# block 1

### Placed standard cells, block 1

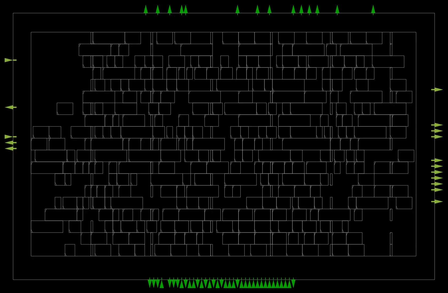

[config.mk]
export PLATFORM = sky130hd
export DESIGN_NAME = pipeline_hazard_ctrl
export DESIGN_NICKNAME = d
export VERILOG_FILES = /design/src/rtl/pipeline_hazard_ctrl.sv
export SDC_FILE = /design/constraint.sdc
export NUM_CORES = 1
export LEC_CHECK = 0
export ABC_CLOCK_PERIOD_IN_PS = 3000
export CAP_MARGIN = 20
export CORE_ASPECT_RATIO = 0.6
export CORE_MARGIN = 4
export CORE_UTILIZATION = 45
export CTS_CLUSTER_DIAMETER = 100
export DETAILED_ROUTE_END_ITERATION = 10
export MAX_ROUTING_LAYER = met4
export PLACE_DENSITY = 0.77
export SLEW_MARGIN = 20
export SYNTH_ARGS = -nofsm -noshare
export SYNTH_HDL_FRONTEND = slang
export SYNTH_SLANG_ARGS = --single-unit
[constraint.sdc]
create_clock -name clk -period 3 [get_ports clk]
set_input_delay 0.3 -clock clk [delete_from_list [all_inputs] [get_ports clk]]
set_output_delay 0.3 -clock clk [all_outputs]
set_load 0.03 [all_outputs]
[src/rtl/pipeline_hazard_ctrl.sv]
// pipeline_hazard_ctrl
// Central hazard controller for the 5-stage RV32 pipeline. It decides, each
// cycle, which pipeline registers hold, which get a bubble or NOP, and when
// a multi-cycle MUL/DIV result may leave EX. All hazard outputs are
// combinational from the current inputs and state. The only state is the
// MUL/DIV occupancy sequencer and a stall-cycle performance counter.

module pipeline_hazard_ctrl #(
  parameter int MD_LATENCY = 33,
  parameter int CNT_W      = 6
) (
  input  logic        clk,
  input  logic        rst,
  input  logic        id_valid,
  input  logic [4:0]  id_rs1,
  input  logic [4:0]  id_rs2,
  input  logic        id_rs1_en,
  input  logic        id_rs2_en,
  input  logic [4:0]  ex_rd,
  input  logic        ex_rd_en,
  input  logic        ex_load,
  input  logic        ex_md_start,
  input  logic        ex_mispredict,
  input  logic        mem_busy,
  output logic        pc_stall,
  output logic        ifid_stall,
  output logic        ifid_flush,
  output logic        feedforward_stall,
  output logic        checkpre_flush,
  output logic        exmem_bubble,
  output logic        exmem_stall,
  output logic        md_busy,
  output logic        md_done,
  output logic [31:0] perf_stall_cnt
);

  // The start cycle in IDLE is the first stall cycle, so BUSY needs
  // MD_LATENCY-2 further stall cycles before the done cycle.
  localparam logic [CNT_W-1:0] MD_LOAD = CNT_W'(MD_LATENCY - 2);

  typedef enum logic {
    IDLE = 1'b0,
    BUSY = 1'b1
  } state_e;

  state_e            state_q, state_d;
  logic [CNT_W-1:0]  cnt_q, cnt_d;
  logic [31:0]       perf_q, perf_d;

  logic              rs1_hit;
  logic              rs2_hit;
  logic              lu_hit;

  // Load-use detection: a load in EX feeding a source read by the valid
  // instruction in ID. A load to x0 never creates a dependence.
  always_comb begin
    rs1_hit = id_rs1_en && (id_rs1 == ex_rd);
    rs2_hit = id_rs2_en && (id_rs2 == ex_rd);
    lu_hit  = ex_load && ex_rd_en && (ex_rd != 5'd0) && id_valid &&
              (rs1_hit || rs2_hit);
  end

  // Prioritised hazard resolution and sequencer next state. A memory freeze
  // outranks everything, because EX is held and whatever sits there will be
  // re-evaluated once memory is ready. The ID/EX hold and the ID/EX bubble
  // are driven from disjoint branches, so they can never both be active.
  always_comb begin
    pc_stall          = 1'b0;
    ifid_stall        = 1'b0;
    ifid_flush        = 1'b0;
    feedforward_stall = 1'b0;
    checkpre_flush    = 1'b0;
    exmem_bubble      = 1'b0;
    exmem_stall       = 1'b0;
    md_busy           = 1'b0;
    md_done           = 1'b0;
    state_d           = state_q;
    cnt_d             = cnt_q;

    if (rst) begin
      state_d = IDLE;
      cnt_d   = '0;
    end else begin
      md_busy = (state_q == BUSY);
      if (mem_busy) begin
        pc_stall          = 1'b1;
        ifid_stall        = 1'b1;
        feedforward_stall = 1'b1;
        exmem_stall       = 1'b1;
      end else if (state_q == BUSY) begin
        if (cnt_q != '0) begin
          pc_stall          = 1'b1;
          ifid_stall        = 1'b1;
          feedforward_stall = 1'b1;
          exmem_bubble      = 1'b1;
          cnt_d             = cnt_q - 1'b1;
        end else begin
          md_done = 1'b1;
          state_d = IDLE;
        end
      end else if (ex_mispredict) begin
        ifid_flush     = 1'b1;
        checkpre_flush = 1'b1;
      end else if (ex_md_start) begin
        pc_stall          = 1'b1;
        ifid_stall        = 1'b1;
        feedforward_stall = 1'b1;
        exmem_bubble      = 1'b1;
        state_d           = BUSY;
        cnt_d             = MD_LOAD;
      end else if (lu_hit) begin
        pc_stall       = 1'b1;
        ifid_stall     = 1'b1;
        checkpre_flush = 1'b1;
      end
    end
  end

  // Stall-cycle counter; wraps naturally at 2^32.
  always_comb begin
    perf_d = perf_q;
    if (pc_stall) begin
      perf_d = perf_q + 32'd1;
    end
  end

  // State, occupancy counter and performance counter registers.
  always_ff @(posedge clk) begin
    if (rst) begin
      state_q <= IDLE;
      cnt_q   <= '0;
      perf_q  <= '0;
    end else begin
      state_q <= state_d;
      cnt_q   <= cnt_d;
      perf_q  <= perf_d;
    end
  end

  assign perf_stall_cnt = perf_q;

endmodule

# block 2

[config.mk]
export PLATFORM = sky130hd
export DESIGN_NAME = mem_word_byte_sequencer
export DESIGN_NICKNAME = d
export VERILOG_FILES = /design/src/rtl/mem_seq_pkg.sv /design/src/rtl/mem_word_byte_sequencer.sv
export SDC_FILE = /design/constraint.sdc
export NUM_CORES = 1
export LEC_CHECK = 0
export CORE_ASPECT_RATIO = 1.25
export CORE_MARGIN = 1
export CORE_UTILIZATION = 49
export DETAILED_ROUTE_END_ITERATION = 8
export GPL_TIMING_DRIVEN = 0
export MAX_ROUTING_LAYER = met4
export PLACE_DENSITY = 0.88
export SYNTH_ARGS = -nofsm -noshare
export SYNTH_HDL_FRONTEND = slang
export SYNTH_SLANG_ARGS = --single-unit
[constraint.sdc]
create_clock -name clk -period 2.36 [get_ports clk]
set_input_delay 0.236 -clock clk [delete_from_list [all_inputs] [get_ports clk]]
set_output_delay 0.236 -clock clk [all_outputs]
set_load 0.01 [all_outputs]
[src/rtl/mem_seq_pkg.sv]
// Shared types and timing constants for the word-to-byte RAM sequencer.
package mem_seq_pkg;

    typedef enum logic [1:0] {
        IDLE,
        ACCESS,
        DRAIN,
        RESP
    } state_t;

    localparam int BYTES_PER_WORD = 4;
    localparam int RD_LATENCY     = 6;
    localparam int WR_LATENCY     = 5;

endpackage

[src/rtl/mem_word_byte_sequencer.sv]
// Splits 32-bit word requests into four little-endian byte accesses on an 8-bit RAM.
// Optional MEM_SEQ_ALIGN_CHECK_EN rejects misaligned requests with rsp_err.
module mem_word_byte_sequencer
    import mem_seq_pkg::*;
#(
    parameter int ADDR_WIDTH = 14
) (
    input  logic                  clk,
    input  logic                  reset_n,
    input  logic                  req_valid,
    output logic                  req_ready,
    input  logic                  req_we,
    input  logic [ADDR_WIDTH-1:0] req_addr,
    input  logic [31:0]           req_wdata,
    input  logic [3:0]            req_be,
    output logic                  rsp_valid,
    output logic [31:0]           rsp_rdata,
    output logic                  rsp_err,
    output logic [ADDR_WIDTH-1:0] ram_addr,
    output logic [7:0]            ram_din,
    output logic                  ram_write_en,
    input  logic [7:0]            ram_dout
);

    state_t                state, state_nxt;
    logic [1:0]            k;
    logic [1:0]            k_inc;
    logic [1:0]            k_dec;
    logic                  we_q;
    logic                  err_q;
    logic [ADDR_WIDTH-1:0] base_q;
    logic [ADDR_WIDTH-1:0] req_base;
    logic [31:0]           wdata_q;
    logic [3:0]            be_q;
    logic                  hs;
    logic                  misalign;

    assign req_ready = (state == IDLE);
    assign rsp_valid = (state == RESP);
    assign rsp_err   = (state == RESP) && err_q;
    assign hs        = req_valid && req_ready;
    assign req_base  = req_addr & ~ADDR_WIDTH'(3);
    assign k_inc     = k + 2'd1;
    assign k_dec     = k - 2'd1;

`ifdef MEM_SEQ_ALIGN_CHECK_EN
    assign misalign = |req_addr[1:0];
`else
    assign misalign = 1'b0;
`endif

    always_ff @(posedge clk or negedge reset_n) begin
        if (!reset_n) state <= IDLE;
        else          state <= state_nxt;
    end

    always_comb begin
        state_nxt = state;
        case (state)
            IDLE:    if (hs) state_nxt = misalign ? RESP : ACCESS;
            ACCESS:  if (k == 2'd3) state_nxt = we_q ? RESP : DRAIN;
            DRAIN:   state_nxt = RESP;
            RESP:    state_nxt = IDLE;
            default: state_nxt = IDLE;
        endcase
    end

    // RAM port signals are registered: each ACCESS cycle shows the address/data
    // loaded on the edge that entered it, so byte k is driven in ACCESS cycle k.
    always_ff @(posedge clk or negedge reset_n) begin
        if (!reset_n) begin
            k            <= 2'd0;
            we_q         <= 1'b0;
            err_q        <= 1'b0;
            base_q       <= '0;
            wdata_q      <= '0;
            be_q         <= '0;
            ram_addr     <= '0;
            ram_din      <= '0;
            ram_write_en <= 1'b0;
            rsp_rdata    <= '0;
        end else begin
            ram_write_en <= 1'b0;
            case (state)
                IDLE: begin
                    if (hs) begin
                        k       <= 2'd0;
                        we_q    <= req_we;
                        err_q   <= misalign;
                        base_q  <= req_base;
                        wdata_q <= req_wdata;
                        be_q    <= req_be;
                        if (!misalign) begin
                            ram_addr     <= req_base;
                            ram_din      <= req_wdata[7:0];
                            ram_write_en <= req_we && req_be[0];
                        end
                    end
                end
                ACCESS: begin
                    k <= k_inc;
                    if (k != 2'd3) begin
                        ram_addr     <= base_q + ADDR_WIDTH'(k_inc);
                        ram_din      <= wdata_q[{k_inc, 3'b000} +: 8];
                        ram_write_en <= we_q && be_q[k_inc];
                    end
                    // ram_dout carries the byte addressed one cycle earlier
                    if (!we_q && k != 2'd0)
                        rsp_rdata[{k_dec, 3'b000} +: 8] <= ram_dout;
                end
                DRAIN:   rsp_rdata[31:24] <= ram_dout;
                default: ;
            endcase
        end
    end

endmodule

# block 3

### config.mk
export PLATFORM = sky130hd
export DESIGN_NAME = conv_frame_ctrl
export DESIGN_NICKNAME = d
export VERILOG_FILES = /design/src/rtl/conv_pkg.sv /design/src/rtl/conv_rc_counter.sv /design/src/rtl/conv_frame_ctrl.sv
export SDC_FILE = /design/constraint.sdc
export NUM_CORES = 1
export LEC_CHECK = 0
export ABC_CLOCK_PERIOD_IN_PS = 5000
export CAP_MARGIN = 20
export CORE_UTILIZATION = 45
export DETAILED_ROUTE_END_ITERATION = 8
export PLACE_DENSITY = 0.7
export SKIP_LAST_GASP = 1
export SYNTH_ARGS = -nofsm -noshare
export SYNTH_HDL_FRONTEND = slang
export SYNTH_SLANG_ARGS = --single-unit
### constraint.sdc
create_clock -name clk -period 5 [get_ports clk]
set_input_delay 1 -clock clk [delete_from_list [all_inputs] [get_ports clk]]
set_output_delay 1 -clock clk [all_outputs]
set_load 0.02 [all_outputs]
### src/rtl/conv_pkg.sv
// Shared types and default geometry for the conv frame controller slice.
package conv_pkg;

  localparam int unsigned IMG_W        = 28;
  localparam int unsigned IMG_H        = 28;
  localparam int unsigned K            = 5;
  localparam int unsigned CONV_FILTERS = 8;
  localparam int unsigned OUT_W        = IMG_W - K + 1;
  localparam int unsigned OUT_H        = IMG_H - K + 1;

  typedef enum logic [2:0] {
    IDLE,
    FILL,
    STREAM,
    DRAIN,
    DONE
  } frame_state_t;

endpackage

### src/rtl/conv_rc_counter.sv
// Row/column position counter for conv output tags; column wraps into row.
module conv_rc_counter
  import conv_pkg::*;
#(
  parameter int unsigned ROWS = 24,
  parameter int unsigned COLS = 24
) (
  input  logic                      clk,
  input  logic                      rst,
  input  logic                      en,
  input  logic                      clr,
  output logic [$clog2(ROWS)-1:0]   row,
  output logic [$clog2(COLS)-1:0]   col,
  output logic                      last_c
);

  localparam int unsigned ROW_W = $clog2(ROWS);
  localparam int unsigned COL_W = $clog2(COLS);

  assign last_c = (row == ROW_W'(ROWS - 1)) && (col == COL_W'(COLS - 1));

  always_ff @(posedge clk) begin
    if (rst || clr) begin
      row <= '0;
      col <= '0;
    end else if (en) begin
      if (col == COL_W'(COLS - 1)) begin
        col <= '0;
        row <= (row == ROW_W'(ROWS - 1)) ? '0 : row + ROW_W'(1);
      end else begin
        col <= col + COL_W'(1);
      end
    end
  end

endmodule

### src/rtl/conv_frame_ctrl.sv
// Frame sequencer: meters FWFT pops into the conv engine, counts and tags
// conv outputs, and reports frame completion and protocol errors.
module conv_frame_ctrl
  import conv_pkg::*;
#(
  parameter int unsigned IMG_W   = conv_pkg::IMG_W,
  parameter int unsigned IMG_H   = conv_pkg::IMG_H,
  parameter int unsigned K       = conv_pkg::K,
  parameter int unsigned TIMEOUT = 1024
) (
  input  logic                            clk,
  input  logic                            rst,
  input  logic                            start,
  input  logic                            abort,
  input  logic                            fifo_valid,
  output logic                            fifo_rd_en,
  output logic                            conv_feat_valid,
  input  logic                            conv_buf_full,
  input  logic                            conv_out_valid,
  output logic                            conv_flush,
  output logic [$clog2(IMG_H-K+1)-1:0]    out_row,
  output logic [$clog2(IMG_W-K+1)-1:0]    out_col,
  output logic                            busy,
  output logic                            frame_done,
  output logic                            err_overrun,
  output logic                            err_timeout
);

  localparam int unsigned OUT_COLS  = IMG_W - K + 1;
  localparam int unsigned OUT_ROWS  = IMG_H - K + 1;
  localparam int unsigned PIX_TOTAL = IMG_W * IMG_H;
  localparam int unsigned OUT_TOTAL = OUT_COLS * OUT_ROWS;
  localparam int unsigned IN_W      = $clog2(PIX_TOTAL + 1);
  localparam int unsigned OCNT_W    = $clog2(OUT_TOTAL + 1);
  localparam int unsigned IDLE_W    = $clog2(TIMEOUT + 1);

  frame_state_t state, next_state;
  logic [IN_W-1:0]   in_cnt;
  logic [OCNT_W-1:0] out_cnt;
  logic [IDLE_W-1:0] idle_cnt;

  logic in_full, out_full, active, feeding;
  logic start_ok, abort_hit, count_out, overrun_hit, timeout_hit, out_last_c;

  assign in_full     = (in_cnt == IN_W'(PIX_TOTAL));
  assign out_full    = (out_cnt == OCNT_W'(OUT_TOTAL));
  assign feeding     = (state == FILL) || (state == STREAM);
  assign active      = feeding || (state == DRAIN);
  assign start_ok    = (state == IDLE) && start && !abort;
  assign abort_hit   = (state != IDLE) && abort;
  assign count_out   = active && conv_out_valid && !out_full;
  assign overrun_hit = conv_out_valid && (!active || out_full);
  assign timeout_hit = (state == DRAIN) && (idle_cnt == IDLE_W'(TIMEOUT));

  // Pop gate is combinational so the FWFT head moves in the cycle it is consumed.
  assign fifo_rd_en      = feeding && fifo_valid && !in_full && !abort;
  assign conv_feat_valid = fifo_rd_en;

  conv_rc_counter #(
    .ROWS (OUT_ROWS),
    .COLS (OUT_COLS)
  ) u_rc (
    .clk    (clk),
    .rst    (rst),
    .en     (count_out),
    .clr    (start_ok || abort_hit),
    .row    (out_row),
    .col    (out_col),
    .last_c (out_last_c)
  );

  always_comb begin
    next_state = state;
    case (state)
      IDLE:   if (start_ok) next_state = FILL;
      FILL: begin
        if (abort)              next_state = IDLE;
        else if (in_full)       next_state = DRAIN;
        else if (conv_buf_full) next_state = STREAM;
      end
      STREAM: begin
        if (abort)        next_state = IDLE;
        else if (in_full) next_state = DRAIN;
      end
      // Leave as soon as the final tagged output is accepted.
      DRAIN: begin
        if (abort) next_state = IDLE;
        else if (out_full || (count_out && out_last_c) || timeout_hit) next_state = DONE;
      end
      DONE:    next_state = IDLE;
      default: next_state = IDLE;
    endcase
  end

  always_ff @(posedge clk) begin
    if (rst) begin
      state       <= IDLE;
      in_cnt      <= '0;
      out_cnt     <= '0;
      idle_cnt    <= '0;
      conv_flush  <= 1'b0;
      busy        <= 1'b0;
      frame_done  <= 1'b0;
      err_overrun <= 1'b0;
      err_timeout <= 1'b0;
    end else begin
      state      <= next_state;
      conv_flush <= start_ok || abort_hit;
      busy       <= (next_state != IDLE);
      frame_done <= (next_state == DONE);

      if (start_ok || abort_hit) in_cnt <= '0;
      else if (fifo_rd_en)       in_cnt <= in_cnt + IN_W'(1);

      if (start_ok || abort_hit) out_cnt <= '0;
      else if (count_out)        out_cnt <= out_cnt + OCNT_W'(1);

      if (abort_hit || (state != DRAIN) || conv_out_valid) idle_cnt <= '0;
      else if (!timeout_hit)                               idle_cnt <= idle_cnt + IDLE_W'(1);

      err_overrun <= (err_overrun && !start_ok) || overrun_hit;
      err_timeout <= (err_timeout && !start_ok) || (timeout_hit && !abort);
    end
  end

endmodule

# block 4

==> config.mk <==
export PLATFORM = sky130hd
export DESIGN_NAME = pipelined_addsub
export DESIGN_NICKNAME = d
export VERILOG_FILES = /design/src/rtl/pipelined_addsub.sv
export SDC_FILE = /design/constraint.sdc
export NUM_CORES = 1
export LEC_CHECK = 0
export CORE_ASPECT_RATIO = 1.2
export CORE_MARGIN = 4
export CORE_UTILIZATION = 45
export DETAILED_ROUTE_END_ITERATION = 12
export GPL_ROUTABILITY_DRIVEN = 0
export PLACE_DENSITY = 0.68
export SLEW_MARGIN = 20
export SYNTH_ARGS = -nofsm -noshare
export SYNTH_HDL_FRONTEND = slang
export SYNTH_SLANG_ARGS = --single-unit
export TNS_END_PERCENT = 50
==> constraint.sdc <==
create_clock -name clk -period 2.9 [get_ports clk]
set_input_delay 0.58 -clock clk [delete_from_list [all_inputs] [get_ports clk]]
set_output_delay 0.58 -clock clk [all_outputs]
set_load 0.02 [all_outputs]
==> src/rtl/pipelined_addsub.sv <==
// Pipelined adder/subtractor: the carry chain is cut into SEG-bit slices, one slice per
// stage, with valid/ready handshakes and cout/zero/parity/overflow flags on the result.
module pipelined_addsub #(
  parameter int WIDTH = 16,
  parameter int SEG   = 4
) (
  input  logic             clk,
  input  logic             rst_n,
  input  logic             in_valid,
  output logic             in_ready,
  input  logic [WIDTH-1:0] ip1,
  input  logic [WIDTH-1:0] ip2,
  input  logic             sub,
  input  logic             cin,
  output logic             out_valid,
  input  logic             out_ready,
  output logic [WIDTH-1:0] sum,
  output logic             cout,
  output logic             zero,
  output logic             parity,
  output logic             overflow
);

  localparam int STAGES = WIDTH / SEG;
  // Inter-stage register count; kept at least 1 so the arrays stay legal when STAGES == 1.
  localparam int NI = (STAGES > 1) ? STAGES - 1 : 1;

  if (SEG < 1 || (WIDTH % SEG) != 0) begin : g_param_check
    $error("pipelined_addsub: WIDTH must be a non-zero multiple of SEG");
  end

  function automatic logic [SEG:0] slice_add(input logic [SEG-1:0] x,
                                             input logic [SEG-1:0] y,
                                             input logic           c);
    return {1'b0, x} + {1'b0, y} + {{SEG{1'b0}}, c};
  endfunction

  logic             en;
  logic [WIDTH-1:0] b_eff;
  logic             c0;
  logic             a_top;
  logic             b_top;
  logic [STAGES-1:0] vld_p;

  logic [WIDTH-1:0] a_p [NI];
  logic [WIDTH-1:0] b_p [NI];
  logic [WIDTH-1:0] s_p [NI];
  logic             c_p [NI];

  logic [WIDTH-1:0] sum_q;
  logic             cout_q;
  logic             zero_q;
  logic             parity_q;
  logic             ovf_q;

  // A single global enable: the whole pipe freezes while a result waits at the output.
  assign en       = !vld_p[STAGES-1] || out_ready;
  assign in_ready = en && rst_n;
  assign b_eff    = sub ? ~ip2 : ip2;
  assign c0       = sub | cin;

  // Operand sign bits seen by the final stage, for the signed-overflow flag.
  assign a_top = (STAGES == 1) ? ip1[WIDTH-1]   : a_p[NI-1][WIDTH-1];
  assign b_top = (STAGES == 1) ? b_eff[WIDTH-1] : b_p[NI-1][WIDTH-1];

  always_ff @(posedge clk or negedge rst_n) begin
    if (!rst_n) begin
      vld_p <= '0;
    end else if (en) begin
      vld_p[0] <= in_valid;
      for (int k = 1; k < STAGES; k++) begin
        vld_p[k] <= vld_p[k-1];
      end
    end
  end

  for (genvar k = 0; k < STAGES; k++) begin : g_stage
    logic [SEG:0]     add;
    logic [WIDTH-1:0] s_nx;

    if (k == 0) begin : g_first
      assign add = slice_add(ip1[SEG-1:0], b_eff[SEG-1:0], c0);
      always_comb begin
        s_nx          = '0;
        s_nx[SEG-1:0] = add[SEG-1:0];
      end
    end else begin : g_next
      assign add = slice_add(a_p[k-1][k*SEG +: SEG], b_p[k-1][k*SEG +: SEG], c_p[k-1]);
      always_comb begin
        s_nx                = s_p[k-1];
        s_nx[k*SEG +: SEG]  = add[SEG-1:0];
      end
    end

    if (k < STAGES - 1) begin : g_reg
      logic [WIDTH-1:0] a_in;
      logic [WIDTH-1:0] b_in;
      if (k == 0) begin : g_src0
        assign a_in = ip1;
        assign b_in = b_eff;
      end else begin : g_srck
        assign a_in = a_p[k-1];
        assign b_in = b_p[k-1];
      end

      // Stage k -> k+1 boundary: operands, partial sum and slice carry move together.
      always_ff @(posedge clk) begin
        if (en) begin
          a_p[k] <= a_in;
          b_p[k] <= b_in;
          s_p[k] <= s_nx;
          c_p[k] <= add[SEG];
        end
      end
    end else begin : g_out
      // Final boundary: full sum and its flags become the visible outputs.
      always_ff @(posedge clk or negedge rst_n) begin
        if (!rst_n) begin
          sum_q    <= '0;
          cout_q   <= 1'b0;
          zero_q   <= 1'b0;
          parity_q <= 1'b0;
          ovf_q    <= 1'b0;
        end else if (en) begin
          sum_q    <= s_nx;
          cout_q   <= add[SEG];
          zero_q   <= ~|s_nx;
          parity_q <= ~^s_nx;
          ovf_q    <= (a_top == b_top) && (s_nx[WIDTH-1] != a_top);
        end
      end
    end
  end

  assign out_valid = vld_p[STAGES-1];
  assign sum       = sum_q;
  assign cout      = cout_q;
  assign zero      = zero_q;
  assign parity    = parity_q;
  assign overflow  = ovf_q;

endmodule


==> screenshots <==
Pin map.
image #1
(4 px per µm) Pins as bars across the die edge, other pins in grey.
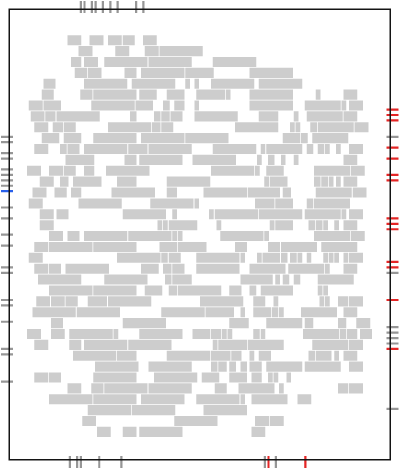
image #2
(4 px per µm) Pins as bars across the die edge, other pins in grey.
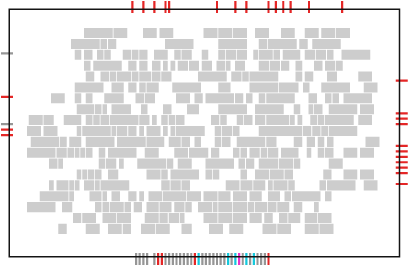
image #3
(6 px per µm) Pins as bars across the die edge, other pins in grey.
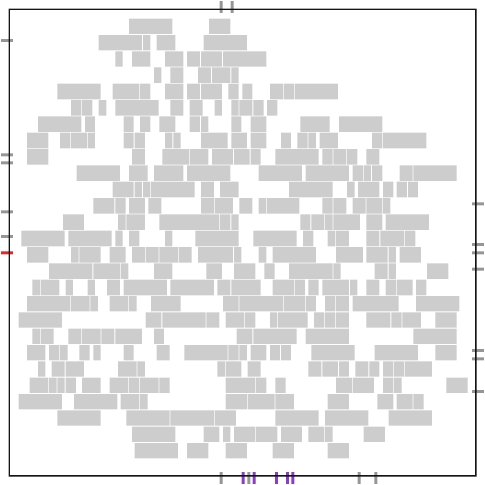
image #4
(4 px per µm) Pins as bars across the die edge, other pins in grey.
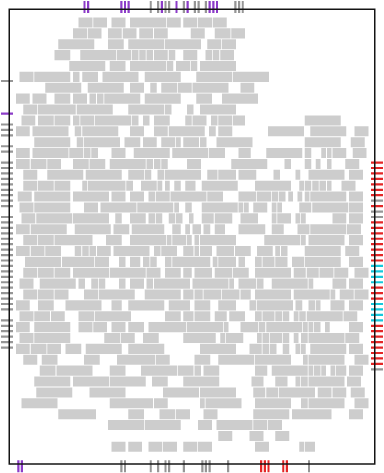
The one with the most pins is image #4.
- image #4 = block 2
- image #1 = block 4
- image #3 = block 3
- image #2 = block 1

Key to image #4:
req_addr -> purple  # pins 14, direction input, edge 11 top, 2 bottom, 1 left
ram_dout -> cyan  # pins 8, direction input, edge right
rsp_rdata -> red  # pins 32, direction output, edge 27 right, 5 bottom

### Sizing map, block 4

(4 px per µm)
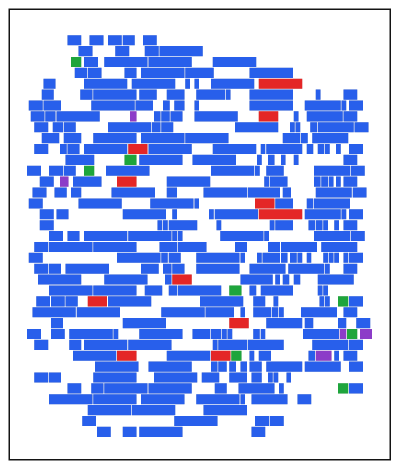
_2 cells -> purple  # cells 5, share 1.5%
_6 and larger -> red  # cells 11, share 3.2%
_3 and _4 cells -> green  # cells 8, share 2.3%
_0 and _1 cells -> blue  # cells 318, share 93%

==> flow_metrics.env, block 4 <==
# yosys + openroad results
export IMPL_cts_setup_buffers=0
export IMPL_clockPowerShare_pct=16.7
export IMPL_grtUsageMet2_pct=19.47
export IMPL_cp_slowest_stage_delay_ns=0.45
export IMPL_dieArea_um2=10650
export IMPL_antenna_found_initial=0
export IMPL_num_nonclk_buffers=64
export IMPL_hold_class="flip-flop to flip-flop"
export IMPL_slowest_stage="fa_1"
export IMPL_dp_slack_ns=0.06563
export IMPL_simple_gate_area_share_pct=4.725
export IMPL_syn_nets=334
export IMPL_comb_share_pct=21.60
export IMPL_grt_pass1_vias=2170
export IMPL_finalClockPeriodUsage_pct=90.07
export IMPL_required_ns=3.18
export IMPL_yosysChipArea_um2=4078
export IMPL_fp_util_pct=46.85
export IMPL_ff2ff_setup_slack_ns=0.29
export IMPL_cts_resized=0
export IMPL_flop_area_um2=2853
export IMPL_syn_inst=269
export IMPL_die_w_um=94.90
export IMPL_drtPass1Iterations=4
export IMPL_p_seq_share_pct=43.4
export IMPL_status="completed"
export IMPL_fin_crit_ns=2.612
export IMPL_maxSlewHeadroom_pct=32.80
## block 4: per-stage QoR
step                power [mW]  instance area [µm²]  instances  hold slack (ns)  utilization (%)
floorplan                4.029                 4078        269           0.2844                -
global placement         4.621                 4827        443           0.4014            55.46
detailed placement       4.705                 4827        443           0.4045            55.46
CTS                      5.638                 5045        459           0.4215            57.96
global route             5.966                 5045        459           0.4316            57.96
finish                   5.526                 5045        459           0.4219            57.96
## block 4: power groups by stage
stage	combinational [mW]	sequential (mW)	clock (mW)
finish	2.20	2.40	0.925
global route	2.47	2.47	1.03
CTS	2.27	2.41	0.963
detailed placement	2.27	2.44	0
global placement	2.21	2.42	0
floorplan	1.46	2.57	0
## block 4: final timing paths
check | startpoint | to | cells after the start
max | a_p[0][44] | parity | 8
min | s_p[0][16] | s_p[0][32] | 0
max reg2reg | a_p[0][44] | parity | 8
min reg2reg | s_p[0][16] | s_p[0][32] | 0
max in group asynchronous | rst_n | sum[0] | 2
min in group asynchronous | rst_n | zero | 2
## block 4: flip-flops by register name (all words and copies together), names as in the netlist
register / cells
vld_p: 4
overflow: 1
s_p: 24
b_p: 24
a_p: 24
parity: 1
zero: 1
sum: 16
cout: 1
c_p: 3
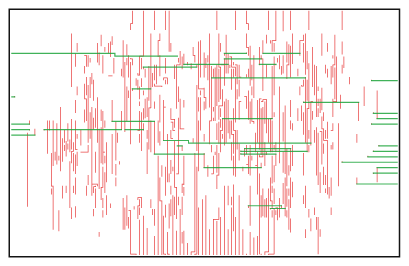
*Metal layers overlaid, block 1*
(4 px per µm) Only two layers are drawn.
metal 2 -> red  # wire length 2680 µm
metal 3 -> green  # wire length 389 µm

About 'Placed standard cells' of block 1:
row count: 19
sequential share of cell area: 26.49%
Core Util, Final: 64.25%

==> flow_metrics.env, block 1 <==
# yosys + openroad results
export IMPL_logic_family="simple AND/OR/NAND/NOR gates"
export IMPL_cts_sinks=39
export IMPL_critical_path_class="input pin to output port"
export IMPL_met3_usage_pct=5.430
export IMPL_worst_path_max_fanout=3
export IMPL_routed_top_layer="met4"
export IMPL_rsz0062_at_grt="false"
export IMPL_dp_hpwl_um=4386
export IMPL_status="completed"
export IMPL_min_to="perf_stall_cnt[31]"
export IMPL_syn_inst=268
export IMPL_die_w_um=97.20
export IMPL_coreArea_um2=4588
export IMPL_edf_count=0
export IMPL_comb_share_pct=43.85
export IMPL_dieArea_um2=5980
export IMPL_num_fill_cells=388
export IMPL_comb_power_share_pct=14.9
export IMPL_nonClkBufAreaFrac_pct=22.67
export IMPL_grt_pass1_wl_um=9584
export IMPL_critPathLaunch="ex_rd[2]"
export IMPL_h_tree_depth=2
export IMPL_num_nonclk_buffers=68
export IMPL_logic_area_um2=1292
export IMPL_syn_nets=295
export IMPL_xor_share_pct=4.485
export IMPL_yosysTopAreaCellShare_pct=36.34
export IMPL_drtPass1Iterations=4
export IMPL_clock_buffers=5
export IMPL_busiest_layer="met2"
export IMPL_maxSlewHeadroom_pct=50.22
## block 1: stage by stage
step	hold slack, ns	cell area, µm²	total power [mW]	worst slack, ns	std cells
after floorplan	0.4676	2148	0.6528	0.7784	268
after global placement	0.4646	2830	0.7248	0.3094	382
after detailed placement	0.4759	2830	0.7291	0.2546	382
after CTS	0.4905	2943	1.174	0.1736	390
after global routing	0.5169	2948	1.218	0.04846	390
final	0.4885	2948	1.172	0.2318	390
## block 1: critical path: stages
cell,delay [ns]
clkdlybuf4s50_1,0.56
xnor2_1,0.14
nand4_1,0.10
o22ai_1,0.36
a31oi_1,0.16
nor2_1,0.15
clkdlybuf4s50_1,0.70
## block 1: flip-flops by register name (all words and copies together), names as in the netlist
register and count:
cnt_q 6, perf_stall_cnt 32, state_q 1
## block 1: power groups by stage
stage,clock (mW),sequential [mW],combinational (mW)
6_report,0.453,0.544,0.175
4_1_cts,0.457,0.543,0.174
3_3_place_gp,0,0.555,0.170
3_5_place_dp,0,0.555,0.174
2_1_floorplan,0,0.560,0.0924
5_1_grt,0.481,0.547,0.189
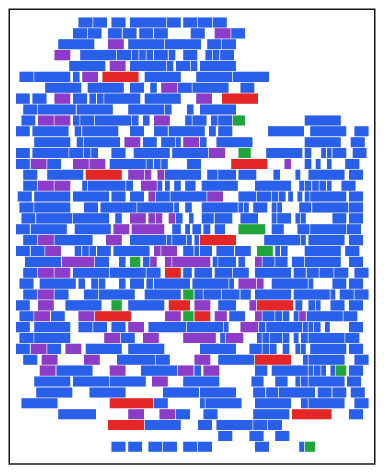
*Sizing map, block 2*
(4 px per µm)
_3 and _4 cells -> green  # cells 10, share 2.0%
_0 and _1 cells -> blue  # cells 414, share 81%
_6 and larger -> red  # cells 14, share 2.7%
_2 cells -> purple  # cells 74, share 14%

==> flow_metrics.env, block 2 <==
# yosys + openroad results
export IMPL_num_fill_cells=709
export IMPL_coreArea_um2=9609
export IMPL_critPathLaunch="k[0]"
export IMPL_cp_slowest_stage_delay_ns=0.42
export IMPL_flop_area_um2=2704
export IMPL_nets=581
export IMPL_slew_viol_final=0
export IMPL_logic_area_um2=1991
export IMPL_ff2ff_setup_slack_ns=0.19
export IMPL_grt_usage_pct=24.85
export IMPL_h_tree_depth=3
export IMPL_required_ns=2.58
export IMPL_routed_wl_met3_um=863
export IMPL_clock_buffers=10
export IMPL_post_dp_cell_area_um2=6198
export IMPL_dp_hpwl_um=8459
export IMPL_final_layout_size_suffix_gt1_share_pct=19.14
export IMPL_tightest_slew_ns=0.5412
export IMPL_vias=3574
export IMPL_grt_pass1_vias=3790
export IMPL_die_h_um=113.3
export IMPL_clk_latency_ns=0.35
export IMPL_leakage_nw=2.770
export IMPL_fin_setup_tns_ns=0
export IMPL_power_top_consumer="combinational logic"
export IMPL_syn_nets=452
export IMPL_die_w_um=91.03
export IMPL_routed_top_layer="met4"
export IMPL_p_sw_share_pct=35.33
export IMPL_synth_dominant_cell_count="dfrtp_1"
export IMPL_crit_path_frequent_cell="buf_6"
export IMPL_status="completed"
block 2: cell families (layout without fill, tap and decap cells):
logic type               count (synthesis)  in the layout  share of synthesized area [%]
buffers and inverters                   31            165                          3.453
flip-flops                             108            108                          55.67
AND-OR/OR-AND                           86             86                          10.75
AND/OR/NAND/NOR                         59             59                          6.160
adder cells (fa/ha/maj)                 12             12                          3.093
multiplexers                            81             81                          20.80
other                                    1              1                        0.07725
block 2: sequential cells by signal, summed over array words and instances, names as in the netlist:
name,count
ram_addr,14
k,2
base_q,12
rsp_rdata,32
ram_write_en,1
ram_din,8
we_q,1
wdata_q,32
state,2
be_q,4
block 2: through the flow:
step	power (mW)	util (%)	std cells
finish	8.919	67.81	638
global route	9.449	67.81	638
CTS	8.903	67.67	638
detailed placement	7.384	64.51	621
global placement	7.145	64.24	620
floorplan	5.696	-	378
block 2: critical path, delay by kind of cell (launching register included):
kind	cells	cell delay (ns)
buffers and inverters	4	0.64
muxes	2	0.50
DFF	1	0.42
adders and majority gates	1	0.40
AOI/OAI and AO/OA	1	0.10
block 2: what timing repair did:
action | 4_1_cts | 5_1_grt
gates resized | 0 | 5
hold buffers | 1 | 0
endpoints found under the setup margin | 0 | 15
endpoints found under the hold margin | 41 | 0
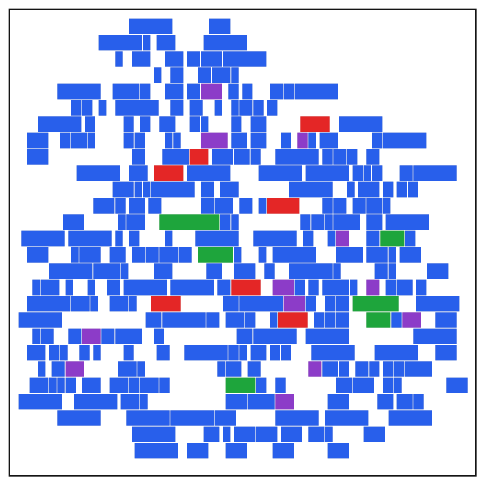
*Sizing map, block 3*
(6 px per µm)
_3 and _4 cells -> green  # cells 6, share 1.9%
_0 and _1 cells -> blue  # cells 283, share 92%
_2 cells -> purple  # cells 12, share 3.9%
_6 and larger -> red  # cells 7, share 2.3%

==> flow_metrics.env, block 3 <==
# yosys + openroad results
export IMPL_comb_power_share_pct=6.1
export IMPL_portBuffers=23
export IMPL_final_layout_size_suffix_gt1_share_pct=8.117
export IMPL_fp_row_count=27
export IMPL_routed_top_layer="met4"
export IMPL_synth_top_flop_cell="dfxtp_1"
export IMPL_areaGrowthSynthToFinish_pct=12.24
export IMPL_routed_wl_met3_um=184
export IMPL_clk_latency_ns=0.30
export IMPL_grt_met1_usage_pct=22.26
export IMPL_fin_crit_ns=3.634
export IMPL_drt_wl_total_um=4979
export IMPL_h_tree_depth=2
export IMPL_leakage_nw=0.9117
export IMPL_synth_seq_share_pct=38.23
export IMPL_arrival_ns=2.63
export IMPL_crit_path_start_kind="input pin"
export IMPL_post_dp_cell_area_um2=2794
export IMPL_dp_cells=372
export IMPL_numCtsBuffers=5
export IMPL_async_flop_share_pct=0
export IMPL_fin_setup_tns_ns=0
export IMPL_power_ir_vdd_worst_mv=0.1563
export IMPL_met3_usage_pct=4.824
export IMPL_status="completed"
export IMPL_cp_end_kind="output port"
export IMPL_max_cap_viol_count=0
export IMPL_cts_tree="done"
export IMPL_muxShareOfSynthArea_pct=1.170
export IMPL_crit_path_end="fifo_rd_en"
export IMPL_clockRootBuffer="clkbuf_8"
export IMPL_p_seq_share_pct=59.4
export IMPL_drc=0
export IMPL_critical_path_class="input pin to output port"
export IMPL_p_sw_share_pct=23.56
export IMPL_power_internal_mw=0.5098
export IMPL_syn_area_um2=2566
export IMPL_required_ns=4.00
export IMPL_ff2ff_setup_slack_ns=3.06
export IMPL_fin_util_pct=52.31
export IMPL_power_density_nw_per_um2=231.5
export IMPL_synthDistinctLibCells=53
export IMPL_routabilityCongestion=0.7884
export IMPL_adder_share_pct=3.901
export IMPL_yosysCellCount=289
block 3: power groups by stage:
stage	sequential [mW]	combinational, mW	clock [mW]
floorplan	0.406	0.0278	0
global placement	0.406	0.0389	0
detailed placement	0.406	0.0413	0
CTS	0.396	0.0414	0.241
global route	0.397	0.0447	0.257
finish	0.396	0.0410	0.230
block 3: worst max-delay path, cell delays in order:
cell and delay [ns]:
clkdlybuf4s50_1 0.52, nor2_1 0.16, nand3_1 0.16, nor2_1 0.17, clkdlybuf4s50_1 0.62
block 3: cell usage after synthesis (3+ instances only):
cell type and n:
o21ai_0 18, o31ai_1 7, a21oi_2 3, nor2_1 22, and4_1 3, and4b_1 3, mux2i_1 3, xor2_1 8
and2_1 4, buf_6 5, or3_1 10, nand3_1 15, ha_1 8, a21oi_1 26, xnor2_1 4, inv_1 16
nor3_1 3, buf_4 5, nand4_1 13, nand3b_1 3, dfxtp_1 49, nand2_1 12, and3_1 4, or4_1 9
block 3: cell type report:
class	count	area, µm²
Clock inverter	2	13.76
Timing Repair Buffer	24	245.2
Tap cell	72	90.09
Inverter	16	60.06
Sequential cell	49	980.9
Multi-Input combinational cell	211	1418
Clock buffer	6	72.57
Fill cell	537	2626

# block 5

### Placed standard cells, block 5

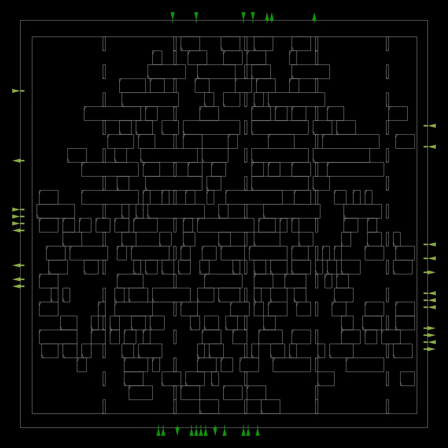

File: src/rtl/pc_sequencer.sv
// PIC16C5x program counter and return-address stack sequencer.
// All state advances only on a qualified Q4 step (step_en && !hold).
module pc_sequencer #(
  parameter int unsigned          PC_WIDTH     = 9,
  parameter int unsigned          STACK_DEPTH  = 2,
  parameter logic [PC_WIDTH-1:0]  RESET_VECTOR = PC_WIDTH'(9'h1FF)
) (
  input  logic                               clk,
  input  logic                               rst_n,
  input  logic                               step_en,
  input  logic                               hold,
  input  logic [1:0]                         stk_cmd,
  input  logic                               jump_en,
  input  logic [PC_WIDTH-1:0]                jump_addr,
  input  logic                               pcl_we,
  input  logic [7:0]                         pcl_data,
  input  logic                               skip_req,
  output logic [PC_WIDTH-1:0]                pc,
  output logic                               flush,
  output logic [$clog2(STACK_DEPTH+1)-1:0]   stk_depth,
  output logic                               stk_ovf,
  output logic                               stk_unf
);

  localparam int unsigned    DW   = $clog2(STACK_DEPTH + 1);
  localparam logic [DW-1:0]  FULL = DW'(STACK_DEPTH);

  typedef enum logic [1:0] {
    CMD_NOP  = 2'b00,
    CMD_PUSH = 2'b01,
    CMD_POP  = 2'b10,
    CMD_RSVD = 2'b11
  } stk_cmd_e;

  stk_cmd_e             cmd;
  logic [PC_WIDTH-1:0]  stk [STACK_DEPTH];
  logic [PC_WIDTH-1:0]  pc_inc;

  always_comb begin
    cmd    = stk_cmd_e'(stk_cmd);
    pc_inc = pc + PC_WIDTH'(1);
  end

  always_ff @(posedge clk) begin
    if (!rst_n) begin
      pc        <= RESET_VECTOR;
      flush     <= 1'b1;
      stk_depth <= '0;
      stk_ovf   <= 1'b0;
      stk_unf   <= 1'b0;
      for (int unsigned i = 0; i < STACK_DEPTH; i++) stk[i] <= '0;
    end else if (step_en && !hold) begin
      if (cmd == CMD_POP) begin
        // POP overrides every other request; the bottom entry duplicates.
        pc    <= stk[0];
        flush <= 1'b1;
        for (int unsigned i = 0; i + 1 < STACK_DEPTH; i++) stk[i] <= stk[i+1];
        if (stk_depth != '0) stk_depth <= stk_depth - DW'(1);
        else                 stk_unf   <= 1'b1;
      end else begin
        if (cmd == CMD_PUSH) begin
          stk[0] <= pc;
          for (int unsigned i = 1; i < STACK_DEPTH; i++) stk[i] <= stk[i-1];
          if (stk_depth != FULL) stk_depth <= stk_depth + DW'(1);
          else                   stk_ovf   <= 1'b1;
        end
        // A PUSH lacking its jump just falls through to the next address.
        if (jump_en) begin
          pc    <= jump_addr;
          flush <= 1'b1;
        end else if (cmd == CMD_PUSH) begin
          pc    <= pc_inc;
          flush <= 1'b0;
        end else if (pcl_we) begin
          pc    <= PC_WIDTH'(pcl_data);
          flush <= 1'b1;
        end else if (skip_req) begin
          pc    <= pc_inc;
          flush <= 1'b1;
        end else begin
          pc    <= pc_inc;
          flush <= 1'b0;
        end
      end
    end
  end

endmodule

File: config.mk
export PLATFORM = sky130hd
export DESIGN_NAME = pc_sequencer
export DESIGN_NICKNAME = d
export VERILOG_FILES = /design/src/rtl/pc_sequencer.sv
export SDC_FILE = /design/constraint.sdc
export NUM_CORES = 1
export LEC_CHECK = 0
export CELL_PAD_IN_SITES_DETAIL_PLACEMENT = 1
export CELL_PAD_IN_SITES_GLOBAL_PLACEMENT = 2
export CORE_MARGIN = 2
export CORE_UTILIZATION = 31
export CTS_CLUSTER_DIAMETER = 80
export DETAILED_ROUTE_END_ITERATION = 16
export MAX_ROUTING_LAYER = met4
export PLACE_DENSITY = 0.83
export SLEW_MARGIN = 25
export SYNTH_ARGS = -nofsm -noshare
export SYNTH_HDL_FRONTEND = slang
export SYNTH_SLANG_ARGS = --single-unit
File: constraint.sdc
create_clock -name clk -period 2.72 [get_ports clk]
set_clock_uncertainty 0.1 [all_clocks]
set_input_delay 0.544 -clock clk [delete_from_list [all_inputs] [get_ports clk]]
set_output_delay 0.544 -clock clk [all_outputs]
set_load 0.02 [all_outputs]
# block 6

[src/rtl/cnn_pkg.sv]
// Shared CNN datapath definitions: stage FSM encoding, phase tags, enable bundle,
// default widths and the fixed 3x3 Laplacian weight table.
package cnn_pkg;

  localparam int CNN_DATA_W   = 8;
  localparam int CNN_N_WORDS  = 9;
  localparam int CNN_ADDR_W   = 4;
  localparam int CNN_ACC_W    = 20;
  localparam int CNN_HOLD_CYC = 4;

  typedef enum logic [2:0] {
    IDLE = 3'd0,
    LOAD = 3'd1,
    MAC  = 3'd2,
    SHOW = 3'd3,
    HOLD = 3'd4
  } state_t;

  typedef enum logic [1:0] {
    PH_NONE = 2'd0,
    PH_MEM  = 2'd1,
    PH_CMP  = 2'd2,
    PH_DSP  = 2'd3
  } phase_t;

  typedef struct packed {
    logic mem;
    logic cmp;
    logic dsp;
  } en_t;

  localparam logic signed [CNN_DATA_W-1:0] W [CNN_N_WORDS] = '{
    8'sd0, -8'sd1, 8'sd0,
    -8'sd1, 8'sd4, -8'sd1,
    8'sd0, -8'sd1, 8'sd0
  };

  function automatic logic multi_hot(input en_t e);
    return (e.mem & e.cmp) | (e.mem & e.dsp) | (e.cmp & e.dsp);
  endfunction

endpackage

[src/rtl/mac_unit.sv]
// Signed multiply-accumulate; clr zeroes the accumulator and wins over en.
// Latency: sum is combinational, the accumulator updates on the next edge.
// Backpressure: none; the caller gates en.
module mac_unit
  import cnn_pkg::*;
#(
  parameter int DATA_W = CNN_DATA_W,
  parameter int ACC_W  = CNN_ACC_W
) (
  input  logic                     clk,
  input  logic                     rst,
  input  logic                     clr,
  input  logic                     en,
  input  logic signed [DATA_W-1:0] a,
  input  logic signed [DATA_W-1:0] b,
  output logic signed [ACC_W-1:0]  sum
);

  logic signed [ACC_W-1:0]    acc_q;
  logic signed [2*DATA_W-1:0] prod;

  assign prod = a * b;
  // Explicit sign extension of the product; addition wraps at ACC_W.
  assign sum  = acc_q + {{(ACC_W-2*DATA_W){prod[2*DATA_W-1]}}, prod};

  always_ff @(posedge clk or negedge rst) begin
    if (!rst) begin
      acc_q <= '0;
    end else if (clr) begin
      acc_q <= '0;
    end else if (en) begin
      acc_q <= sum;
    end
  end

endmodule

[src/rtl/stage_executor.sv]
// Executes memory/compute/display phases for the controller; RELU_EN selects ReLU display.
// Latency: load N_WORDS+1, compute N_WORDS, display HOLD_CYC cycles from the enable edge.
// Backpressure: a missing mem_valid stalls LOAD indefinitely; done held until enable drops.
module stage_executor
  import cnn_pkg::*;
#(
  parameter int DATA_W   = CNN_DATA_W,
  parameter int N_WORDS  = CNN_N_WORDS,
  parameter int ADDR_W   = CNN_ADDR_W,
  parameter int ACC_W    = CNN_ACC_W,
  parameter int HOLD_CYC = CNN_HOLD_CYC
) (
  input  logic                    clk,
  input  logic                    rst,
  input  logic                    enable_memory,
  input  logic                    enable_compute,
  input  logic                    enable_display,
  output logic                    mem_rd,
  output logic [ADDR_W-1:0]       mem_addr,
  input  logic [DATA_W-1:0]       mem_rdata,
  input  logic                    mem_valid,
  output logic                    memory_done,
  output logic                    compute_done,
  output logic                    display_done,
  output logic [7:0]              display_data,
  output logic                    display_valid,
  output logic signed [ACC_W-1:0] acc_out,
  output logic                    error
);

  localparam int CW = ADDR_W + 1;
  localparam int IW = $clog2(N_WORDS);
  localparam int HW = $clog2(HOLD_CYC + 1);
  localparam logic [CW-1:0] CNT_LAST  = CW'(N_WORDS - 1);
  localparam logic [CW-1:0] CNT_END   = CW'(N_WORDS);
  localparam logic [HW-1:0] SHOW_LAST = HW'(HOLD_CYC - 1);
  localparam logic signed [ACC_W-1:0] DISP_MAX = ACC_W'(127);
  localparam logic signed [ACC_W-1:0] DISP_MIN = ACC_W'(-128);

  en_t    en_now, en_prev, en_rise;
  logic   multi, any_en, own_en, blocked_q;
  state_t state_q, state_d;
  phase_t phase_q, phase_d;
  logic [CW-1:0] rd_q, rd_d, wr_q, wr_d;
  logic [HW-1:0] show_q, show_d;
  logic   mac_clr, mac_en, acc_load, buf_we;
  logic signed [ACC_W-1:0]  mac_sum;
  logic signed [DATA_W-1:0] win_buf [N_WORDS];
  logic signed [7:0]        clamped;

  assign en_now  = '{mem: enable_memory, cmp: enable_compute, dsp: enable_display};
  assign en_rise = en_now & ~en_prev;
  assign multi   = multi_hot(en_now);
  assign any_en  = |en_now;

  always_comb begin
    own_en = 1'b0;
    unique case (phase_q)
      PH_MEM:  own_en = en_now.mem;
      PH_CMP:  own_en = en_now.cmp;
      PH_DSP:  own_en = en_now.dsp;
      default: own_en = 1'b0;
    endcase
  end

  always_comb begin
    state_d  = state_q;
    phase_d  = phase_q;
    rd_d     = rd_q;
    wr_d     = wr_q;
    show_d   = show_q;
    mac_clr  = 1'b0;
    mac_en   = 1'b0;
    acc_load = 1'b0;
    if (multi) begin
      state_d = IDLE;
      phase_d = PH_NONE;
    end else begin
      unique case (state_q)
        IDLE: begin
          rd_d   = '0;
          wr_d   = '0;
          show_d = '0;
          // After an overlap, edges are ignored until every enable has been low.
          if (!blocked_q) begin
            if (en_rise.mem) begin
              state_d = LOAD;
              phase_d = PH_MEM;
            end else if (en_rise.cmp) begin
              state_d = MAC;
              phase_d = PH_CMP;
              mac_clr = 1'b1;
            end else if (en_rise.dsp) begin
              state_d = SHOW;
              phase_d = PH_DSP;
            end
          end
        end
        LOAD: begin
          if (!en_now.mem) begin
            state_d = IDLE;
            phase_d = PH_NONE;
          end else begin
            if (rd_q != CNT_END) rd_d = rd_q + 1'b1;
            if (mem_valid) begin
              wr_d = wr_q + 1'b1;
              if (wr_q == CNT_LAST) state_d = HOLD;
            end
          end
        end
        MAC: begin
          if (!en_now.cmp) begin
            state_d = IDLE;
            phase_d = PH_NONE;
          end else begin
            mac_en = 1'b1;
            rd_d   = rd_q + 1'b1;
            if (rd_q == CNT_LAST) begin
              state_d  = HOLD;
              acc_load = 1'b1;
            end
          end
        end
        SHOW: begin
          if (!en_now.dsp) begin
            state_d = IDLE;
            phase_d = PH_NONE;
          end else begin
            show_d = show_q + 1'b1;
            if (show_q == SHOW_LAST) state_d = HOLD;
          end
        end
        HOLD: begin
          if (!own_en) begin
            state_d = IDLE;
            phase_d = PH_NONE;
          end
        end
        default: begin
          state_d = IDLE;
          phase_d = PH_NONE;
        end
      endcase
    end
  end

  always_ff @(posedge clk or negedge rst) begin
    if (!rst) begin
      state_q   <= IDLE;
      phase_q   <= PH_NONE;
      rd_q      <= '0;
      wr_q      <= '0;
      show_q    <= '0;
      en_prev   <= '0;
      blocked_q <= 1'b0;
      error     <= 1'b0;
      acc_out   <= '0;
    end else begin
      state_q   <= state_d;
      phase_q   <= phase_d;
      rd_q      <= rd_d;
      wr_q      <= wr_d;
      show_q    <= show_d;
      en_prev   <= en_now;
      blocked_q <= multi | (blocked_q & any_en);
      error     <= error | multi;
      if (mac_clr) begin
        acc_out <= '0;
      end else if (acc_load) begin
        acc_out <= mac_sum;
      end
    end
  end

  // Window storage needs no reset; contents are only meaningful after a full LOAD.
  assign buf_we = (state_q == LOAD) && en_now.mem && !multi && mem_valid && (wr_q < CNT_END);

  always_ff @(posedge clk) begin
    if (buf_we) win_buf[wr_q[IW-1:0]] <= mem_rdata;
  end

  mac_unit #(
    .DATA_W (DATA_W),
    .ACC_W  (ACC_W)
  ) u_mac (
    .clk (clk),
    .rst (rst),
    .clr (mac_clr),
    .en  (mac_en),
    .a   (win_buf[rd_q[IW-1:0]]),
    .b   (W[rd_q[IW-1:0]]),
    .sum (mac_sum)
  );

  assign mem_rd        = (state_q == LOAD) && (rd_q < CNT_END);
  assign mem_addr      = mem_rd ? rd_q[ADDR_W-1:0] : '0;
  assign memory_done   = (state_q == HOLD) && (phase_q == PH_MEM);
  assign compute_done  = (state_q == HOLD) && (phase_q == PH_CMP);
  assign display_done  = (state_q == HOLD) && (phase_q == PH_DSP);
  assign display_valid = (state_q == SHOW);

  always_comb begin
    clamped = acc_out[7:0];
    if (acc_out > DISP_MAX) begin
      clamped = 8'h7F;
    end else if (acc_out < DISP_MIN) begin
      clamped = 8'h80;
    end
  end

  always_comb begin
    display_data = 8'h00;
    if (display_valid) begin
`ifdef RELU_EN
      display_data = clamped[7] ? 8'h00 : clamped;
`else
      display_data = clamped;
`endif
    end
  end

endmodule

[config.mk]
export PLATFORM = sky130hd
export DESIGN_NAME = stage_executor
export DESIGN_NICKNAME = d
export VERILOG_FILES = /design/src/rtl/cnn_pkg.sv /design/src/rtl/mac_unit.sv /design/src/rtl/stage_executor.sv
export SDC_FILE = /design/constraint.sdc
export NUM_CORES = 1
export LEC_CHECK = 0
export CAP_MARGIN = 40
export CELL_PAD_IN_SITES_DETAIL_PLACEMENT = 1
export CELL_PAD_IN_SITES_GLOBAL_PLACEMENT = 2
export CORE_MARGIN = 1.5
export CORE_UTILIZATION = 43
export CTS_CLUSTER_DIAMETER = 40
export DETAILED_ROUTE_END_ITERATION = 12
export PLACE_DENSITY = 0.85
export REMOVE_ABC_BUFFERS = 1
export SLEW_MARGIN = 20
export SYNTH_ARGS = -nofsm -noshare
export SYNTH_HDL_FRONTEND = slang
export SYNTH_SLANG_ARGS = --single-unit
[constraint.sdc]
create_clock -name clk -period 17.65 [get_ports clk]
set_input_delay 5.295 -clock clk [delete_from_list [all_inputs] [get_ports clk]]
set_output_delay 5.295 -clock clk [all_outputs]
set_load 0.1 [all_outputs]
# block 7

[config.mk]
export PLATFORM = sky130hd
export DESIGN_NAME = mem_bus_arbiter
export DESIGN_NICKNAME = d
export VERILOG_FILES = /design/src/rtl/mem_bus_arbiter.sv
export SDC_FILE = /design/constraint.sdc
export NUM_CORES = 1
export LEC_CHECK = 0
export ABC_AREA = 0
export ABC_CLOCK_PERIOD_IN_PS = 4300
export CORE_MARGIN = 1.5
export CORE_UTILIZATION = 35
export DETAILED_ROUTE_END_ITERATION = 8
export PLACE_DENSITY = 0.72
export SYNTH_ARGS = -nofsm -noshare
export SYNTH_HDL_FRONTEND = slang
export SYNTH_SLANG_ARGS = --single-unit
[constraint.sdc]
create_clock -name clock -period 4.3 [get_ports clock]
set_input_delay 0.86 -clock clock [delete_from_list [all_inputs] [get_ports clock]]
set_output_delay 0.86 -clock clock [all_outputs]
set_load 0.005 [all_outputs]
[src/rtl/mem_bus_arbiter.sv]
// Two-requester arbiter and sequencer for the shared memory bus.
// Serialises CPU (r0) and IO/DMA (r1) accesses, holds the bus for HOLD_CYCLES and returns a one-cycle ack.
//
// state  | meaning
// IDLE   | no transaction; arbitrate on any request
// ACCESS | bus driven with m_en=1, hold_cnt counting down to data capture
// RESP   | owner's ack high for this single cycle
// ERR    | out-of-range address; owner's ack and err high for this single cycle
module mem_bus_arbiter #(
    parameter logic [31:0] MEMSIZE     = 32'h7000,
    parameter bit          PRIO_MODE   = 1'b0,
    parameter int          HOLD_CYCLES = 1
) (
    input  logic        clock,
    input  logic        reset,
    input  logic        r0_req,
    input  logic        r0_rw,
    input  logic [1:0]  r0_size,
    input  logic [31:0] r0_addr,
    input  logic [31:0] r0_wdata,
    output logic        r0_ack,
    output logic        r0_err,
    output logic [31:0] r0_rdata,
    input  logic        r1_req,
    input  logic        r1_rw,
    input  logic [1:0]  r1_size,
    input  logic [31:0] r1_addr,
    input  logic [31:0] r1_wdata,
    output logic        r1_ack,
    output logic        r1_err,
    output logic [31:0] r1_rdata,
    output logic        m_en,
    output logic        m_rw,
    output logic [1:0]  m_size,
    output logic [31:0] m_abus,
    output logic [31:0] m_dout,
    input  logic [31:0] m_din,
    output logic        busy,
    output logic        owner
);

    localparam logic [31:0] ADDR_MAX  = MEMSIZE - 32'd4;
    localparam logic [3:0]  HOLD_LOAD = 4'(HOLD_CYCLES - 1);

    typedef enum logic [1:0] {IDLE, ACCESS, RESP, ERR} state_t;

    state_t      state, state_nxt;
    logic [3:0]  hold_cnt, hold_cnt_nxt;
    logic        last_served, last_served_nxt;
    logic        owner_nxt, busy_nxt;
    logic        m_en_nxt, m_rw_nxt;
    logic [1:0]  m_size_nxt;
    logic [31:0] m_abus_nxt, m_dout_nxt;
    logic        r0_ack_nxt, r0_err_nxt, r1_ack_nxt, r1_err_nxt;
    logic [31:0] r0_rdata_nxt, r1_rdata_nxt;

    logic        win;
    logic        sel_rw;
    logic [1:0]  sel_size;
    logic [31:0] sel_addr, sel_wdata;

    always_comb begin
        // Round-robin only matters on a tie; a lone requester always wins.
        if (PRIO_MODE)
            win = ~r0_req;
        else if (r0_req && r1_req)
            win = ~last_served;
        else
            win = ~r0_req;

        sel_rw    = win ? r1_rw    : r0_rw;
        sel_size  = win ? r1_size  : r0_size;
        sel_addr  = win ? r1_addr  : r0_addr;
        sel_wdata = win ? r1_wdata : r0_wdata;

        state_nxt       = state;
        hold_cnt_nxt    = hold_cnt;
        last_served_nxt = last_served;
        owner_nxt       = owner;
        m_en_nxt        = m_en;
        m_rw_nxt        = m_rw;
        m_size_nxt      = m_size;
        m_abus_nxt      = m_abus;
        m_dout_nxt      = m_dout;
        r0_rdata_nxt    = r0_rdata;
        r1_rdata_nxt    = r1_rdata;
        r0_ack_nxt      = 1'b0;
        r0_err_nxt      = 1'b0;
        r1_ack_nxt      = 1'b0;
        r1_err_nxt      = 1'b0;

        case (state)
            IDLE: begin
                if (r0_req || r1_req) begin
                    owner_nxt = win;
                    if (sel_addr > ADDR_MAX) begin
                        state_nxt       = ERR;
                        last_served_nxt = win;
                        r0_ack_nxt      = ~win;
                        r0_err_nxt      = ~win;
                        r1_ack_nxt      = win;
                        r1_err_nxt      = win;
                    end else begin
                        state_nxt    = ACCESS;
                        m_en_nxt     = 1'b1;
                        m_rw_nxt     = sel_rw;
                        m_size_nxt   = sel_size;
                        m_abus_nxt   = sel_addr;
                        m_dout_nxt   = sel_wdata;
                        hold_cnt_nxt = HOLD_LOAD;
                    end
                end
            end
            ACCESS: begin
                if (hold_cnt != 4'd0) begin
                    hold_cnt_nxt = hold_cnt - 4'd1;
                end else begin
                    if (m_rw) begin
                        if (owner) r1_rdata_nxt = m_din;
                        else       r0_rdata_nxt = m_din;
                    end
                    m_en_nxt        = 1'b0;
                    m_rw_nxt        = 1'b1;
                    r0_ack_nxt      = ~owner;
                    r1_ack_nxt      = owner;
                    last_served_nxt = owner;
                    state_nxt       = RESP;
                end
            end
            RESP:    state_nxt = IDLE;
            ERR:     state_nxt = IDLE;
            default: state_nxt = IDLE;
        endcase

        busy_nxt = (state_nxt != IDLE);
    end

    always_ff @(posedge clock or negedge reset) begin
        if (!reset) begin
            state       <= IDLE;
            hold_cnt    <= 4'd0;
            last_served <= 1'b1;
            owner       <= 1'b0;
            busy        <= 1'b0;
            m_en        <= 1'b0;
            m_rw        <= 1'b1;
            m_size      <= 2'b11;
            m_abus      <= 32'd0;
            m_dout      <= 32'd0;
            r0_ack      <= 1'b0;
            r0_err      <= 1'b0;
            r0_rdata    <= 32'd0;
            r1_ack      <= 1'b0;
            r1_err      <= 1'b0;
            r1_rdata    <= 32'd0;
        end else begin
            state       <= state_nxt;
            hold_cnt    <= hold_cnt_nxt;
            last_served <= last_served_nxt;
            owner       <= owner_nxt;
            busy        <= busy_nxt;
            m_en        <= m_en_nxt;
            m_rw        <= m_rw_nxt;
            m_size      <= m_size_nxt;
            m_abus      <= m_abus_nxt;
            m_dout      <= m_dout_nxt;
            r0_ack      <= r0_ack_nxt;
            r0_err      <= r0_err_nxt;
            r0_rdata    <= r0_rdata_nxt;
            r1_ack      <= r1_ack_nxt;
            r1_err      <= r1_err_nxt;
            r1_rdata    <= r1_rdata_nxt;
        end
    end

endmodule

### Nets reached from selected ports, block 5

(3 px per µm)
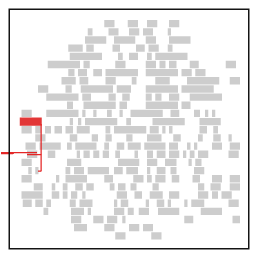
stk_unf -> red  # bits 1, direction output, end cells 1, buffers 1, wire 29.8 µm

About 'Placed standard cells' of block 5:
row count: 27
sequential share of cell area: 34.69%
non-filler cells, final: 292

==> flow_metrics.env, block 5 <==
# yosys + openroad results
export IMPL_ff2ff_setup_slack_ns=0.73
export IMPL_arrival_ns=2.33
export IMPL_slew_viol_final=0
export IMPL_r2r_cells=5
export IMPL_cts_sinks=32
export IMPL_met3_usage_pct=5.114
export IMPL_fin_crit_ns=2.275
export IMPL_status="completed"
export IMPL_cts_tree="done"
export IMPL_syn_inst=173
export IMPL_vias=1567
export IMPL_synth_avg_cell_area_um2=10.18
export IMPL_post_dp_cell_area_um2=2273
export IMPL_top_cells_by_count="18 x edfxtp_1, 14 x dfxtp_1, 12 x nand2_1"
export IMPL_syn_nets=203
export IMPL_path_cells="clkdlybuf4s50_1 -> inv_1 -> ha_1 -> nor2b_1 -> mux2_2 -> mux2i_1 -> o311ai_0"
export IMPL_cts_setup_buffers=0
export IMPL_yosysCellCount=173
export IMPL_overflow=0
export IMPL_areaGrowthSynthToFinish_pct=34.40
export IMPL_portBuffers=39
export IMPL_min_delay_start="stk_ovf"
export IMPL_required_ns=2.78
export IMPL_drt_iter0_drc=114
export IMPL_crit_path_end="pc[1]"
export IMPL_synth_warnings=0
export IMPL_drc=0
export IMPL_yosysTopAreaCellShare_pct=30.70
export IMPL_critical_path_class="input pin to flip-flop"
export IMPL_grt_pass1_vias=1619
export IMPL_max_freq_mhz=439.5
export IMPL_busiest_layer="met2"
export IMPL_fin_util_pct=42.97
export IMPL_drt_wl_total_um=5190
export IMPL_worst_path_max_fanout=7
export IMPL_clk_path_buf_depth=2
export IMPL_grt_max_degree=14
block 5: state kept, by name, summed over array words and instances (netlist names):
name and flops:
stk 18, stk_ovf 1, pc 9, flush 1, stk_depth 2, stk_unf 1
block 5: final cells by class:
| type | instances | area [µm²] | area share (%) |
|---|---|---|---|
| inverter | 7 | 26.28 | 1.111 |
| tap | 72 | 90.09 | 3.808 |
| clock inverter | 2 | 10.01 | 0.4231 |
| timing repair buffer | 50 | 473.0 | 19.99 |
| multi-input combinational | 123 | 863.3 | 36.49 |
| clock buffer | 6 | 82.58 | 3.490 |
| sequential | 32 | 820.8 | 34.69 |
block 5: critical path, delay by kind of cell:
family                     cells  cell delay [ns]
adders and majority gates      1             0.23
buffers and inverters          2             0.56
AOI/OAI and AO/OA              1             0.11
and+or+nand+nor                1             0.38
muxes                          2             0.51
block 5: cells by family after synthesis:
| logic type | Yosys count |
|---|---|
| buf+inv | 18 |
| fa+ha+maj | 4 |
| compound gates | 50 |
| flops | 32 |
| simple gates | 60 |
| mux | 5 |
| xor+xnor | 4 |
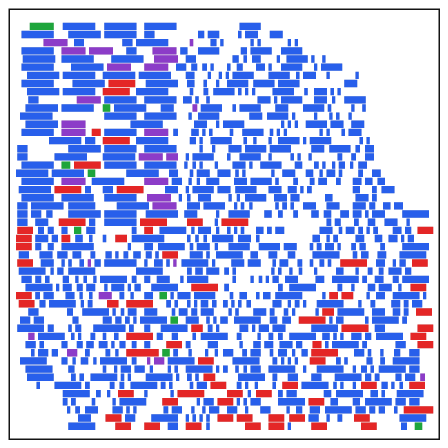
*Sizing map, block 6*
(3 px per µm)
_3 and _4 cells -> green  # cells 9, share 0.98%
_6 and larger -> red  # cells 71, share 7.8%
_2 cells -> purple  # cells 27, share 3.0%
_0 and _1 cells -> blue  # cells 807, share 88%

==> flow_metrics.env, block 6 <==
# yosys + openroad results
export IMPL_clk_path_buf_depth=2
export IMPL_setup_viol=0
export IMPL_routed_wl_met3_um=386
export IMPL_fin_setup_tns_ns=0
export IMPL_grt_max_degree=64
export IMPL_overflow=0
export IMPL_wl_met2_um=11710
export IMPL_mostFrequentLayoutCell="inv_1"
export IMPL_path_depth=6
export IMPL_final_antenna_net_count=0
export IMPL_async_flop_share_pct=49.61
export IMPL_hold_depth=1
export IMPL_max_cap_viol_count=0
export IMPL_hold_slack_ns=0.4805
export IMPL_dp_slack_ns=9.483
export IMPL_finalClockSkew_ns=0.01893
export IMPL_top_area_cell="edfxtp_1"
export IMPL_seq_share_pct=33.56
export IMPL_grt_pass1_vias=7010
export IMPL_ff2ff_setup_slack_ns=9.78
export IMPL_diodes=0
export IMPL_cts_setup_buffers=0
export IMPL_cpLargestDelayFamily="simple AND/OR/NAND/NOR gates"
export IMPL_critPathLaunch="state_q[0]"
export IMPL_cts_tree="done"
export IMPL_crit_path_start_kind="flip-flop"
export IMPL_nets=1023
export IMPL_seq_cells=127
export IMPL_taps=260
export IMPL_logic_gate_count=555
export IMPL_status="completed"
export IMPL_path_cells="inv_2 -> nor2_1 -> nand2_1 -> nor2_1 -> clkdlybuf4s50_1 -> buf_8"
export IMPL_ys_flops=127
export IMPL_dp_hpwl_um=16000
export IMPL_syn_inst=808
export IMPL_cp_slowest_stage_delay_ns=0.69
export IMPL_cp_num_buf_inv=3
export IMPL_tool_warnings=32
export IMPL_fin_ws_ns=9.590
export IMPL_routed_top_layer="met4"
export IMPL_yosysCellCount=808
export IMPL_die_h_um=142.8
[block 6: registers in the layout (all words and copies together) (netlist names)]
| name | flops |
|---|---|
| win_buf | 64 |
| acc_out | 20 |
| u_mac.acc_q | 20 |
| rd_q | 5 |
| wr_q | 5 |
| en_prev | 3 |
| show_q | 3 |
| state_q | 3 |
| phase_q | 2 |
| blocked_q | 1 |
| error | 1 |
[block 6: kinds of logic (layout without fill, tap and decap cells)]
family	after synthesis	count (layout)	share of synthesized area (%)
xor gates and xnor gates	36	36	3.751
muxes	24	24	5.403
adders and majority gates	109	109	20.13
AOI/OAI and AO/OA	134	134	9.809
buffers and inverters	126	232	5.760
DFF	127	127	41.62
and+or+nand+nor	252	252	13.53
[block 6: per-layer routing]
metal,vias to the layer above,GRT usage [%]
met5,-,0
met4,0,8.030
met3,31,3.991
met2,78,41.62
met1,3207,26.72
li1,2966,-
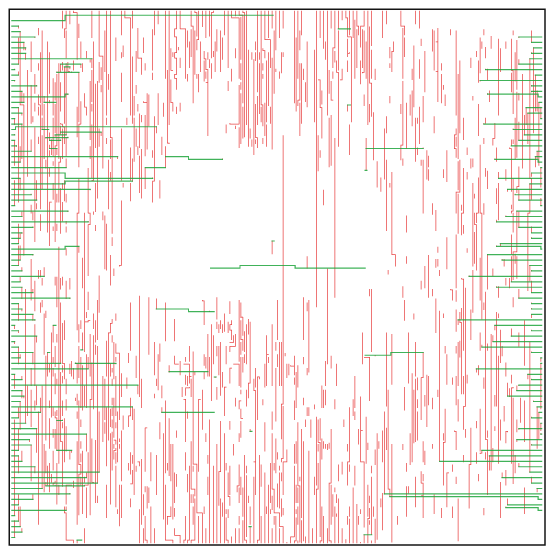
*Metal layers overlaid, block 7*
(4 px per µm) Only two layers are drawn.
metal 3 -> green  # wire length 1570 µm
metal 2 -> red  # wire length 8630 µm

==> flow_metrics.env, block 7 <==
# yosys + openroad results
export IMPL_status="completed"
export IMPL_vias_per_cell=4.810
export IMPL_syn_inst=542
export IMPL_hold_slack_ns=0.4799
export IMPL_drt_iter0_drc=218
export IMPL_synthDistinctLibCells=40
export IMPL_fin_crit_ns=3.154
export IMPL_final_layout_size_suffix_gt1_share_pct=13.40
export IMPL_areaGrowthSynthToFinish_pct=64.54
export IMPL_grtUsageMet2_pct=34.20
export IMPL_cts_sinks=145
export IMPL_diodes=0
export IMPL_clkTransAtPathRegs_ns=0.06
export IMPL_antenna_found_initial=0
export IMPL_routed_top_layer="met4"
export IMPL_clockRootBuffer="clkbuf_16"
export IMPL_post_dp_cell_area_um2=9269
export IMPL_cp_end_kind="flip-flop"
export IMPL_ys_flops=145
export IMPL_drtPass1Iterations=4
export IMPL_logic_family="simple AND/OR/NAND/NOR gates"
export IMPL_clk_path_buf_depth=2
export IMPL_simple_gate_area_share_pct=16.25
export IMPL_fp_util_pct=35.85
export IMPL_async_flop_share_pct=100.0
## block 7: cell type report
class	instances	area (µm²)
well taps	220	275.3
multi-input cells	359	2187
inverters	7	26.28
repair buffers	315	3147
fillers	1449	6824
flip-flops and latches	145	3633
clock inverters	14	120.1
clock buffers	18	429.2
## block 7: cell families after synthesis
family                   count (synthesis)
AND/OR/NAND/NOR                        223
adder cells (fa/ha/maj)                  2
AND-OR/OR-AND                           69
multiplexers                            65
buffers and inverters                   38
flip-flops                             145
## block 7: state kept, by name, indices dropped and copies added (netlist names)
signal / count
r0_ack: 1
owner: 1
r1_err: 1
hold_cnt: 4
m_abus: 32
m_dout: 32
m_size: 2
busy: 1
m_rw: 1
r0_err: 1
last_served: 1
state: 2
r0_rdata: 32
r1_ack: 1
r1_rdata: 32
m_en: 1
## block 7: critical path, stage by stage
cell	delay [ns]
clkdlybuf4s50_1	0.51
nand4_1	0.09
or4b_1	0.47
or4_1	0.50
a21oi_2	0.23
nor3_2	0.09
buf_4	0.37
nor2_1	0.18
a31oi_1	0.06

# block 8

### Metal layers overlaid, block 8

(8 px per µm) Only two layers are drawn.
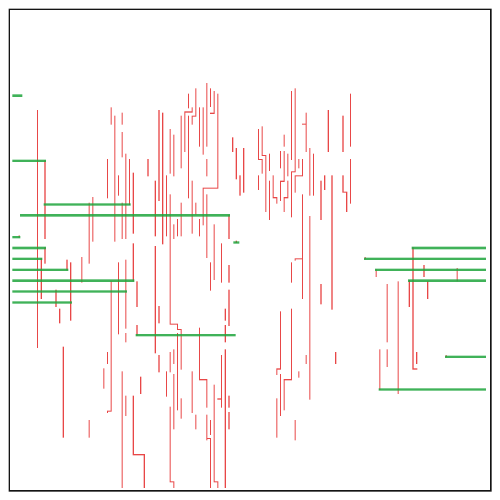

[src/rtl/sr_pulse_driver.sv]
// Command side of an external SR latch: turns level requests into one timed S or R pulse,
// waits out a dead time, then checks the latch q against the expected (shadow) state.
module sr_pulse_driver #(
    parameter int PULSE_W = 2,
    parameter int DEAD_W  = 1,
    parameter int CW      = 4
) (
    input  logic       clk,
    input  logic       reset,
    input  logic       req_valid,
    output logic       req_ready,
    input  logic       req_level,
    input  logic       req_force,
    output logic       s_out,
    output logic       r_out,
    input  logic       q_in,
    output logic       shadow_q,
    output logic       busy,
    output logic       err,
    input  logic       err_clr,
    output logic [7:0] pulse_cnt
);

    typedef enum logic [1:0] {IDLE, PULSE, DEAD, CHECK} state_t;

    localparam logic [CW-1:0] PULSE_LAST = CW'(PULSE_W - 1);
    localparam logic [CW-1:0] DEAD_LAST  = CW'(DEAD_W - 1);
    localparam logic [CW-1:0] PHASE_ONE  = CW'(1);

    state_t        state_q;
    logic [CW-1:0] phase_q;
    logic          s_q;
    logic          r_q;
    logic          level_q;
    logic          err_q;
    logic [7:0]    cnt_q;

    // s_q and r_q are only ever raised as complements at accept and cleared together,
    // so the forbidden S=R=1 latch input can never appear.
    always_ff @(posedge clk) begin
        if (reset) begin
            state_q <= IDLE;
            phase_q <= '0;
            s_q     <= 1'b0;
            r_q     <= 1'b0;
            level_q <= 1'b0;
            err_q   <= 1'b0;
            cnt_q   <= '0;
        end else begin
            if (err_clr) begin
                err_q <= 1'b0;
            end
            case (state_q)
                IDLE: begin
                    if (req_valid && (req_force || (req_level != level_q))) begin
                        level_q <= req_level;
                        cnt_q   <= cnt_q + 8'd1;
                        phase_q <= '0;
                        s_q     <= req_level;
                        r_q     <= ~req_level;
                        state_q <= PULSE;
                    end
                end
                PULSE: begin
                    if (phase_q == PULSE_LAST) begin
                        s_q     <= 1'b0;
                        r_q     <= 1'b0;
                        phase_q <= '0;
                        state_q <= DEAD;
                    end else begin
                        phase_q <= phase_q + PHASE_ONE;
                    end
                end
                DEAD: begin
                    if (phase_q == DEAD_LAST) begin
                        phase_q <= '0;
                        state_q <= CHECK;
                    end else begin
                        phase_q <= phase_q + PHASE_ONE;
                    end
                end
                CHECK: begin
                    // Placed after the clear so a mismatch in the same cycle wins.
                    if (q_in != level_q) begin
                        err_q <= 1'b1;
                    end
                    state_q <= IDLE;
                end
                default: state_q <= IDLE;
            endcase
        end
    end

    assign req_ready = (state_q == IDLE);
    assign busy      = ~req_ready;
    assign s_out     = s_q;
    assign r_out     = r_q;
    assign shadow_q  = level_q;
    assign err       = err_q;
    assign pulse_cnt = cnt_q;

endmodule

[config.mk]
export PLATFORM = sky130hd
export DESIGN_NAME = sr_pulse_driver
export DESIGN_NICKNAME = d
export VERILOG_FILES = /design/src/rtl/sr_pulse_driver.sv
export SDC_FILE = /design/constraint.sdc
export NUM_CORES = 1
export LEC_CHECK = 0
export CORE_MARGIN = 3
export CORE_UTILIZATION = 35
export CTS_CLUSTER_DIAMETER = 80
export CTS_CLUSTER_SIZE = 10
export DETAILED_ROUTE_END_ITERATION = 8
export DONT_BUFFER_PORTS = 1
export PLACE_DENSITY_LB_ADDON = 0.1
export RECOVER_POWER = 100
export SKIP_LAST_GASP = 1
export SLEW_MARGIN = 20
export SYNTH_ARGS = -nofsm -noshare
export SYNTH_HDL_FRONTEND = slang
export SYNTH_SLANG_ARGS = --single-unit
[constraint.sdc]
create_clock -name clk -period 2.45 [get_ports clk]
set_input_delay 0.49 -clock clk [delete_from_list [all_inputs] [get_ports clk]]
set_output_delay 0.49 -clock clk [all_outputs]
set_load 0.02 [all_outputs]
# block 9

<file path="src/rtl/clk_ratio_monitor.sv">
// clk_ratio_monitor
// Measures the rising-edge period of an asynchronous divided clock in
// fast-clock cycles. It reports each period, declares lock after a run of
// periods equal to EXPECTED, and pulses err on a mismatch or when the
// input stops toggling.
module clk_ratio_monitor #(
  parameter int CNT_W      = 8,
  parameter int EXPECTED   = 5,
  parameter int LOCK_COUNT = 4
) (
  input  logic             clk,
  input  logic             rst,
  input  logic             sig_in,
  output logic [CNT_W-1:0] period,
  output logic             period_valid,
  output logic             locked,
  output logic             err
);

  // Longest period the counter can represent. Reaching it without an edge
  // means the input clock is considered lost.
  localparam logic [CNT_W-1:0] CNT_MAX  = '1;
  localparam logic [CNT_W-1:0] EXP_VAL  = CNT_W'(EXPECTED);
  localparam logic [3:0]       LOCK_VAL = 4'(LOCK_COUNT);

  typedef enum logic {
    IDLE,
    MEASURE
  } state_t;

  state_t           state;
  logic             s1;
  logic             s2;
  logic             s3;
  logic             rise;
  logic [CNT_W-1:0] cnt;
  logic [3:0]       match_cnt;
  logic [3:0]       match_next;

  // Two-flop synchronizer for the asynchronous input, plus one history flop
  // used for edge detection.
  always_ff @(posedge clk) begin
    if (rst) begin
      s1 <= 1'b0;
      s2 <= 1'b0;
      s3 <= 1'b0;
    end else begin
      s1 <= sig_in;
      s2 <= s1;
      s3 <= s2;
    end
  end

  assign rise = s2 & ~s3;

  // The match run saturates at LOCK_COUNT, so lock holds across further
  // matching periods without the 4-bit counter wrapping.
  assign match_next = (match_cnt >= LOCK_VAL) ? LOCK_VAL : match_cnt + 4'd1;

  // Measurement FSM. All outputs are registered here. period_valid and err
  // fall back to zero on every cycle that does not explicitly pulse them.
  always_ff @(posedge clk) begin
    if (rst) begin
      state        <= IDLE;
      cnt          <= '0;
      match_cnt    <= '0;
      period       <= '0;
      period_valid <= 1'b0;
      locked       <= 1'b0;
      err          <= 1'b0;
    end else begin
      period_valid <= 1'b0;
      err          <= 1'b0;
      case (state)
        IDLE: begin
          // The first rise only arms the measurement; no period exists yet.
          cnt <= '0;
          if (rise) begin
            cnt   <= CNT_W'(1);
            state <= MEASURE;
          end
        end
        MEASURE: begin
          if (rise) begin
            // A rise wins over a timeout on the same cycle, so a period of
            // exactly CNT_MAX is still reported (as a mismatch).
            period       <= cnt;
            period_valid <= 1'b1;
            cnt          <= CNT_W'(1);
            if (cnt == EXP_VAL) begin
              match_cnt <= match_next;
              if (match_next == LOCK_VAL) begin
                locked <= 1'b1;
              end
            end else begin
              err       <= 1'b1;
              match_cnt <= '0;
              locked    <= 1'b0;
            end
          end else if (cnt != CNT_MAX) begin
            cnt <= cnt + CNT_W'(1);
          end else begin
            // Input lost: drop lock, keep the last period, and re-arm from IDLE.
            err       <= 1'b1;
            locked    <= 1'b0;
            match_cnt <= '0;
            cnt       <= '0;
            state     <= IDLE;
          end
        end
        default: begin
          state <= IDLE;
        end
      endcase
    end
  end

endmodule
</file>
<file path="config.mk">
export PLATFORM = sky130hd
export DESIGN_NAME = clk_ratio_monitor
export DESIGN_NICKNAME = d
export VERILOG_FILES = /design/src/rtl/clk_ratio_monitor.sv
export SDC_FILE = /design/constraint.sdc
export NUM_CORES = 1
export LEC_CHECK = 0
export ABC_AREA = 0
export CAP_MARGIN = 40
export CORE_UTILIZATION = 40
export DETAILED_ROUTE_END_ITERATION = 10
export PLACE_DENSITY = 0.66
export SYNTH_ARGS = -nofsm -noshare
export SYNTH_HDL_FRONTEND = slang
export SYNTH_SLANG_ARGS = --single-unit
</file>
<file path="constraint.sdc">
create_clock -name clk -period 2.8 [get_ports clk]
set_input_delay 0.56 -clock clk [delete_from_list [all_inputs] [get_ports clk]]
set_output_delay 0.56 -clock clk [all_outputs]
set_load 0.05 [all_outputs]
</file>
# block 10

**src/rtl/clock_pkg.sv**
```systemverilog
// Shared constants for the time-of-day counter.
//   - Digit widths: units digits are 4-bit BCD; each tens digit is just wide
//     enough for its largest value (hours 0-2, minutes/seconds 0-5).
//   - Wrap limits in BCD form, compared directly by the digit-pair counters.
//   - to_bcd(): turns a binary 0-99 parameter into a packed two-digit BCD byte.
package clock_pkg;

  localparam int unsigned UNITS_W     = 4;
  localparam int unsigned HRS_TENS_W  = 2;
  localparam int unsigned MINS_TENS_W = 3;
  localparam int unsigned SECS_TENS_W = 3;

  localparam logic [7:0] SECS_MAX = 8'h59;
  localparam logic [7:0] MINS_MAX = 8'h59;
  localparam logic [7:0] HRS_MAX  = 8'h23;

  function automatic logic [7:0] to_bcd(input int unsigned v);
    return {4'(v / 10), 4'(v % 10)};
  endfunction

endpackage

```
**src/rtl/bcd_pair.sv**
```systemverilog
// Two-digit BCD counter with a programmable wrap value.
// Ports:
//   clk, reset      - clock, synchronous active-high reset (loads RST)
//   inc             - advance by one; rolls WRAP -> 00
//   clear           - force 00; wins over inc
//   tens, units     - registered digit outputs
//   carry           - high in the cycle where inc rolls WRAP -> 00
module bcd_pair
  import clock_pkg::*;
#(
  parameter int unsigned TENS_W = 3,
  parameter logic [7:0]  WRAP   = 8'h59,
  parameter logic [7:0]  RST    = 8'h00
) (
  input  logic              clk,
  input  logic              reset,
  input  logic              inc,
  input  logic              clear,
  output logic [TENS_W-1:0] tens,
  output logic [UNITS_W-1:0] units,
  output logic              carry
);

  logic [TENS_W-1:0]  tens_q, tens_d;
  logic [UNITS_W-1:0] units_q, units_d;
  logic               at_wrap;

  // The wrap is detected by comparing with the BCD limit, so the counter never
  // relies on binary overflow and works for any limit (59 or 23).
  assign at_wrap = (tens_q == WRAP[4 +: TENS_W]) && (units_q == WRAP[3:0]);
  assign carry   = inc && !clear && at_wrap;

  always_comb begin
    // NOTE: next-state defaults to the current state before any branch, so
    // every path assigns tens_d/units_d and no latch is inferred.
    tens_d  = tens_q;
    units_d = units_q;
    if (clear) begin
      tens_d  = '0;
      units_d = '0;
    end else if (inc) begin
      if (at_wrap) begin
        tens_d  = '0;
        units_d = '0;
      end else if (units_q == UNITS_W'(9)) begin
        tens_d  = tens_q + TENS_W'(1);
        units_d = '0;
      end else begin
        units_d = units_q + UNITS_W'(1);
      end
    end
  end

  always_ff @(posedge clk) begin
    // NOTE: state registers use non-blocking assignments so every flop in the
    // design samples its pre-edge inputs regardless of evaluation order.
    if (reset) begin
      tens_q  <= RST[4 +: TENS_W];
      units_q <= RST[3:0];
    end else begin
      tens_q  <= tens_d;
      units_q <= units_d;
    end
  end

  assign tens  = tens_q;
  assign units = units_q;

endmodule

```
**src/rtl/time_counter.sv**
```systemverilog
// Time-of-day register (HH:MM:SS as six BCD digits) for the VGA clock.
// Ports:
//   clk, reset                 - pixel clock, synchronous active-high reset
//   sec_tick                   - once-per-second strobe, advances seconds
//   adj_hrs/adj_mins/adj_secs  - button pulses: hours+1, minutes+1, seconds=00
//   hrs_d1..secs_d0            - registered BCD digits
//   changed                    - one-cycle strobe after any digit update
// Priority: an adjust on a field replaces the carry into that field, so each
// field moves by at most one step per cycle; reset beats everything.
module time_counter
  import clock_pkg::*;
#(
  parameter int unsigned RESET_HRS  = 0,
  parameter int unsigned RESET_MINS = 0
) (
  input  logic                   clk,
  input  logic                   reset,
  input  logic                   sec_tick,
  input  logic                   adj_hrs,
  input  logic                   adj_mins,
  input  logic                   adj_secs,
  output logic [HRS_TENS_W-1:0]  hrs_d1,
  output logic [UNITS_W-1:0]     hrs_d0,
  output logic [MINS_TENS_W-1:0] mins_d1,
  output logic [UNITS_W-1:0]     mins_d0,
  output logic [SECS_TENS_W-1:0] secs_d1,
  output logic [UNITS_W-1:0]     secs_d0,
  output logic                   changed
);

  localparam logic [7:0] HRS_RST  = to_bcd(RESET_HRS);
  localparam logic [7:0] MINS_RST = to_bcd(RESET_MINS);

  logic secs_carry;
  logic mins_carry;
  logic mins_inc;
  logic hrs_inc;
  logic hrs_carry_unused;  // 23 -> 00 leaves the block with nowhere to go
  logic changed_q, changed_d;

  // adj_secs clears seconds inside u_secs, which also suppresses its carry.
  assign mins_inc = adj_mins | secs_carry;
  // A minute adjust at 59 wraps minutes but must not bump hours.
  assign hrs_inc  = adj_hrs | (mins_carry & ~adj_mins);

  bcd_pair #(.TENS_W(SECS_TENS_W), .WRAP(SECS_MAX), .RST(8'h00)) u_secs (
    .clk   (clk),
    .reset (reset),
    .inc   (sec_tick),
    .clear (adj_secs),
    .tens  (secs_d1),
    .units (secs_d0),
    .carry (secs_carry)
  );

  bcd_pair #(.TENS_W(MINS_TENS_W), .WRAP(MINS_MAX), .RST(MINS_RST)) u_mins (
    .clk   (clk),
    .reset (reset),
    .inc   (mins_inc),
    .clear (1'b0),
    .tens  (mins_d1),
    .units (mins_d0),
    .carry (mins_carry)
  );

  bcd_pair #(.TENS_W(HRS_TENS_W), .WRAP(HRS_MAX), .RST(HRS_RST)) u_hrs (
    .clk   (clk),
    .reset (reset),
    .inc   (hrs_inc),
    .clear (1'b0),
    .tens  (hrs_d1),
    .units (hrs_d0),
    .carry (hrs_carry_unused)
  );

  assign changed_d = sec_tick | adj_hrs | adj_mins | adj_secs;

  always_ff @(posedge clk) begin
    if (reset) changed_q <= 1'b0;
    else       changed_q <= changed_d;
  end

  assign changed = changed_q;

endmodule

```
**config.mk**
```make
export PLATFORM = sky130hd
export DESIGN_NAME = time_counter
export DESIGN_NICKNAME = d
export VERILOG_FILES = /design/src/rtl/clock_pkg.sv /design/src/rtl/bcd_pair.sv /design/src/rtl/time_counter.sv
export SDC_FILE = /design/constraint.sdc
export NUM_CORES = 1
export LEC_CHECK = 0
export CORE_MARGIN = 4
export CORE_UTILIZATION = 46
export CTS_BUF_LIST = sky130_fd_sc_hd__clkbuf_8
export CTS_CLUSTER_SIZE = 10
export DETAILED_ROUTE_END_ITERATION = 7
export GPL_TIMING_DRIVEN = 0
export PLACE_DENSITY_LB_ADDON = 0.15
export RECOVER_POWER = 50
export SLEW_MARGIN = 5
export SYNTH_ARGS = -nofsm -noshare
export SYNTH_HDL_FRONTEND = slang
export SYNTH_SLANG_ARGS = --single-unit
```
**constraint.sdc**
```tcl
create_clock -name clk -period 1.8 [get_ports clk]
set_input_delay 0.27 -clock clk [delete_from_list [all_inputs] [get_ports clk]]
set_output_delay 0.27 -clock clk [all_outputs]
set_load 0.1 [all_outputs]
```
# block 11

$ cat src/rtl/lcd_pkg.sv
// lcd_pkg: shared word format, idle value and arbiter FSM encoding.
// A word is {dc, byte}: dc=0 command, dc=1 pixel/parameter data.
package lcd_pkg;

  localparam int LCD_WORD_W = 9;

  localparam logic DC_CMD  = 1'b0;
  localparam logic DC_DATA = 1'b1;

  localparam logic [LCD_WORD_W-1:0] DATA_IDLE = 9'h000;

  typedef logic [LCD_WORD_W-1:0] lcd_word_t;

  typedef enum logic [1:0] {
    IDLE = 2'd0,
    OWN  = 2'd1,
    WAIT = 2'd2,
    GAP  = 2'd3
  } arb_state_e;

endpackage

$ cat src/rtl/lcd_rr_pick.sv
// lcd_rr_pick: combinational winner select; index 0 has absolute priority,
// others round-robin from ptr over 1..NUM_REQ-1. Out: one-hot win, win_id.
module lcd_rr_pick #(
  parameter int NUM_REQ = 3,
  parameter int IDW     = 2
) (
  input  logic [NUM_REQ-1:0] elig,
  input  logic [IDW-1:0]     ptr,
  output logic [NUM_REQ-1:0] win,
  output logic [IDW-1:0]     win_id,
  output logic               pick_any
);

  logic [IDW-1:0] idx;

  always_comb begin
    win      = '0;
    win_id   = '0;
    pick_any = 1'b0;
    idx      = '0;
    if (elig[0]) begin
      win[0]   = 1'b1;
      pick_any = 1'b1;
    end
    // ptr always holds 1..NUM_REQ-1, so the walk starts at a valid index
    for (int k = 0; k < NUM_REQ-1; k++) begin
      idx = IDW'(1 + (int'(ptr) - 1 + k) % (NUM_REQ-1));
      if (!pick_any && elig[idx]) begin
        win[idx] = 1'b1;
        win_id   = idx;
        pick_any = 1'b1;
      end
    end
  end

endmodule

$ cat src/rtl/lcd_bus_arbiter.sv
// lcd_bus_arbiter: shares one lcd_write byte engine among NUM_REQ (<=4)
// requesters; whole-transaction grants, gap, init lock, wr_done watchdog.
module lcd_bus_arbiter #(
  parameter int NUM_REQ = 3,
  parameter int GAP_CYC = 4,
  parameter logic [15:0] TIMEOUT_CYC = 16'd2000,
  parameter logic [lcd_pkg::LCD_WORD_W-1:0] DATA_IDLE = lcd_pkg::DATA_IDLE
) (
  input  logic                    sys_clk_50MHz,
  input  logic                    sys_rst_n,
  input  logic                    init_done,
  input  logic [NUM_REQ-1:0]      req,
  input  logic [NUM_REQ-1:0]      req_wr,
  input  logic [9*NUM_REQ-1:0]    req_data,
  output logic [NUM_REQ-1:0]      gnt,
  output logic [NUM_REQ-1:0]      wr_ack,
  output logic [8:0]              data,
  output logic                    en_write,
  input  logic                    wr_done,
  output logic                    busy,
  output logic [1:0]              grant_id,
  output logic                    timeout_err
);

  import lcd_pkg::*;

  arb_state_e state, state_n;

  logic [NUM_REQ-1:0] elig, win;
  logic [NUM_REQ-1:0] gnt_n, ack_n;
  logic [1:0]  win_id, ptr, ptr_n, gid_n, nxt_ptr;
  logic        pick_any;
  logic [8:0]  data_n, own_word;
  logic        own_req, own_wr;
  logic        en_n, busy_n, tmo_n;
  logic [15:0] cnt, cnt_n;
  logic [7:0]  gap_cnt, gap_n;
  logic        to_hit, gap_end, take;

  // Requesters other than lcd_init are locked out until init completes
  assign elig = req & {{(NUM_REQ-1){init_done}}, 1'b1};

  lcd_rr_pick #(
    .NUM_REQ (NUM_REQ),
    .IDW     (2)
  ) u_pick (
    .elig     (elig),
    .ptr      (ptr),
    .win      (win),
    .win_id   (win_id),
    .pick_any (pick_any)
  );

  always_comb begin
    own_req  = 1'b0;
    own_wr   = 1'b0;
    own_word = DATA_IDLE;
    for (int i = 0; i < NUM_REQ; i++) begin
      if (grant_id == 2'(i)) begin
        own_req  = req[i];
        own_wr   = req_wr[i];
        own_word = req_data[i*LCD_WORD_W +: LCD_WORD_W];
      end
    end
  end

  assign take    = own_req && own_wr;
  assign to_hit  = (cnt == TIMEOUT_CYC - 16'd1);
  assign gap_end = (gap_cnt == 8'(GAP_CYC-1));
  assign nxt_ptr = (int'(grant_id) >= NUM_REQ-1) ? 2'd1
                                                 : grant_id + 2'd1;

  always_ff @(posedge sys_clk_50MHz or negedge sys_rst_n) begin
    if (!sys_rst_n) begin
      state       <= IDLE;
      gnt         <= '0;
      wr_ack      <= '0;
      en_write    <= 1'b0;
      data        <= DATA_IDLE;
      busy        <= 1'b0;
      grant_id    <= '0;
      timeout_err <= 1'b0;
      ptr         <= 2'd1;
      cnt         <= '0;
      gap_cnt     <= '0;
    end else begin
      state       <= state_n;
      gnt         <= gnt_n;
      wr_ack      <= ack_n;
      en_write    <= en_n;
      data        <= data_n;
      busy        <= busy_n;
      grant_id    <= gid_n;
      timeout_err <= tmo_n;
      ptr         <= ptr_n;
      cnt         <= cnt_n;
      gap_cnt     <= gap_n;
    end
  end

  always_comb begin
    state_n = state;
    unique case (state)
      IDLE: if (pick_any) state_n = OWN;
      OWN: begin
        if (take)          state_n = WAIT;
        else if (!own_req) state_n = GAP;
      end
      WAIT: begin
        if (wr_done)     state_n = OWN;
        else if (to_hit) state_n = GAP;
      end
      GAP: if (gap_end) state_n = IDLE;
      default: state_n = IDLE;
    endcase
  end

  always_comb begin
    gnt_n  = gnt;
    ack_n  = '0;
    en_n   = 1'b0;
    data_n = data;
    gid_n  = grant_id;
    tmo_n  = timeout_err;
    ptr_n  = ptr;
    cnt_n  = cnt;
    gap_n  = gap_cnt;
    unique case (state)
      IDLE: begin
        gap_n = '0;
        if (pick_any) begin
          gnt_n = win;
          gid_n = win_id;
        end
      end
      OWN: begin
        if (take) begin
          data_n = own_word;
          en_n   = 1'b1;
          cnt_n  = '0;
        end else if (!own_req) begin
          gnt_n = '0;
          ptr_n = nxt_ptr;
          gap_n = '0;
        end
      end
      WAIT: begin
        // wr_done wins over a watchdog expiring in the same cycle
        if (wr_done) begin
          ack_n  = gnt;
          data_n = DATA_IDLE;
        end else if (to_hit) begin
          tmo_n  = 1'b1;
          gnt_n  = '0;
          ptr_n  = nxt_ptr;
          data_n = DATA_IDLE;
          gap_n  = '0;
        end else begin
          cnt_n = cnt + 16'd1;
        end
      end
      GAP: gap_n = gap_cnt + 8'd1;
      default: ;
    endcase
  end

  assign busy_n = (state_n != IDLE);

endmodule

$ cat config.mk
export PLATFORM = sky130hd
export DESIGN_NAME = lcd_bus_arbiter
export DESIGN_NICKNAME = d
export VERILOG_FILES = /design/src/rtl/lcd_pkg.sv /design/src/rtl/lcd_rr_pick.sv /design/src/rtl/lcd_bus_arbiter.sv
export SDC_FILE = /design/constraint.sdc
export NUM_CORES = 1
export LEC_CHECK = 0
export ABC_AREA = 0
export CORE_UTILIZATION = 52
export DETAILED_ROUTE_END_ITERATION = 8
export HOLD_SLACK_MARGIN = 0.1
export MAX_ROUTING_LAYER = met4
export PLACE_DENSITY_LB_ADDON = 0.15
export SLEW_MARGIN = 20
export SYNTH_ARGS = -nofsm -noshare
export SYNTH_HDL_FRONTEND = slang
export SYNTH_SLANG_ARGS = --single-unit
$ cat constraint.sdc
create_clock -name sys_clk_50MHz -period 2.8 [get_ports sys_clk_50MHz]
set_clock_uncertainty 0.1 [all_clocks]
set_input_delay 0.28 -clock sys_clk_50MHz [delete_from_list [all_inputs] [get_ports sys_clk_50MHz]]
set_output_delay 0.28 -clock sys_clk_50MHz [all_outputs]
set_load 0.01 [all_outputs]
# block 12

File: src/rtl/matrix_spi_pkg.sv
// rtl/matrix_spi_pkg.sv - Shared state, byte type and default sizes for the matrix SPI streamer
package matrix_spi_pkg;

  typedef enum logic [1:0] {IDLE, READ, SHIFT, DONE} state_t;

  typedef logic [7:0] lane_byte_t;

  localparam int LANES_DEFAULT           = 12;
  localparam int BYTES_PER_BLOCK_DEFAULT = 2250;

endpackage

File: src/rtl/spi_sck_gen.sv
// rtl/spi_sck_gen.sv - Mode-0 SCK divider; ticks mark the cycle whose closing edge moves SCK
module spi_sck_gen #(
  parameter int CLK_DIV = 2
) (
  input  logic clk,
  input  logic rst,
  input  logic enable,
  output logic sck,
  output logic rise_tick,
  output logic fall_tick
);

  localparam int DIV_W = $clog2(CLK_DIV) + 1;
  localparam logic [DIV_W-1:0] DIV_LAST = DIV_W'(CLK_DIV - 1);

  logic [DIV_W-1:0] div_cnt;
  logic             phase_end;

  assign phase_end = enable && (div_cnt == DIV_LAST);
  assign rise_tick = phase_end && !sck;
  assign fall_tick = phase_end && sck;

  always_ff @(posedge clk or posedge rst) begin
    if (rst) begin
      div_cnt <= '0;
      sck     <= 1'b0;
    end else if (!enable) begin
      div_cnt <= '0;
      sck     <= 1'b0;
    end else if (phase_end) begin
      div_cnt <= '0;
      sck     <= ~sck;
    end else begin
      div_cnt <= div_cnt + DIV_W'(1);
    end
  end

endmodule

File: src/rtl/matrix_spi_streamer.sv
// rtl/matrix_spi_streamer.sv - Streams one frame-store block onto LANES mode-0 SPI lines
// MATRIX_SPI_PREFETCH_EN: fetch byte n+1 while byte n shifts, removing the inter-byte READ gap.
module matrix_spi_streamer
  import matrix_spi_pkg::*;
#(
  parameter int BYTES_PER_BLOCK = BYTES_PER_BLOCK_DEFAULT,
  parameter int LANES           = LANES_DEFAULT,
  parameter int CLK_DIV         = 2,
  parameter int READ_LATENCY    = 2,
  parameter int ADDR_W          = $clog2(BYTES_PER_BLOCK)
) (
  input  logic               I_clk,
  input  logic               I_rst,
  input  logic               I_start,
  input  logic               I_data_valid,
  output logic [ADDR_W-1:0]  O_read_address,
  output logic               O_read_en,
  input  logic [LANES*8-1:0] I_data_flat,
  output logic               O_sck,
  output logic [LANES-1:0]   O_mosi,
  output logic               O_cs_n,
  output logic               O_busy,
  output logic               O_frame_done
);

  localparam int WAIT_W = $clog2(READ_LATENCY + 1);
  localparam logic [ADDR_W-1:0] LAST_ADDR = ADDR_W'(BYTES_PER_BLOCK - 1);
  localparam logic [WAIT_W-1:0] WAIT_LAST = WAIT_W'(READ_LATENCY);

  state_t            state;
  logic [ADDR_W-1:0] byte_cnt;
  logic [2:0]        bit_cnt;
  logic [WAIT_W-1:0] wait_cnt;
  lane_byte_t        shreg [LANES];
  logic              sck_en;
  logic              rise_tick;
  logic              fall_tick;
  logic              unused_rise;

  assign sck_en      = (state == SHIFT);
  assign unused_rise = rise_tick;

  spi_sck_gen #(.CLK_DIV(CLK_DIV)) u_sck_gen (
    .clk      (I_clk),
    .rst      (I_rst),
    .enable   (sck_en),
    .sck      (O_sck),
    .rise_tick(rise_tick),
    .fall_tick(fall_tick)
  );

`ifdef MATRIX_SPI_PREFETCH_EN
  lane_byte_t staging [LANES];
  logic       pf_pending;

  // The prefetched byte must land in staging before the current byte's last fall.
  if (16 * CLK_DIV <= READ_LATENCY + 1) begin : g_prefetch_too_slow
    $error("matrix_spi_streamer: 16*CLK_DIV must exceed READ_LATENCY+1 with prefetch");
  end
`endif

  always_ff @(posedge I_clk or posedge I_rst) begin
    if (I_rst) begin
      state          <= IDLE;
      O_read_address <= '0;
      O_read_en      <= 1'b0;
      O_mosi         <= '0;
      O_cs_n         <= 1'b1;
      O_busy         <= 1'b0;
      O_frame_done   <= 1'b0;
      byte_cnt       <= '0;
      bit_cnt        <= '0;
      wait_cnt       <= '0;
      for (int i = 0; i < LANES; i++) shreg[i] <= '0;
`ifdef MATRIX_SPI_PREFETCH_EN
      pf_pending <= 1'b0;
      for (int i = 0; i < LANES; i++) staging[i] <= '0;
`endif
    end else begin
      O_read_en    <= 1'b0;
      O_frame_done <= 1'b0;
      case (state)
        IDLE: begin
          if (I_start && I_data_valid) begin
            state          <= READ;
            O_busy         <= 1'b1;
            O_cs_n         <= 1'b0;
            byte_cnt       <= '0;
            O_read_address <= '0;
            O_read_en      <= 1'b1;
            wait_cnt       <= '0;
          end
        end
        READ: begin
          if (wait_cnt == WAIT_LAST) begin
            state   <= SHIFT;
            bit_cnt <= '0;
            for (int i = 0; i < LANES; i++) begin
              shreg[i]  <= I_data_flat[i*8 +: 8];
              O_mosi[i] <= I_data_flat[i*8 + 7];
            end
`ifdef MATRIX_SPI_PREFETCH_EN
            if (byte_cnt != LAST_ADDR) begin
              O_read_address <= byte_cnt + ADDR_W'(1);
              O_read_en      <= 1'b1;
              pf_pending     <= 1'b1;
              wait_cnt       <= '0;
            end
`endif
          end else begin
            wait_cnt <= wait_cnt + WAIT_W'(1);
          end
        end
        SHIFT: begin
`ifdef MATRIX_SPI_PREFETCH_EN
          if (pf_pending) begin
            if (wait_cnt == WAIT_LAST) begin
              for (int i = 0; i < LANES; i++) staging[i] <= I_data_flat[i*8 +: 8];
              pf_pending <= 1'b0;
            end else begin
              wait_cnt <= wait_cnt + WAIT_W'(1);
            end
          end
`endif
          // MOSI only moves together with the falling SCK edge.
          if (fall_tick) begin
            bit_cnt <= bit_cnt + 3'd1;
            for (int i = 0; i < LANES; i++) begin
              shreg[i]  <= {shreg[i][6:0], 1'b0};
              O_mosi[i] <= shreg[i][6];
            end
            if (bit_cnt == 3'd7) begin
              if (byte_cnt == LAST_ADDR) begin
                state          <= DONE;
                O_cs_n         <= 1'b1;
                O_busy         <= 1'b0;
                O_frame_done   <= 1'b1;
                O_read_address <= '0;
                O_mosi         <= '0;
              end else begin
                byte_cnt <= byte_cnt + ADDR_W'(1);
`ifdef MATRIX_SPI_PREFETCH_EN
                for (int i = 0; i < LANES; i++) begin
                  shreg[i]  <= staging[i];
                  O_mosi[i] <= staging[i][7];
                end
                if (byte_cnt + ADDR_W'(1) != LAST_ADDR) begin
                  O_read_address <= byte_cnt + ADDR_W'(2);
                  O_read_en      <= 1'b1;
                  pf_pending     <= 1'b1;
                  wait_cnt       <= '0;
                end
`else
                state          <= READ;
                O_read_address <= byte_cnt + ADDR_W'(1);
                O_read_en      <= 1'b1;
                wait_cnt       <= '0;
`endif
              end
            end
          end
        end
        DONE: state <= IDLE;
        default: state <= IDLE;
      endcase
    end
  end

endmodule

File: config.mk
export PLATFORM = sky130hd
export DESIGN_NAME = matrix_spi_streamer
export DESIGN_NICKNAME = d
export VERILOG_FILES = /design/src/rtl/matrix_spi_pkg.sv /design/src/rtl/spi_sck_gen.sv /design/src/rtl/matrix_spi_streamer.sv
export SDC_FILE = /design/constraint.sdc
export NUM_CORES = 1
export LEC_CHECK = 0
export ABC_AREA = 1
export CORE_UTILIZATION = 45
export DETAILED_ROUTE_END_ITERATION = 16
export PLACE_DENSITY = 0.71
export SYNTH_ARGS = -nofsm -noshare
export SYNTH_HDL_FRONTEND = slang
export SYNTH_SLANG_ARGS = --single-unit
File: constraint.sdc
create_clock -name I_clk -period 6.55 [get_ports I_clk]
set_input_delay 1.6375 -clock I_clk [delete_from_list [all_inputs] [get_ports I_clk]]
set_output_delay 1.6375 -clock I_clk [all_outputs]
set_load 0.02 [all_outputs]
### Metal layers overlaid, block 10

(8 px per µm) Only two layers are drawn.
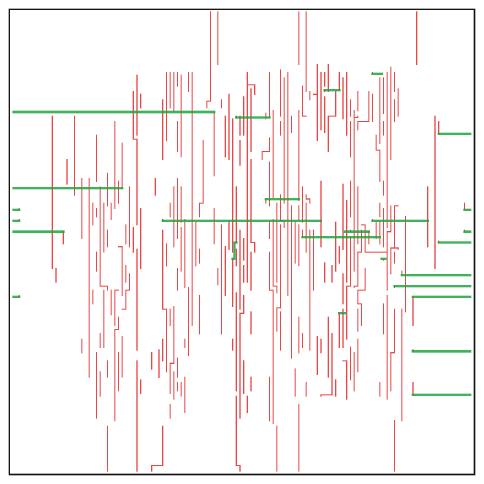
metal 2 -> red  # wire length 1430 µm
metal 3 -> green  # wire length 150 µm

==> flow_metrics.env, block 10 <==
# yosys + openroad results
export IMPL_status="complete, but fails checks"
export IMPL_violations="setup timing"
export IMPL_grtUsageMet2_pct=29.19
export IMPL_setup_viol=4
export IMPL_wl_per_cell_um=14.88
export IMPL_seq_share_pct=28.29
export IMPL_areaGrowthSynthToFinish_pct=47.49
export IMPL_fin_ws_ns=-0.05144
export IMPL_drt_iter0_drc=34
export IMPL_clk_path_buf_depth=2
export IMPL_die_w_um=57.97
export IMPL_holdBufCountCts=0
export IMPL_yosys_area_share_aoi_pct=21.79
export IMPL_grt_met1_usage_pct=22.51
export IMPL_critical_path_class="flip-flop to flip-flop"
export IMPL_routed_wl_met3_um=149
export IMPL_cp_end_kind="flip-flop"
export IMPL_cts_setup_buffers=10
export IMPL_arrival_ns=2.01
export IMPL_hold_depth=2
export IMPL_syn_nets=144
export IMPL_syn_area_um2=1149
-- block 10: worst max path at each step --
stage | end | startpoint | slack, ns | cells after the start
2_1_floorplan | u_hrs.tens[1] | u_hrs.units[0] | -0.14 | 5
3_3_place_gp | u_hrs.tens[1] | adj_secs | -0.34 | 5
3_5_place_dp | u_hrs.units[1] | adj_secs | -0.41 | 5
4_1_cts | u_hrs.units[2] | u_secs.units[1] | 0.001 | 6
5_1_grt | u_hrs.units[2] | u_mins.units[1] | -0.10 | 6
6_report | u_hrs.tens[1] | u_mins.units[1] | -0.05 | 6
-- block 10: where the power goes --
part | internal, mW | leakage, nW | switching, mW
Combinational | 0.0577 | 0.507 | 0.139
Clock | 0.154 | 0.0255 | 0.158
Sequential | 0.463 | 0.184 | 0.0184
Total | 0.675 | 0.716 | 0.315
-- block 10: flip-flops by register name (all words and copies together) (netlist names) --
register and cells:
u_hrs.tens 2, u_secs.units 4, u_mins.tens 3, changed 1, u_secs.tens 3, u_hrs.units 4
u_mins.units 4
-- block 10: worst max-delay path, cell delays in order (launching register included) --
cell,delay [ns]
dfxtp_4,0.36
inv_2,0.06
ha_4,0.12
nand3b_1,0.13
o41a_1,0.55
o311a_1,0.33
a41o_1,0.19
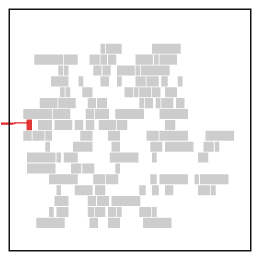
*Nets reached from selected ports, block 8*
(4 px per µm)
busy -> red  # bits 1, direction output, end cells 1, buffers 0, wire 4.80 µm

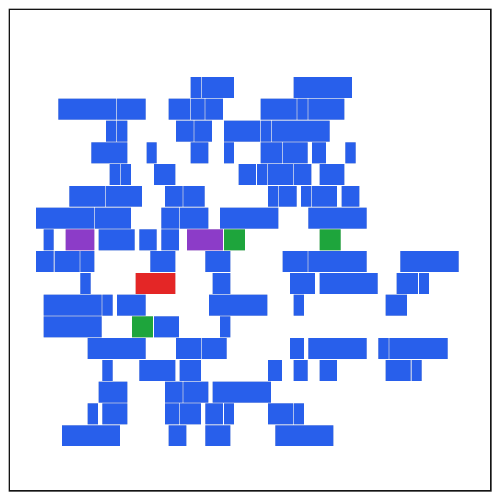
*Sizing map, block 8*
(8 px per µm)
_3 and _4 cells -> green  # cells 3, share 2.7%
_6 and larger -> red  # cells 1, share 0.88%
_0 and _1 cells -> blue  # cells 107, share 95%
_2 cells -> purple  # cells 2, share 1.8%

About 'Metal layers overlaid' of block 8:
metal 3 -> green  # wire length 170 µm
metal 2 -> red  # wire length 841 µm

==> flow_metrics.env, block 8 <==
# yosys + openroad results
export IMPL_cpLargestDelayFamily="simple AND/OR/NAND/NOR gates"
export IMPL_path_cells="inv_1 -> ha_1 -> and2_0 -> o2111ai_1 -> or4_1 -> nand2_1"
export IMPL_pg_seq_mw=0.411
export IMPL_h_tree_depth=1
export IMPL_grt_pass1_vias=713
export IMPL_final_layout_size_suffix_gt1_share_pct=5.310
export IMPL_clk_path_buf_depth=2
export IMPL_crit_path_start_kind="flip-flop"
export IMPL_portBuffers=0
export IMPL_p_seq_share_pct=42.2
export IMPL_status="completed"
export IMPL_clockRootBuffer="clkbuf_4"
export IMPL_post_dp_cell_area_um2=1042
export IMPL_max_freq_mhz=498.2
export IMPL_clk_latency_ns=0.30
export IMPL_tightest_slew_ns=0.4490
export IMPL_cts_tree="done"
export IMPL_busiest_layer="met2"
export IMPL_edf_count=0
-- block 8: how the worst max path moves through the flow --
stage | endpoint | startpoint | slack [ns] | cells after the start
final | pulse_cnt[7] | state_q[0] | 0.44 | 6
after global routing | pulse_cnt[7] | state_q[0] | 0.23 | 6
after CTS | pulse_cnt[7] | state_q[0] | 0.47 | 6
after detailed placement | pulse_cnt[7] | state_q[0] | 0.49 | 6
after global placement | pulse_cnt[7] | state_q[0] | 0.54 | 6
after floorplan | pulse_cnt[7] | state_q[0] | 0.70 | 7
-- block 8: cell usage in the layout (no fill, tap or decap), drive strengths merged, types with 3 or more instances in the layout --
cell type	n
nor2b	3
nand3	3
nand2	8
dfxtp	18
o211ai	3
xor2	7
and3	3
mux2i	3
nand2b	3
ha	9
nor2	9
inv	8
clkbuf	4
-- block 8: flip-flops by register name, summed over array words and instances (netlist names) --
register / cells
shadow_q: 1
s_out: 1
phase_q: 4
r_out: 1
state_q: 2
pulse_cnt: 8
err: 1
-- block 8: layout make-up --
type | count | area [µm²]
fillers | 277 | 1541
multi-input cells | 83 | 606.8
flip-flops and latches | 18 | 360.3
well taps | 30 | 37.54
clock buffers | 4 | 36.28
inverters | 8 | 30.03
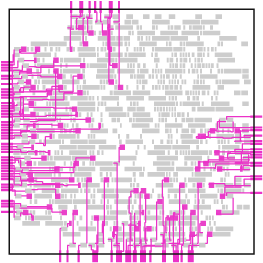
*Nets reached from selected ports, block 12*
(2 px per µm)
I_data_flat -> magenta  # bits 96, direction input, end cells 96, buffers 96, wire 2320 µm

==> flow_metrics.env, block 12 <==
# yosys + openroad results
export IMPL_critPathLaunch="wait_cnt[0]"
export IMPL_grt_pass1_vias=5003
export IMPL_hold_slack_ns=0.4625
export IMPL_max_freq_mhz=300.0
export IMPL_edf_count=0
export IMPL_diodes=0
export IMPL_cp_num_buf_inv=4
export IMPL_p_seq_share_pct=45.2
export IMPL_arrival_ns=3.63
export IMPL_synth_dominant_cell_count="nand2_1"
export IMPL_fp_row_count=43
export IMPL_pin_count=129
export IMPL_dieArea_um2=14800
export IMPL_vias=5410
export IMPL_cp_slowest_stage_delay_ns=0.80
export IMPL_fin_util_pct=59.75
export IMPL_fin_crit_ns=3.334
export IMPL_cp_end_kind="flip-flop"
export IMPL_yosysChipArea_um2=6442
export IMPL_syn_area_um2=6442
export IMPL_dp_slack_ns=3.142
export IMPL_status="completed"
export IMPL_cts_setup_buffers=0
export IMPL_comb_power_share_pct=6.5
export IMPL_cts_tree="done"
## block 12: flip-flops by register name (all words and copies together), names as in the netlist
name and flops:
O_busy 1, byte_cnt 12, wait_cnt 2, O_mosi 12, bit_cnt 3, O_frame_done 1
shreg 84, O_read_address 12, O_cs_n 1, u_sck_gen.div_cnt 2, O_read_en 1, u_sck_gen.sck 1
state 2
## block 12: placed cells by master (no fill, tap or decap), drive strengths merged, types with 4 or more instances in the layout
cell type / netlist / routed
o211ai: 72 / 72
nor2: 74 / 74
ha: 5 / 5
nand2: 182 / 182
nand3: 24 / 24
dfrtp: 133 / 133
a21oi: 13 / 13
nor3: 4 / 4
o21ai: 101 / 101
nand4: 8 / 8
inv: 123 / 123
buf: 24 / 4
clkdlybuf4s50: 0 / 128
clkbuf: 20 / 26
## block 12: area by class of cell
class | count | share of cell area, %
tap | 180 | 2.705
multi-input combinational | 488 | 28.93
timing repair buffer | 132 | 15.75
clock inverter | 4 | 0.8416
sequential | 134 | 40.29
inverter | 123 | 5.606
clock buffer | 26 | 5.876
## block 12: routing by layer
metal	track usage [%]	part of all wire, %	wire length, µm
met2	31.07	44	6468
met1	30.42	48	7005
met3	4.869	5.9	854
met5	0	0	0
met4	7.562	1.6	233
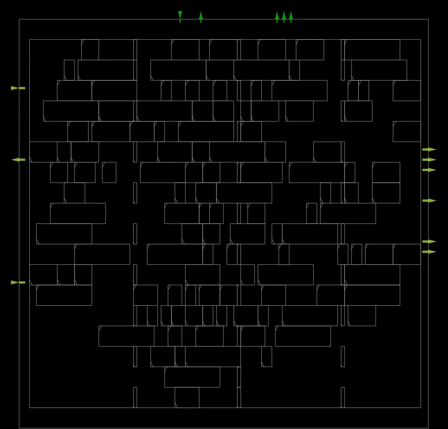
*Placed standard cells, block 9*
row count: 18
Core ar.: 2545 µm²
seq_cells: 27
Layout fillers: 247
Tap Cells: 30

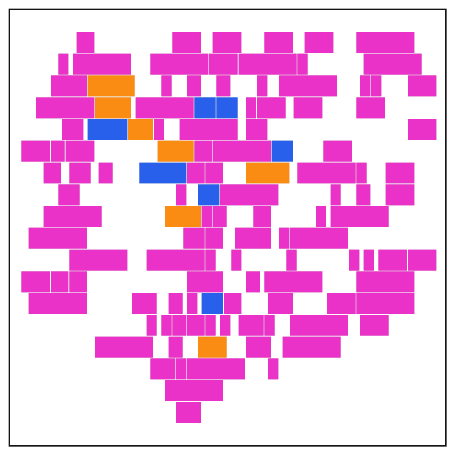
*Sizing map, block 9*
(8 px per µm)
_3 and _4 cells -> blue  # cells 7, share 5.7%
_2 cells -> orange  # cells 7, share 5.7%
_0 and _1 cells -> magenta  # cells 109, share 89%

==> flow_metrics.env, block 9 <==
# yosys + openroad results
export IMPL_fin_crit_ns=2.074
export IMPL_slew_viol_final=0
export IMPL_hold_depth=1
export IMPL_r2r_cells=5
export IMPL_final_cells=153
export IMPL_mostFrequentLayoutCell="dfxtp_1"
export IMPL_antenna_found_initial=0
export IMPL_clockRootBuffer="clkbuf_4"
export IMPL_areaGrowthSynthToFinish_pct=16.76
export IMPL_holdBufCountCts=0
export IMPL_final_layout_size_suffix_gt1_share_pct=11.38
export IMPL_rr_startpoint="cnt[0]"
export IMPL_dp_hpwl_um=1461
export IMPL_wl_met1_um=940
export IMPL_dieArea_um2=2957
export IMPL_status="completed"
export IMPL_critical_path_class="flip-flop to output port"
export IMPL_drtPass1Iterations=4
export IMPL_cpLargestDelayFamily="buffers and inverters"
export IMPL_cts_resized=0
export IMPL_routed_top_layer="met4"
export IMPL_crit_path_end="period[0]"
export IMPL_die_w_um=54.38
export IMPL_synthDistinctLibCells=30
export IMPL_die_h_um=54.38
export IMPL_clk_path_buf_depth=2
export IMPL_syn_inst=110
export IMPL_path_cells="clkdlybuf4s50_1"
export IMPL_synth_top_flop_cell="dfxtp_1"
export IMPL_cp_end_kind="output port"
export IMPL_required_ns=2.24
export IMPL_cts_tree="done"
export IMPL_min_delay_start="s1"
export IMPL_path_depth=1
export IMPL_finalClockPeriodUsage_pct=74.06
export IMPL_final_hold_violation_count=0
export IMPL_cts_setup_buffers=0
export IMPL_max_freq_mhz=482.3
export IMPL_crit_path_start_kind="flip-flop"
export IMPL_overflow=0
export IMPL_yosysChipArea_um2=1097
export IMPL_yosys_area_share_aoi_pct=9.806
export IMPL_vias=832
export IMPL_adder_share_pct=3.421
export IMPL_min_to="s2"
==> block 9: final cells by class <==
class | count | area [µm²]
Sequential cell | 27 | 540.5
Fill cell | 247 | 1264
Tap cell | 30 | 37.54
Inverter | 2 | 7.507
Timing Repair Buffer | 15 | 145.1
Clock buffer | 4 | 26.28
Multi-Input combinational cell | 75 | 524.3
==> block 9: power by group <==
group          switching (mW)  leakage (nW)  internal, mW
clock                   0.115        0.0150        0.0559
combinational          0.0116         0.257       0.00923
sequential            0.00372         0.218         0.388
total                   0.130         0.491         0.453
==> block 9: layer usage <==
metal | global-route usage [%] | vias up
met1 | 20.17 | 398
met2 | 26.02 | 31
li1 | - | 400
met5 | 0 | -
met3 | 2.500 | 3
met4 | 7.692 | 0
==> block 9: Yosys cell counts, drive strengths merged (3+ instances only) <==
library cell	instances	area, µm²
nand2	4	15.01
nor2b	5	31.28
dfxtp	27	540.5
nor2	20	75.07
nand4	5	43.79
a21oi	5	25.02
ha	3	37.54
mux2i	6	60.06
buf	4	17.52
o21a	3	22.52
nand3	4	20.02
xor2	4	35.03
==> block 9: state kept, by name (all words and copies together) (netlist names) <==
name,cells
s3,1
state,1
s1,1
period_valid,1
s2,1
locked,1
err,1
match_cnt,4
period,8
cnt,8
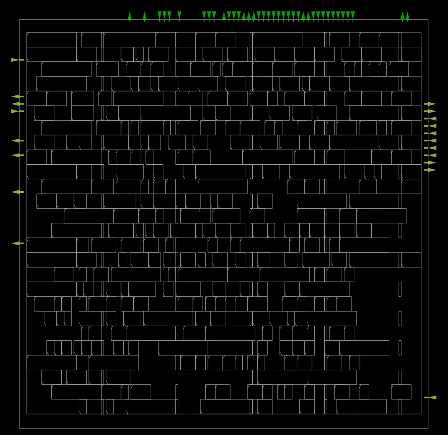
*Placed standard cells, block 11*
Core Util, Final: 68.80%
row count: 26
sequential share of cell area: 33.79%
Core ar.: 5172 µm²
Layout fillers: 420

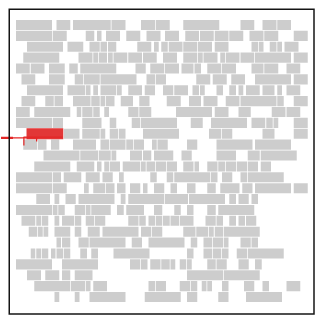
*Nets reached from selected ports, block 11*
(4 px per µm)
busy -> red  # bits 1, direction output, end cells 1, buffers 1, wire 18.8 µm

==> flow_metrics.env, block 11 <==
# yosys + openroad results
export IMPL_vias_per_cell=5.877
export IMPL_final_hold_violation_count=0
export IMPL_synth_seq_share_pct=42.43
export IMPL_path_depth=8
export IMPL_critical_path_class="flip-flop to flip-flop"
export IMPL_dp_cells=414
export IMPL_grt_max_degree=34
export IMPL_async_flop_share_pct=100.0
export IMPL_antenna_found_initial=0
export IMPL_cp_slowest_stage_delay_ns=0.49
export IMPL_synth_top_flop_cell="dfrtp_1"
export IMPL_dp_slack_ns=0.3357
export IMPL_wl_met1_um=2919
export IMPL_critPathLaunch="state[0]"
export IMPL_tool_warnings=31
export IMPL_yosysChipArea_um2=2834
export IMPL_grt_pass1_vias=2284
export IMPL_final_layout_size_suffix_gt1_share_pct=10.48
export IMPL_ys_flops=48
export IMPL_reg2reg_to="cnt[14]"
export IMPL_numCtsBuffers=5
export IMPL_status="completed"
export IMPL_edf_count=0
export IMPL_pg_seq_mw=0.991
export IMPL_crit_path_frequent_cell="inv_1"
export IMPL_fin_ws_ns=0.2878
export IMPL_post_dp_cell_area_um2=3463
export IMPL_vias=2486
export IMPL_slew_viol_final=0
export IMPL_routed_top_layer="met4"
export IMPL_maxSlewHeadroom_pct=64.54
export IMPL_hold_class="flip-flop to flip-flop"
export IMPL_syn_inst=297
export IMPL_clk_path_buf_depth=2
export IMPL_rr_startpoint="state[0]"
export IMPL_leakage_nw=1.463
export IMPL_wl_per_cell_um=15.57
export IMPL_overflow=0
export IMPL_portBuffers=56
export IMPL_grtUsageMet2_pct=41.79
export IMPL_power_internal_mw=1.645
export IMPL_crit_path_start_kind="flip-flop"
export IMPL_grt_usage_pct=24.52
export IMPL_met3_usage_pct=3.968
export IMPL_final_antenna_net_count=0
==> block 11: cells by family after synthesis <==
| group | count (synthesis) | share of synthesized area (%) |
|---|---|---|
| mux | 20 | 7.329 |
| fa+ha+maj | 8 | 3.532 |
| flops | 48 | 42.43 |
| simple gates | 111 | 21.90 |
| buf+inv | 30 | 4.680 |
| compound gates | 80 | 20.13 |
==> block 11: worst reg2reg max path: cells and delay by family, from the launching register on <==
kind	cells	cell delay (ns)
AOI/OAI and AO/OA	2	0.22
and+or+nand+nor	2	0.66
buffers and inverters	3	0.64
DFF	1	0.46
adders and majority gates	1	0.36
==> block 11: cell type report <==
cell class,count,area (µm²),share of cell area [%]
repair buffers,66,633.1,17.79
multi-input cells,219,1505,42.30
inverters,12,45.04,1.266
well taps,70,87.58,2.461
flip-flops and latches,48,1202,33.79
clock buffers,6,72.57,2.039
clock inverters,2,12.51,0.3516
==> block 11: state kept, by name (all words and copies together), names as in the netlist <==
signal	cells
busy	1
cnt	16
data	9
en_write	1
gap_cnt	8
gnt	3
grant_id	2
ptr	2
state	2
timeout_err	1
wr_ack	3


## Gallery

Placed standard cells.
panel A
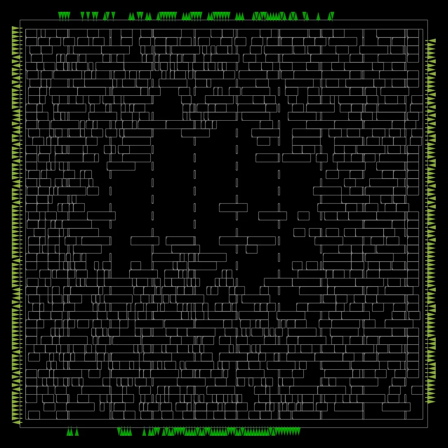
panel B
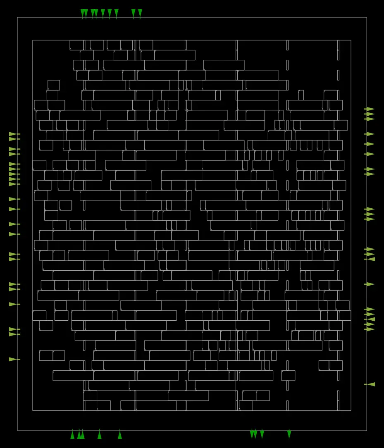
panel C
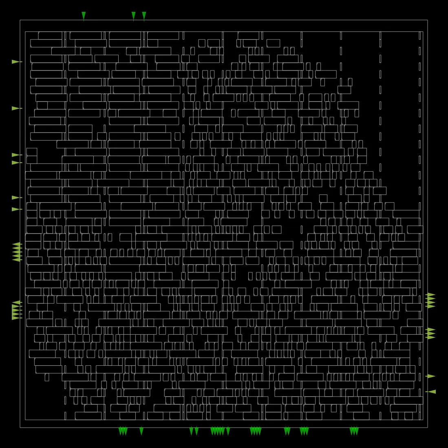
panel D
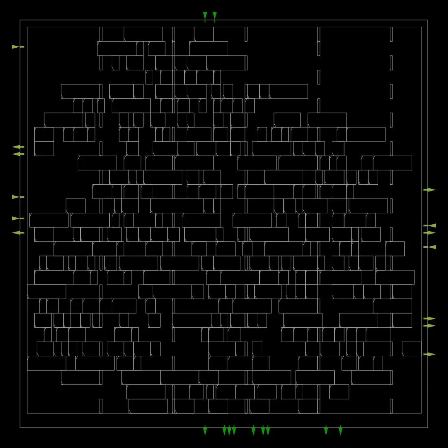
panel E
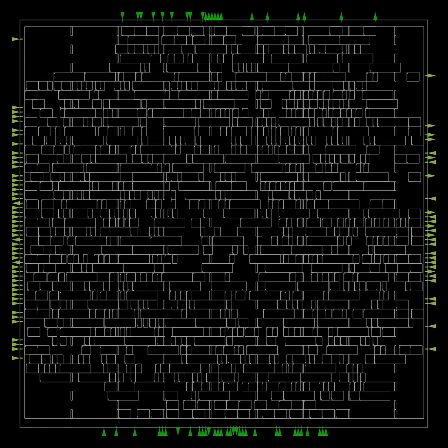
panel F
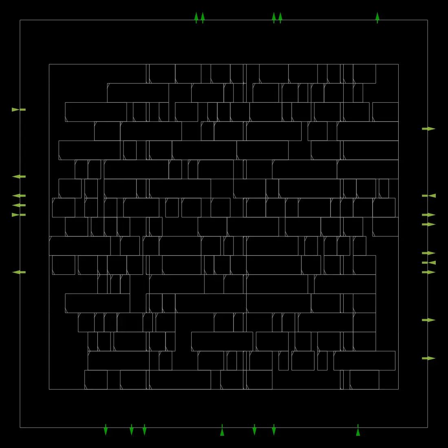
block 10: panel F
block 6: panel C
block 12: panel E
block 3: panel D
block 7: panel A
block 4: panel B
- highest utilization: panel F
- fewest cells: panel F


==> layout pictures side by side <==
Sizing map.
Plate I
(4 px per µm)
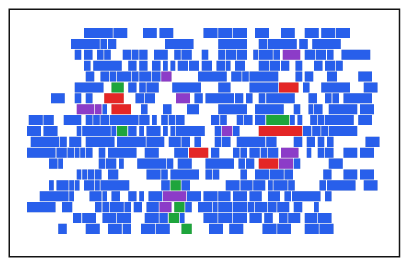
Plate II
(8 px per µm)
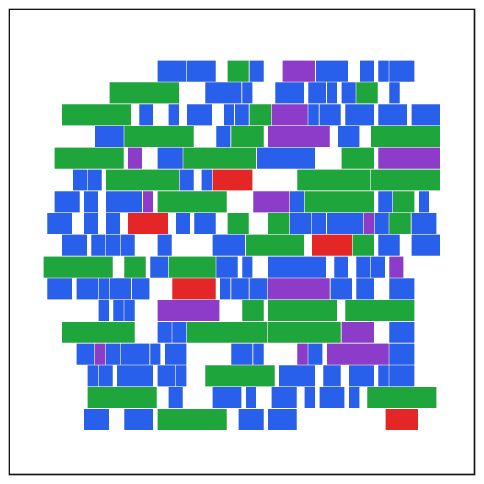
Plate III
(4 px per µm)
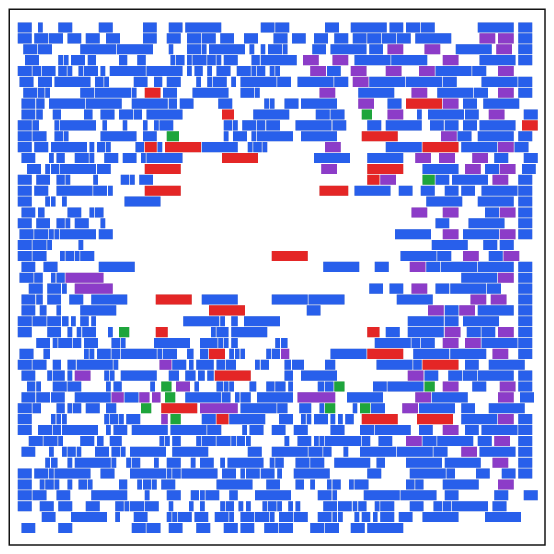
Plate IV
(6 px per µm)
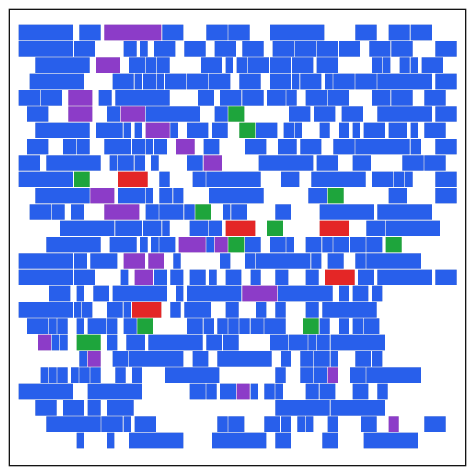
Plate V
(6 px per µm)
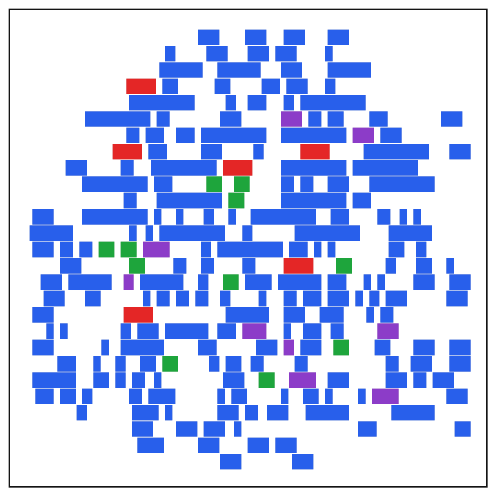
Plate VI
(4 px per µm)
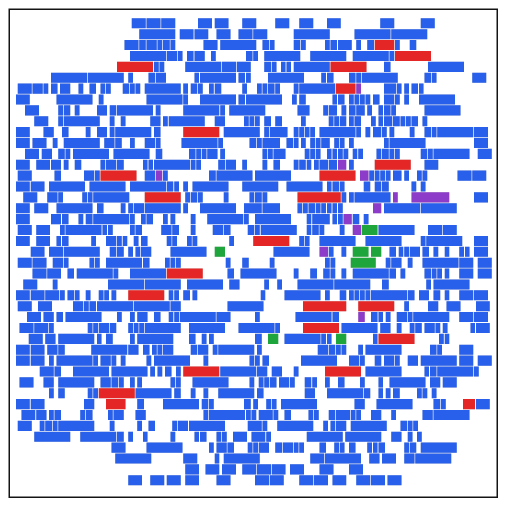
The one with the fewest cells is Plate II.
The one with the smallest die is Plate II.
| picture | from |
|---|---|
| Plate V | block 5 |
| Plate VI | block 12 |
| Plate I | block 1 |
| Plate IV | block 11 |
| Plate II | block 10 |
| Plate III | block 7 |

Power and IR drop assume default switching activity.
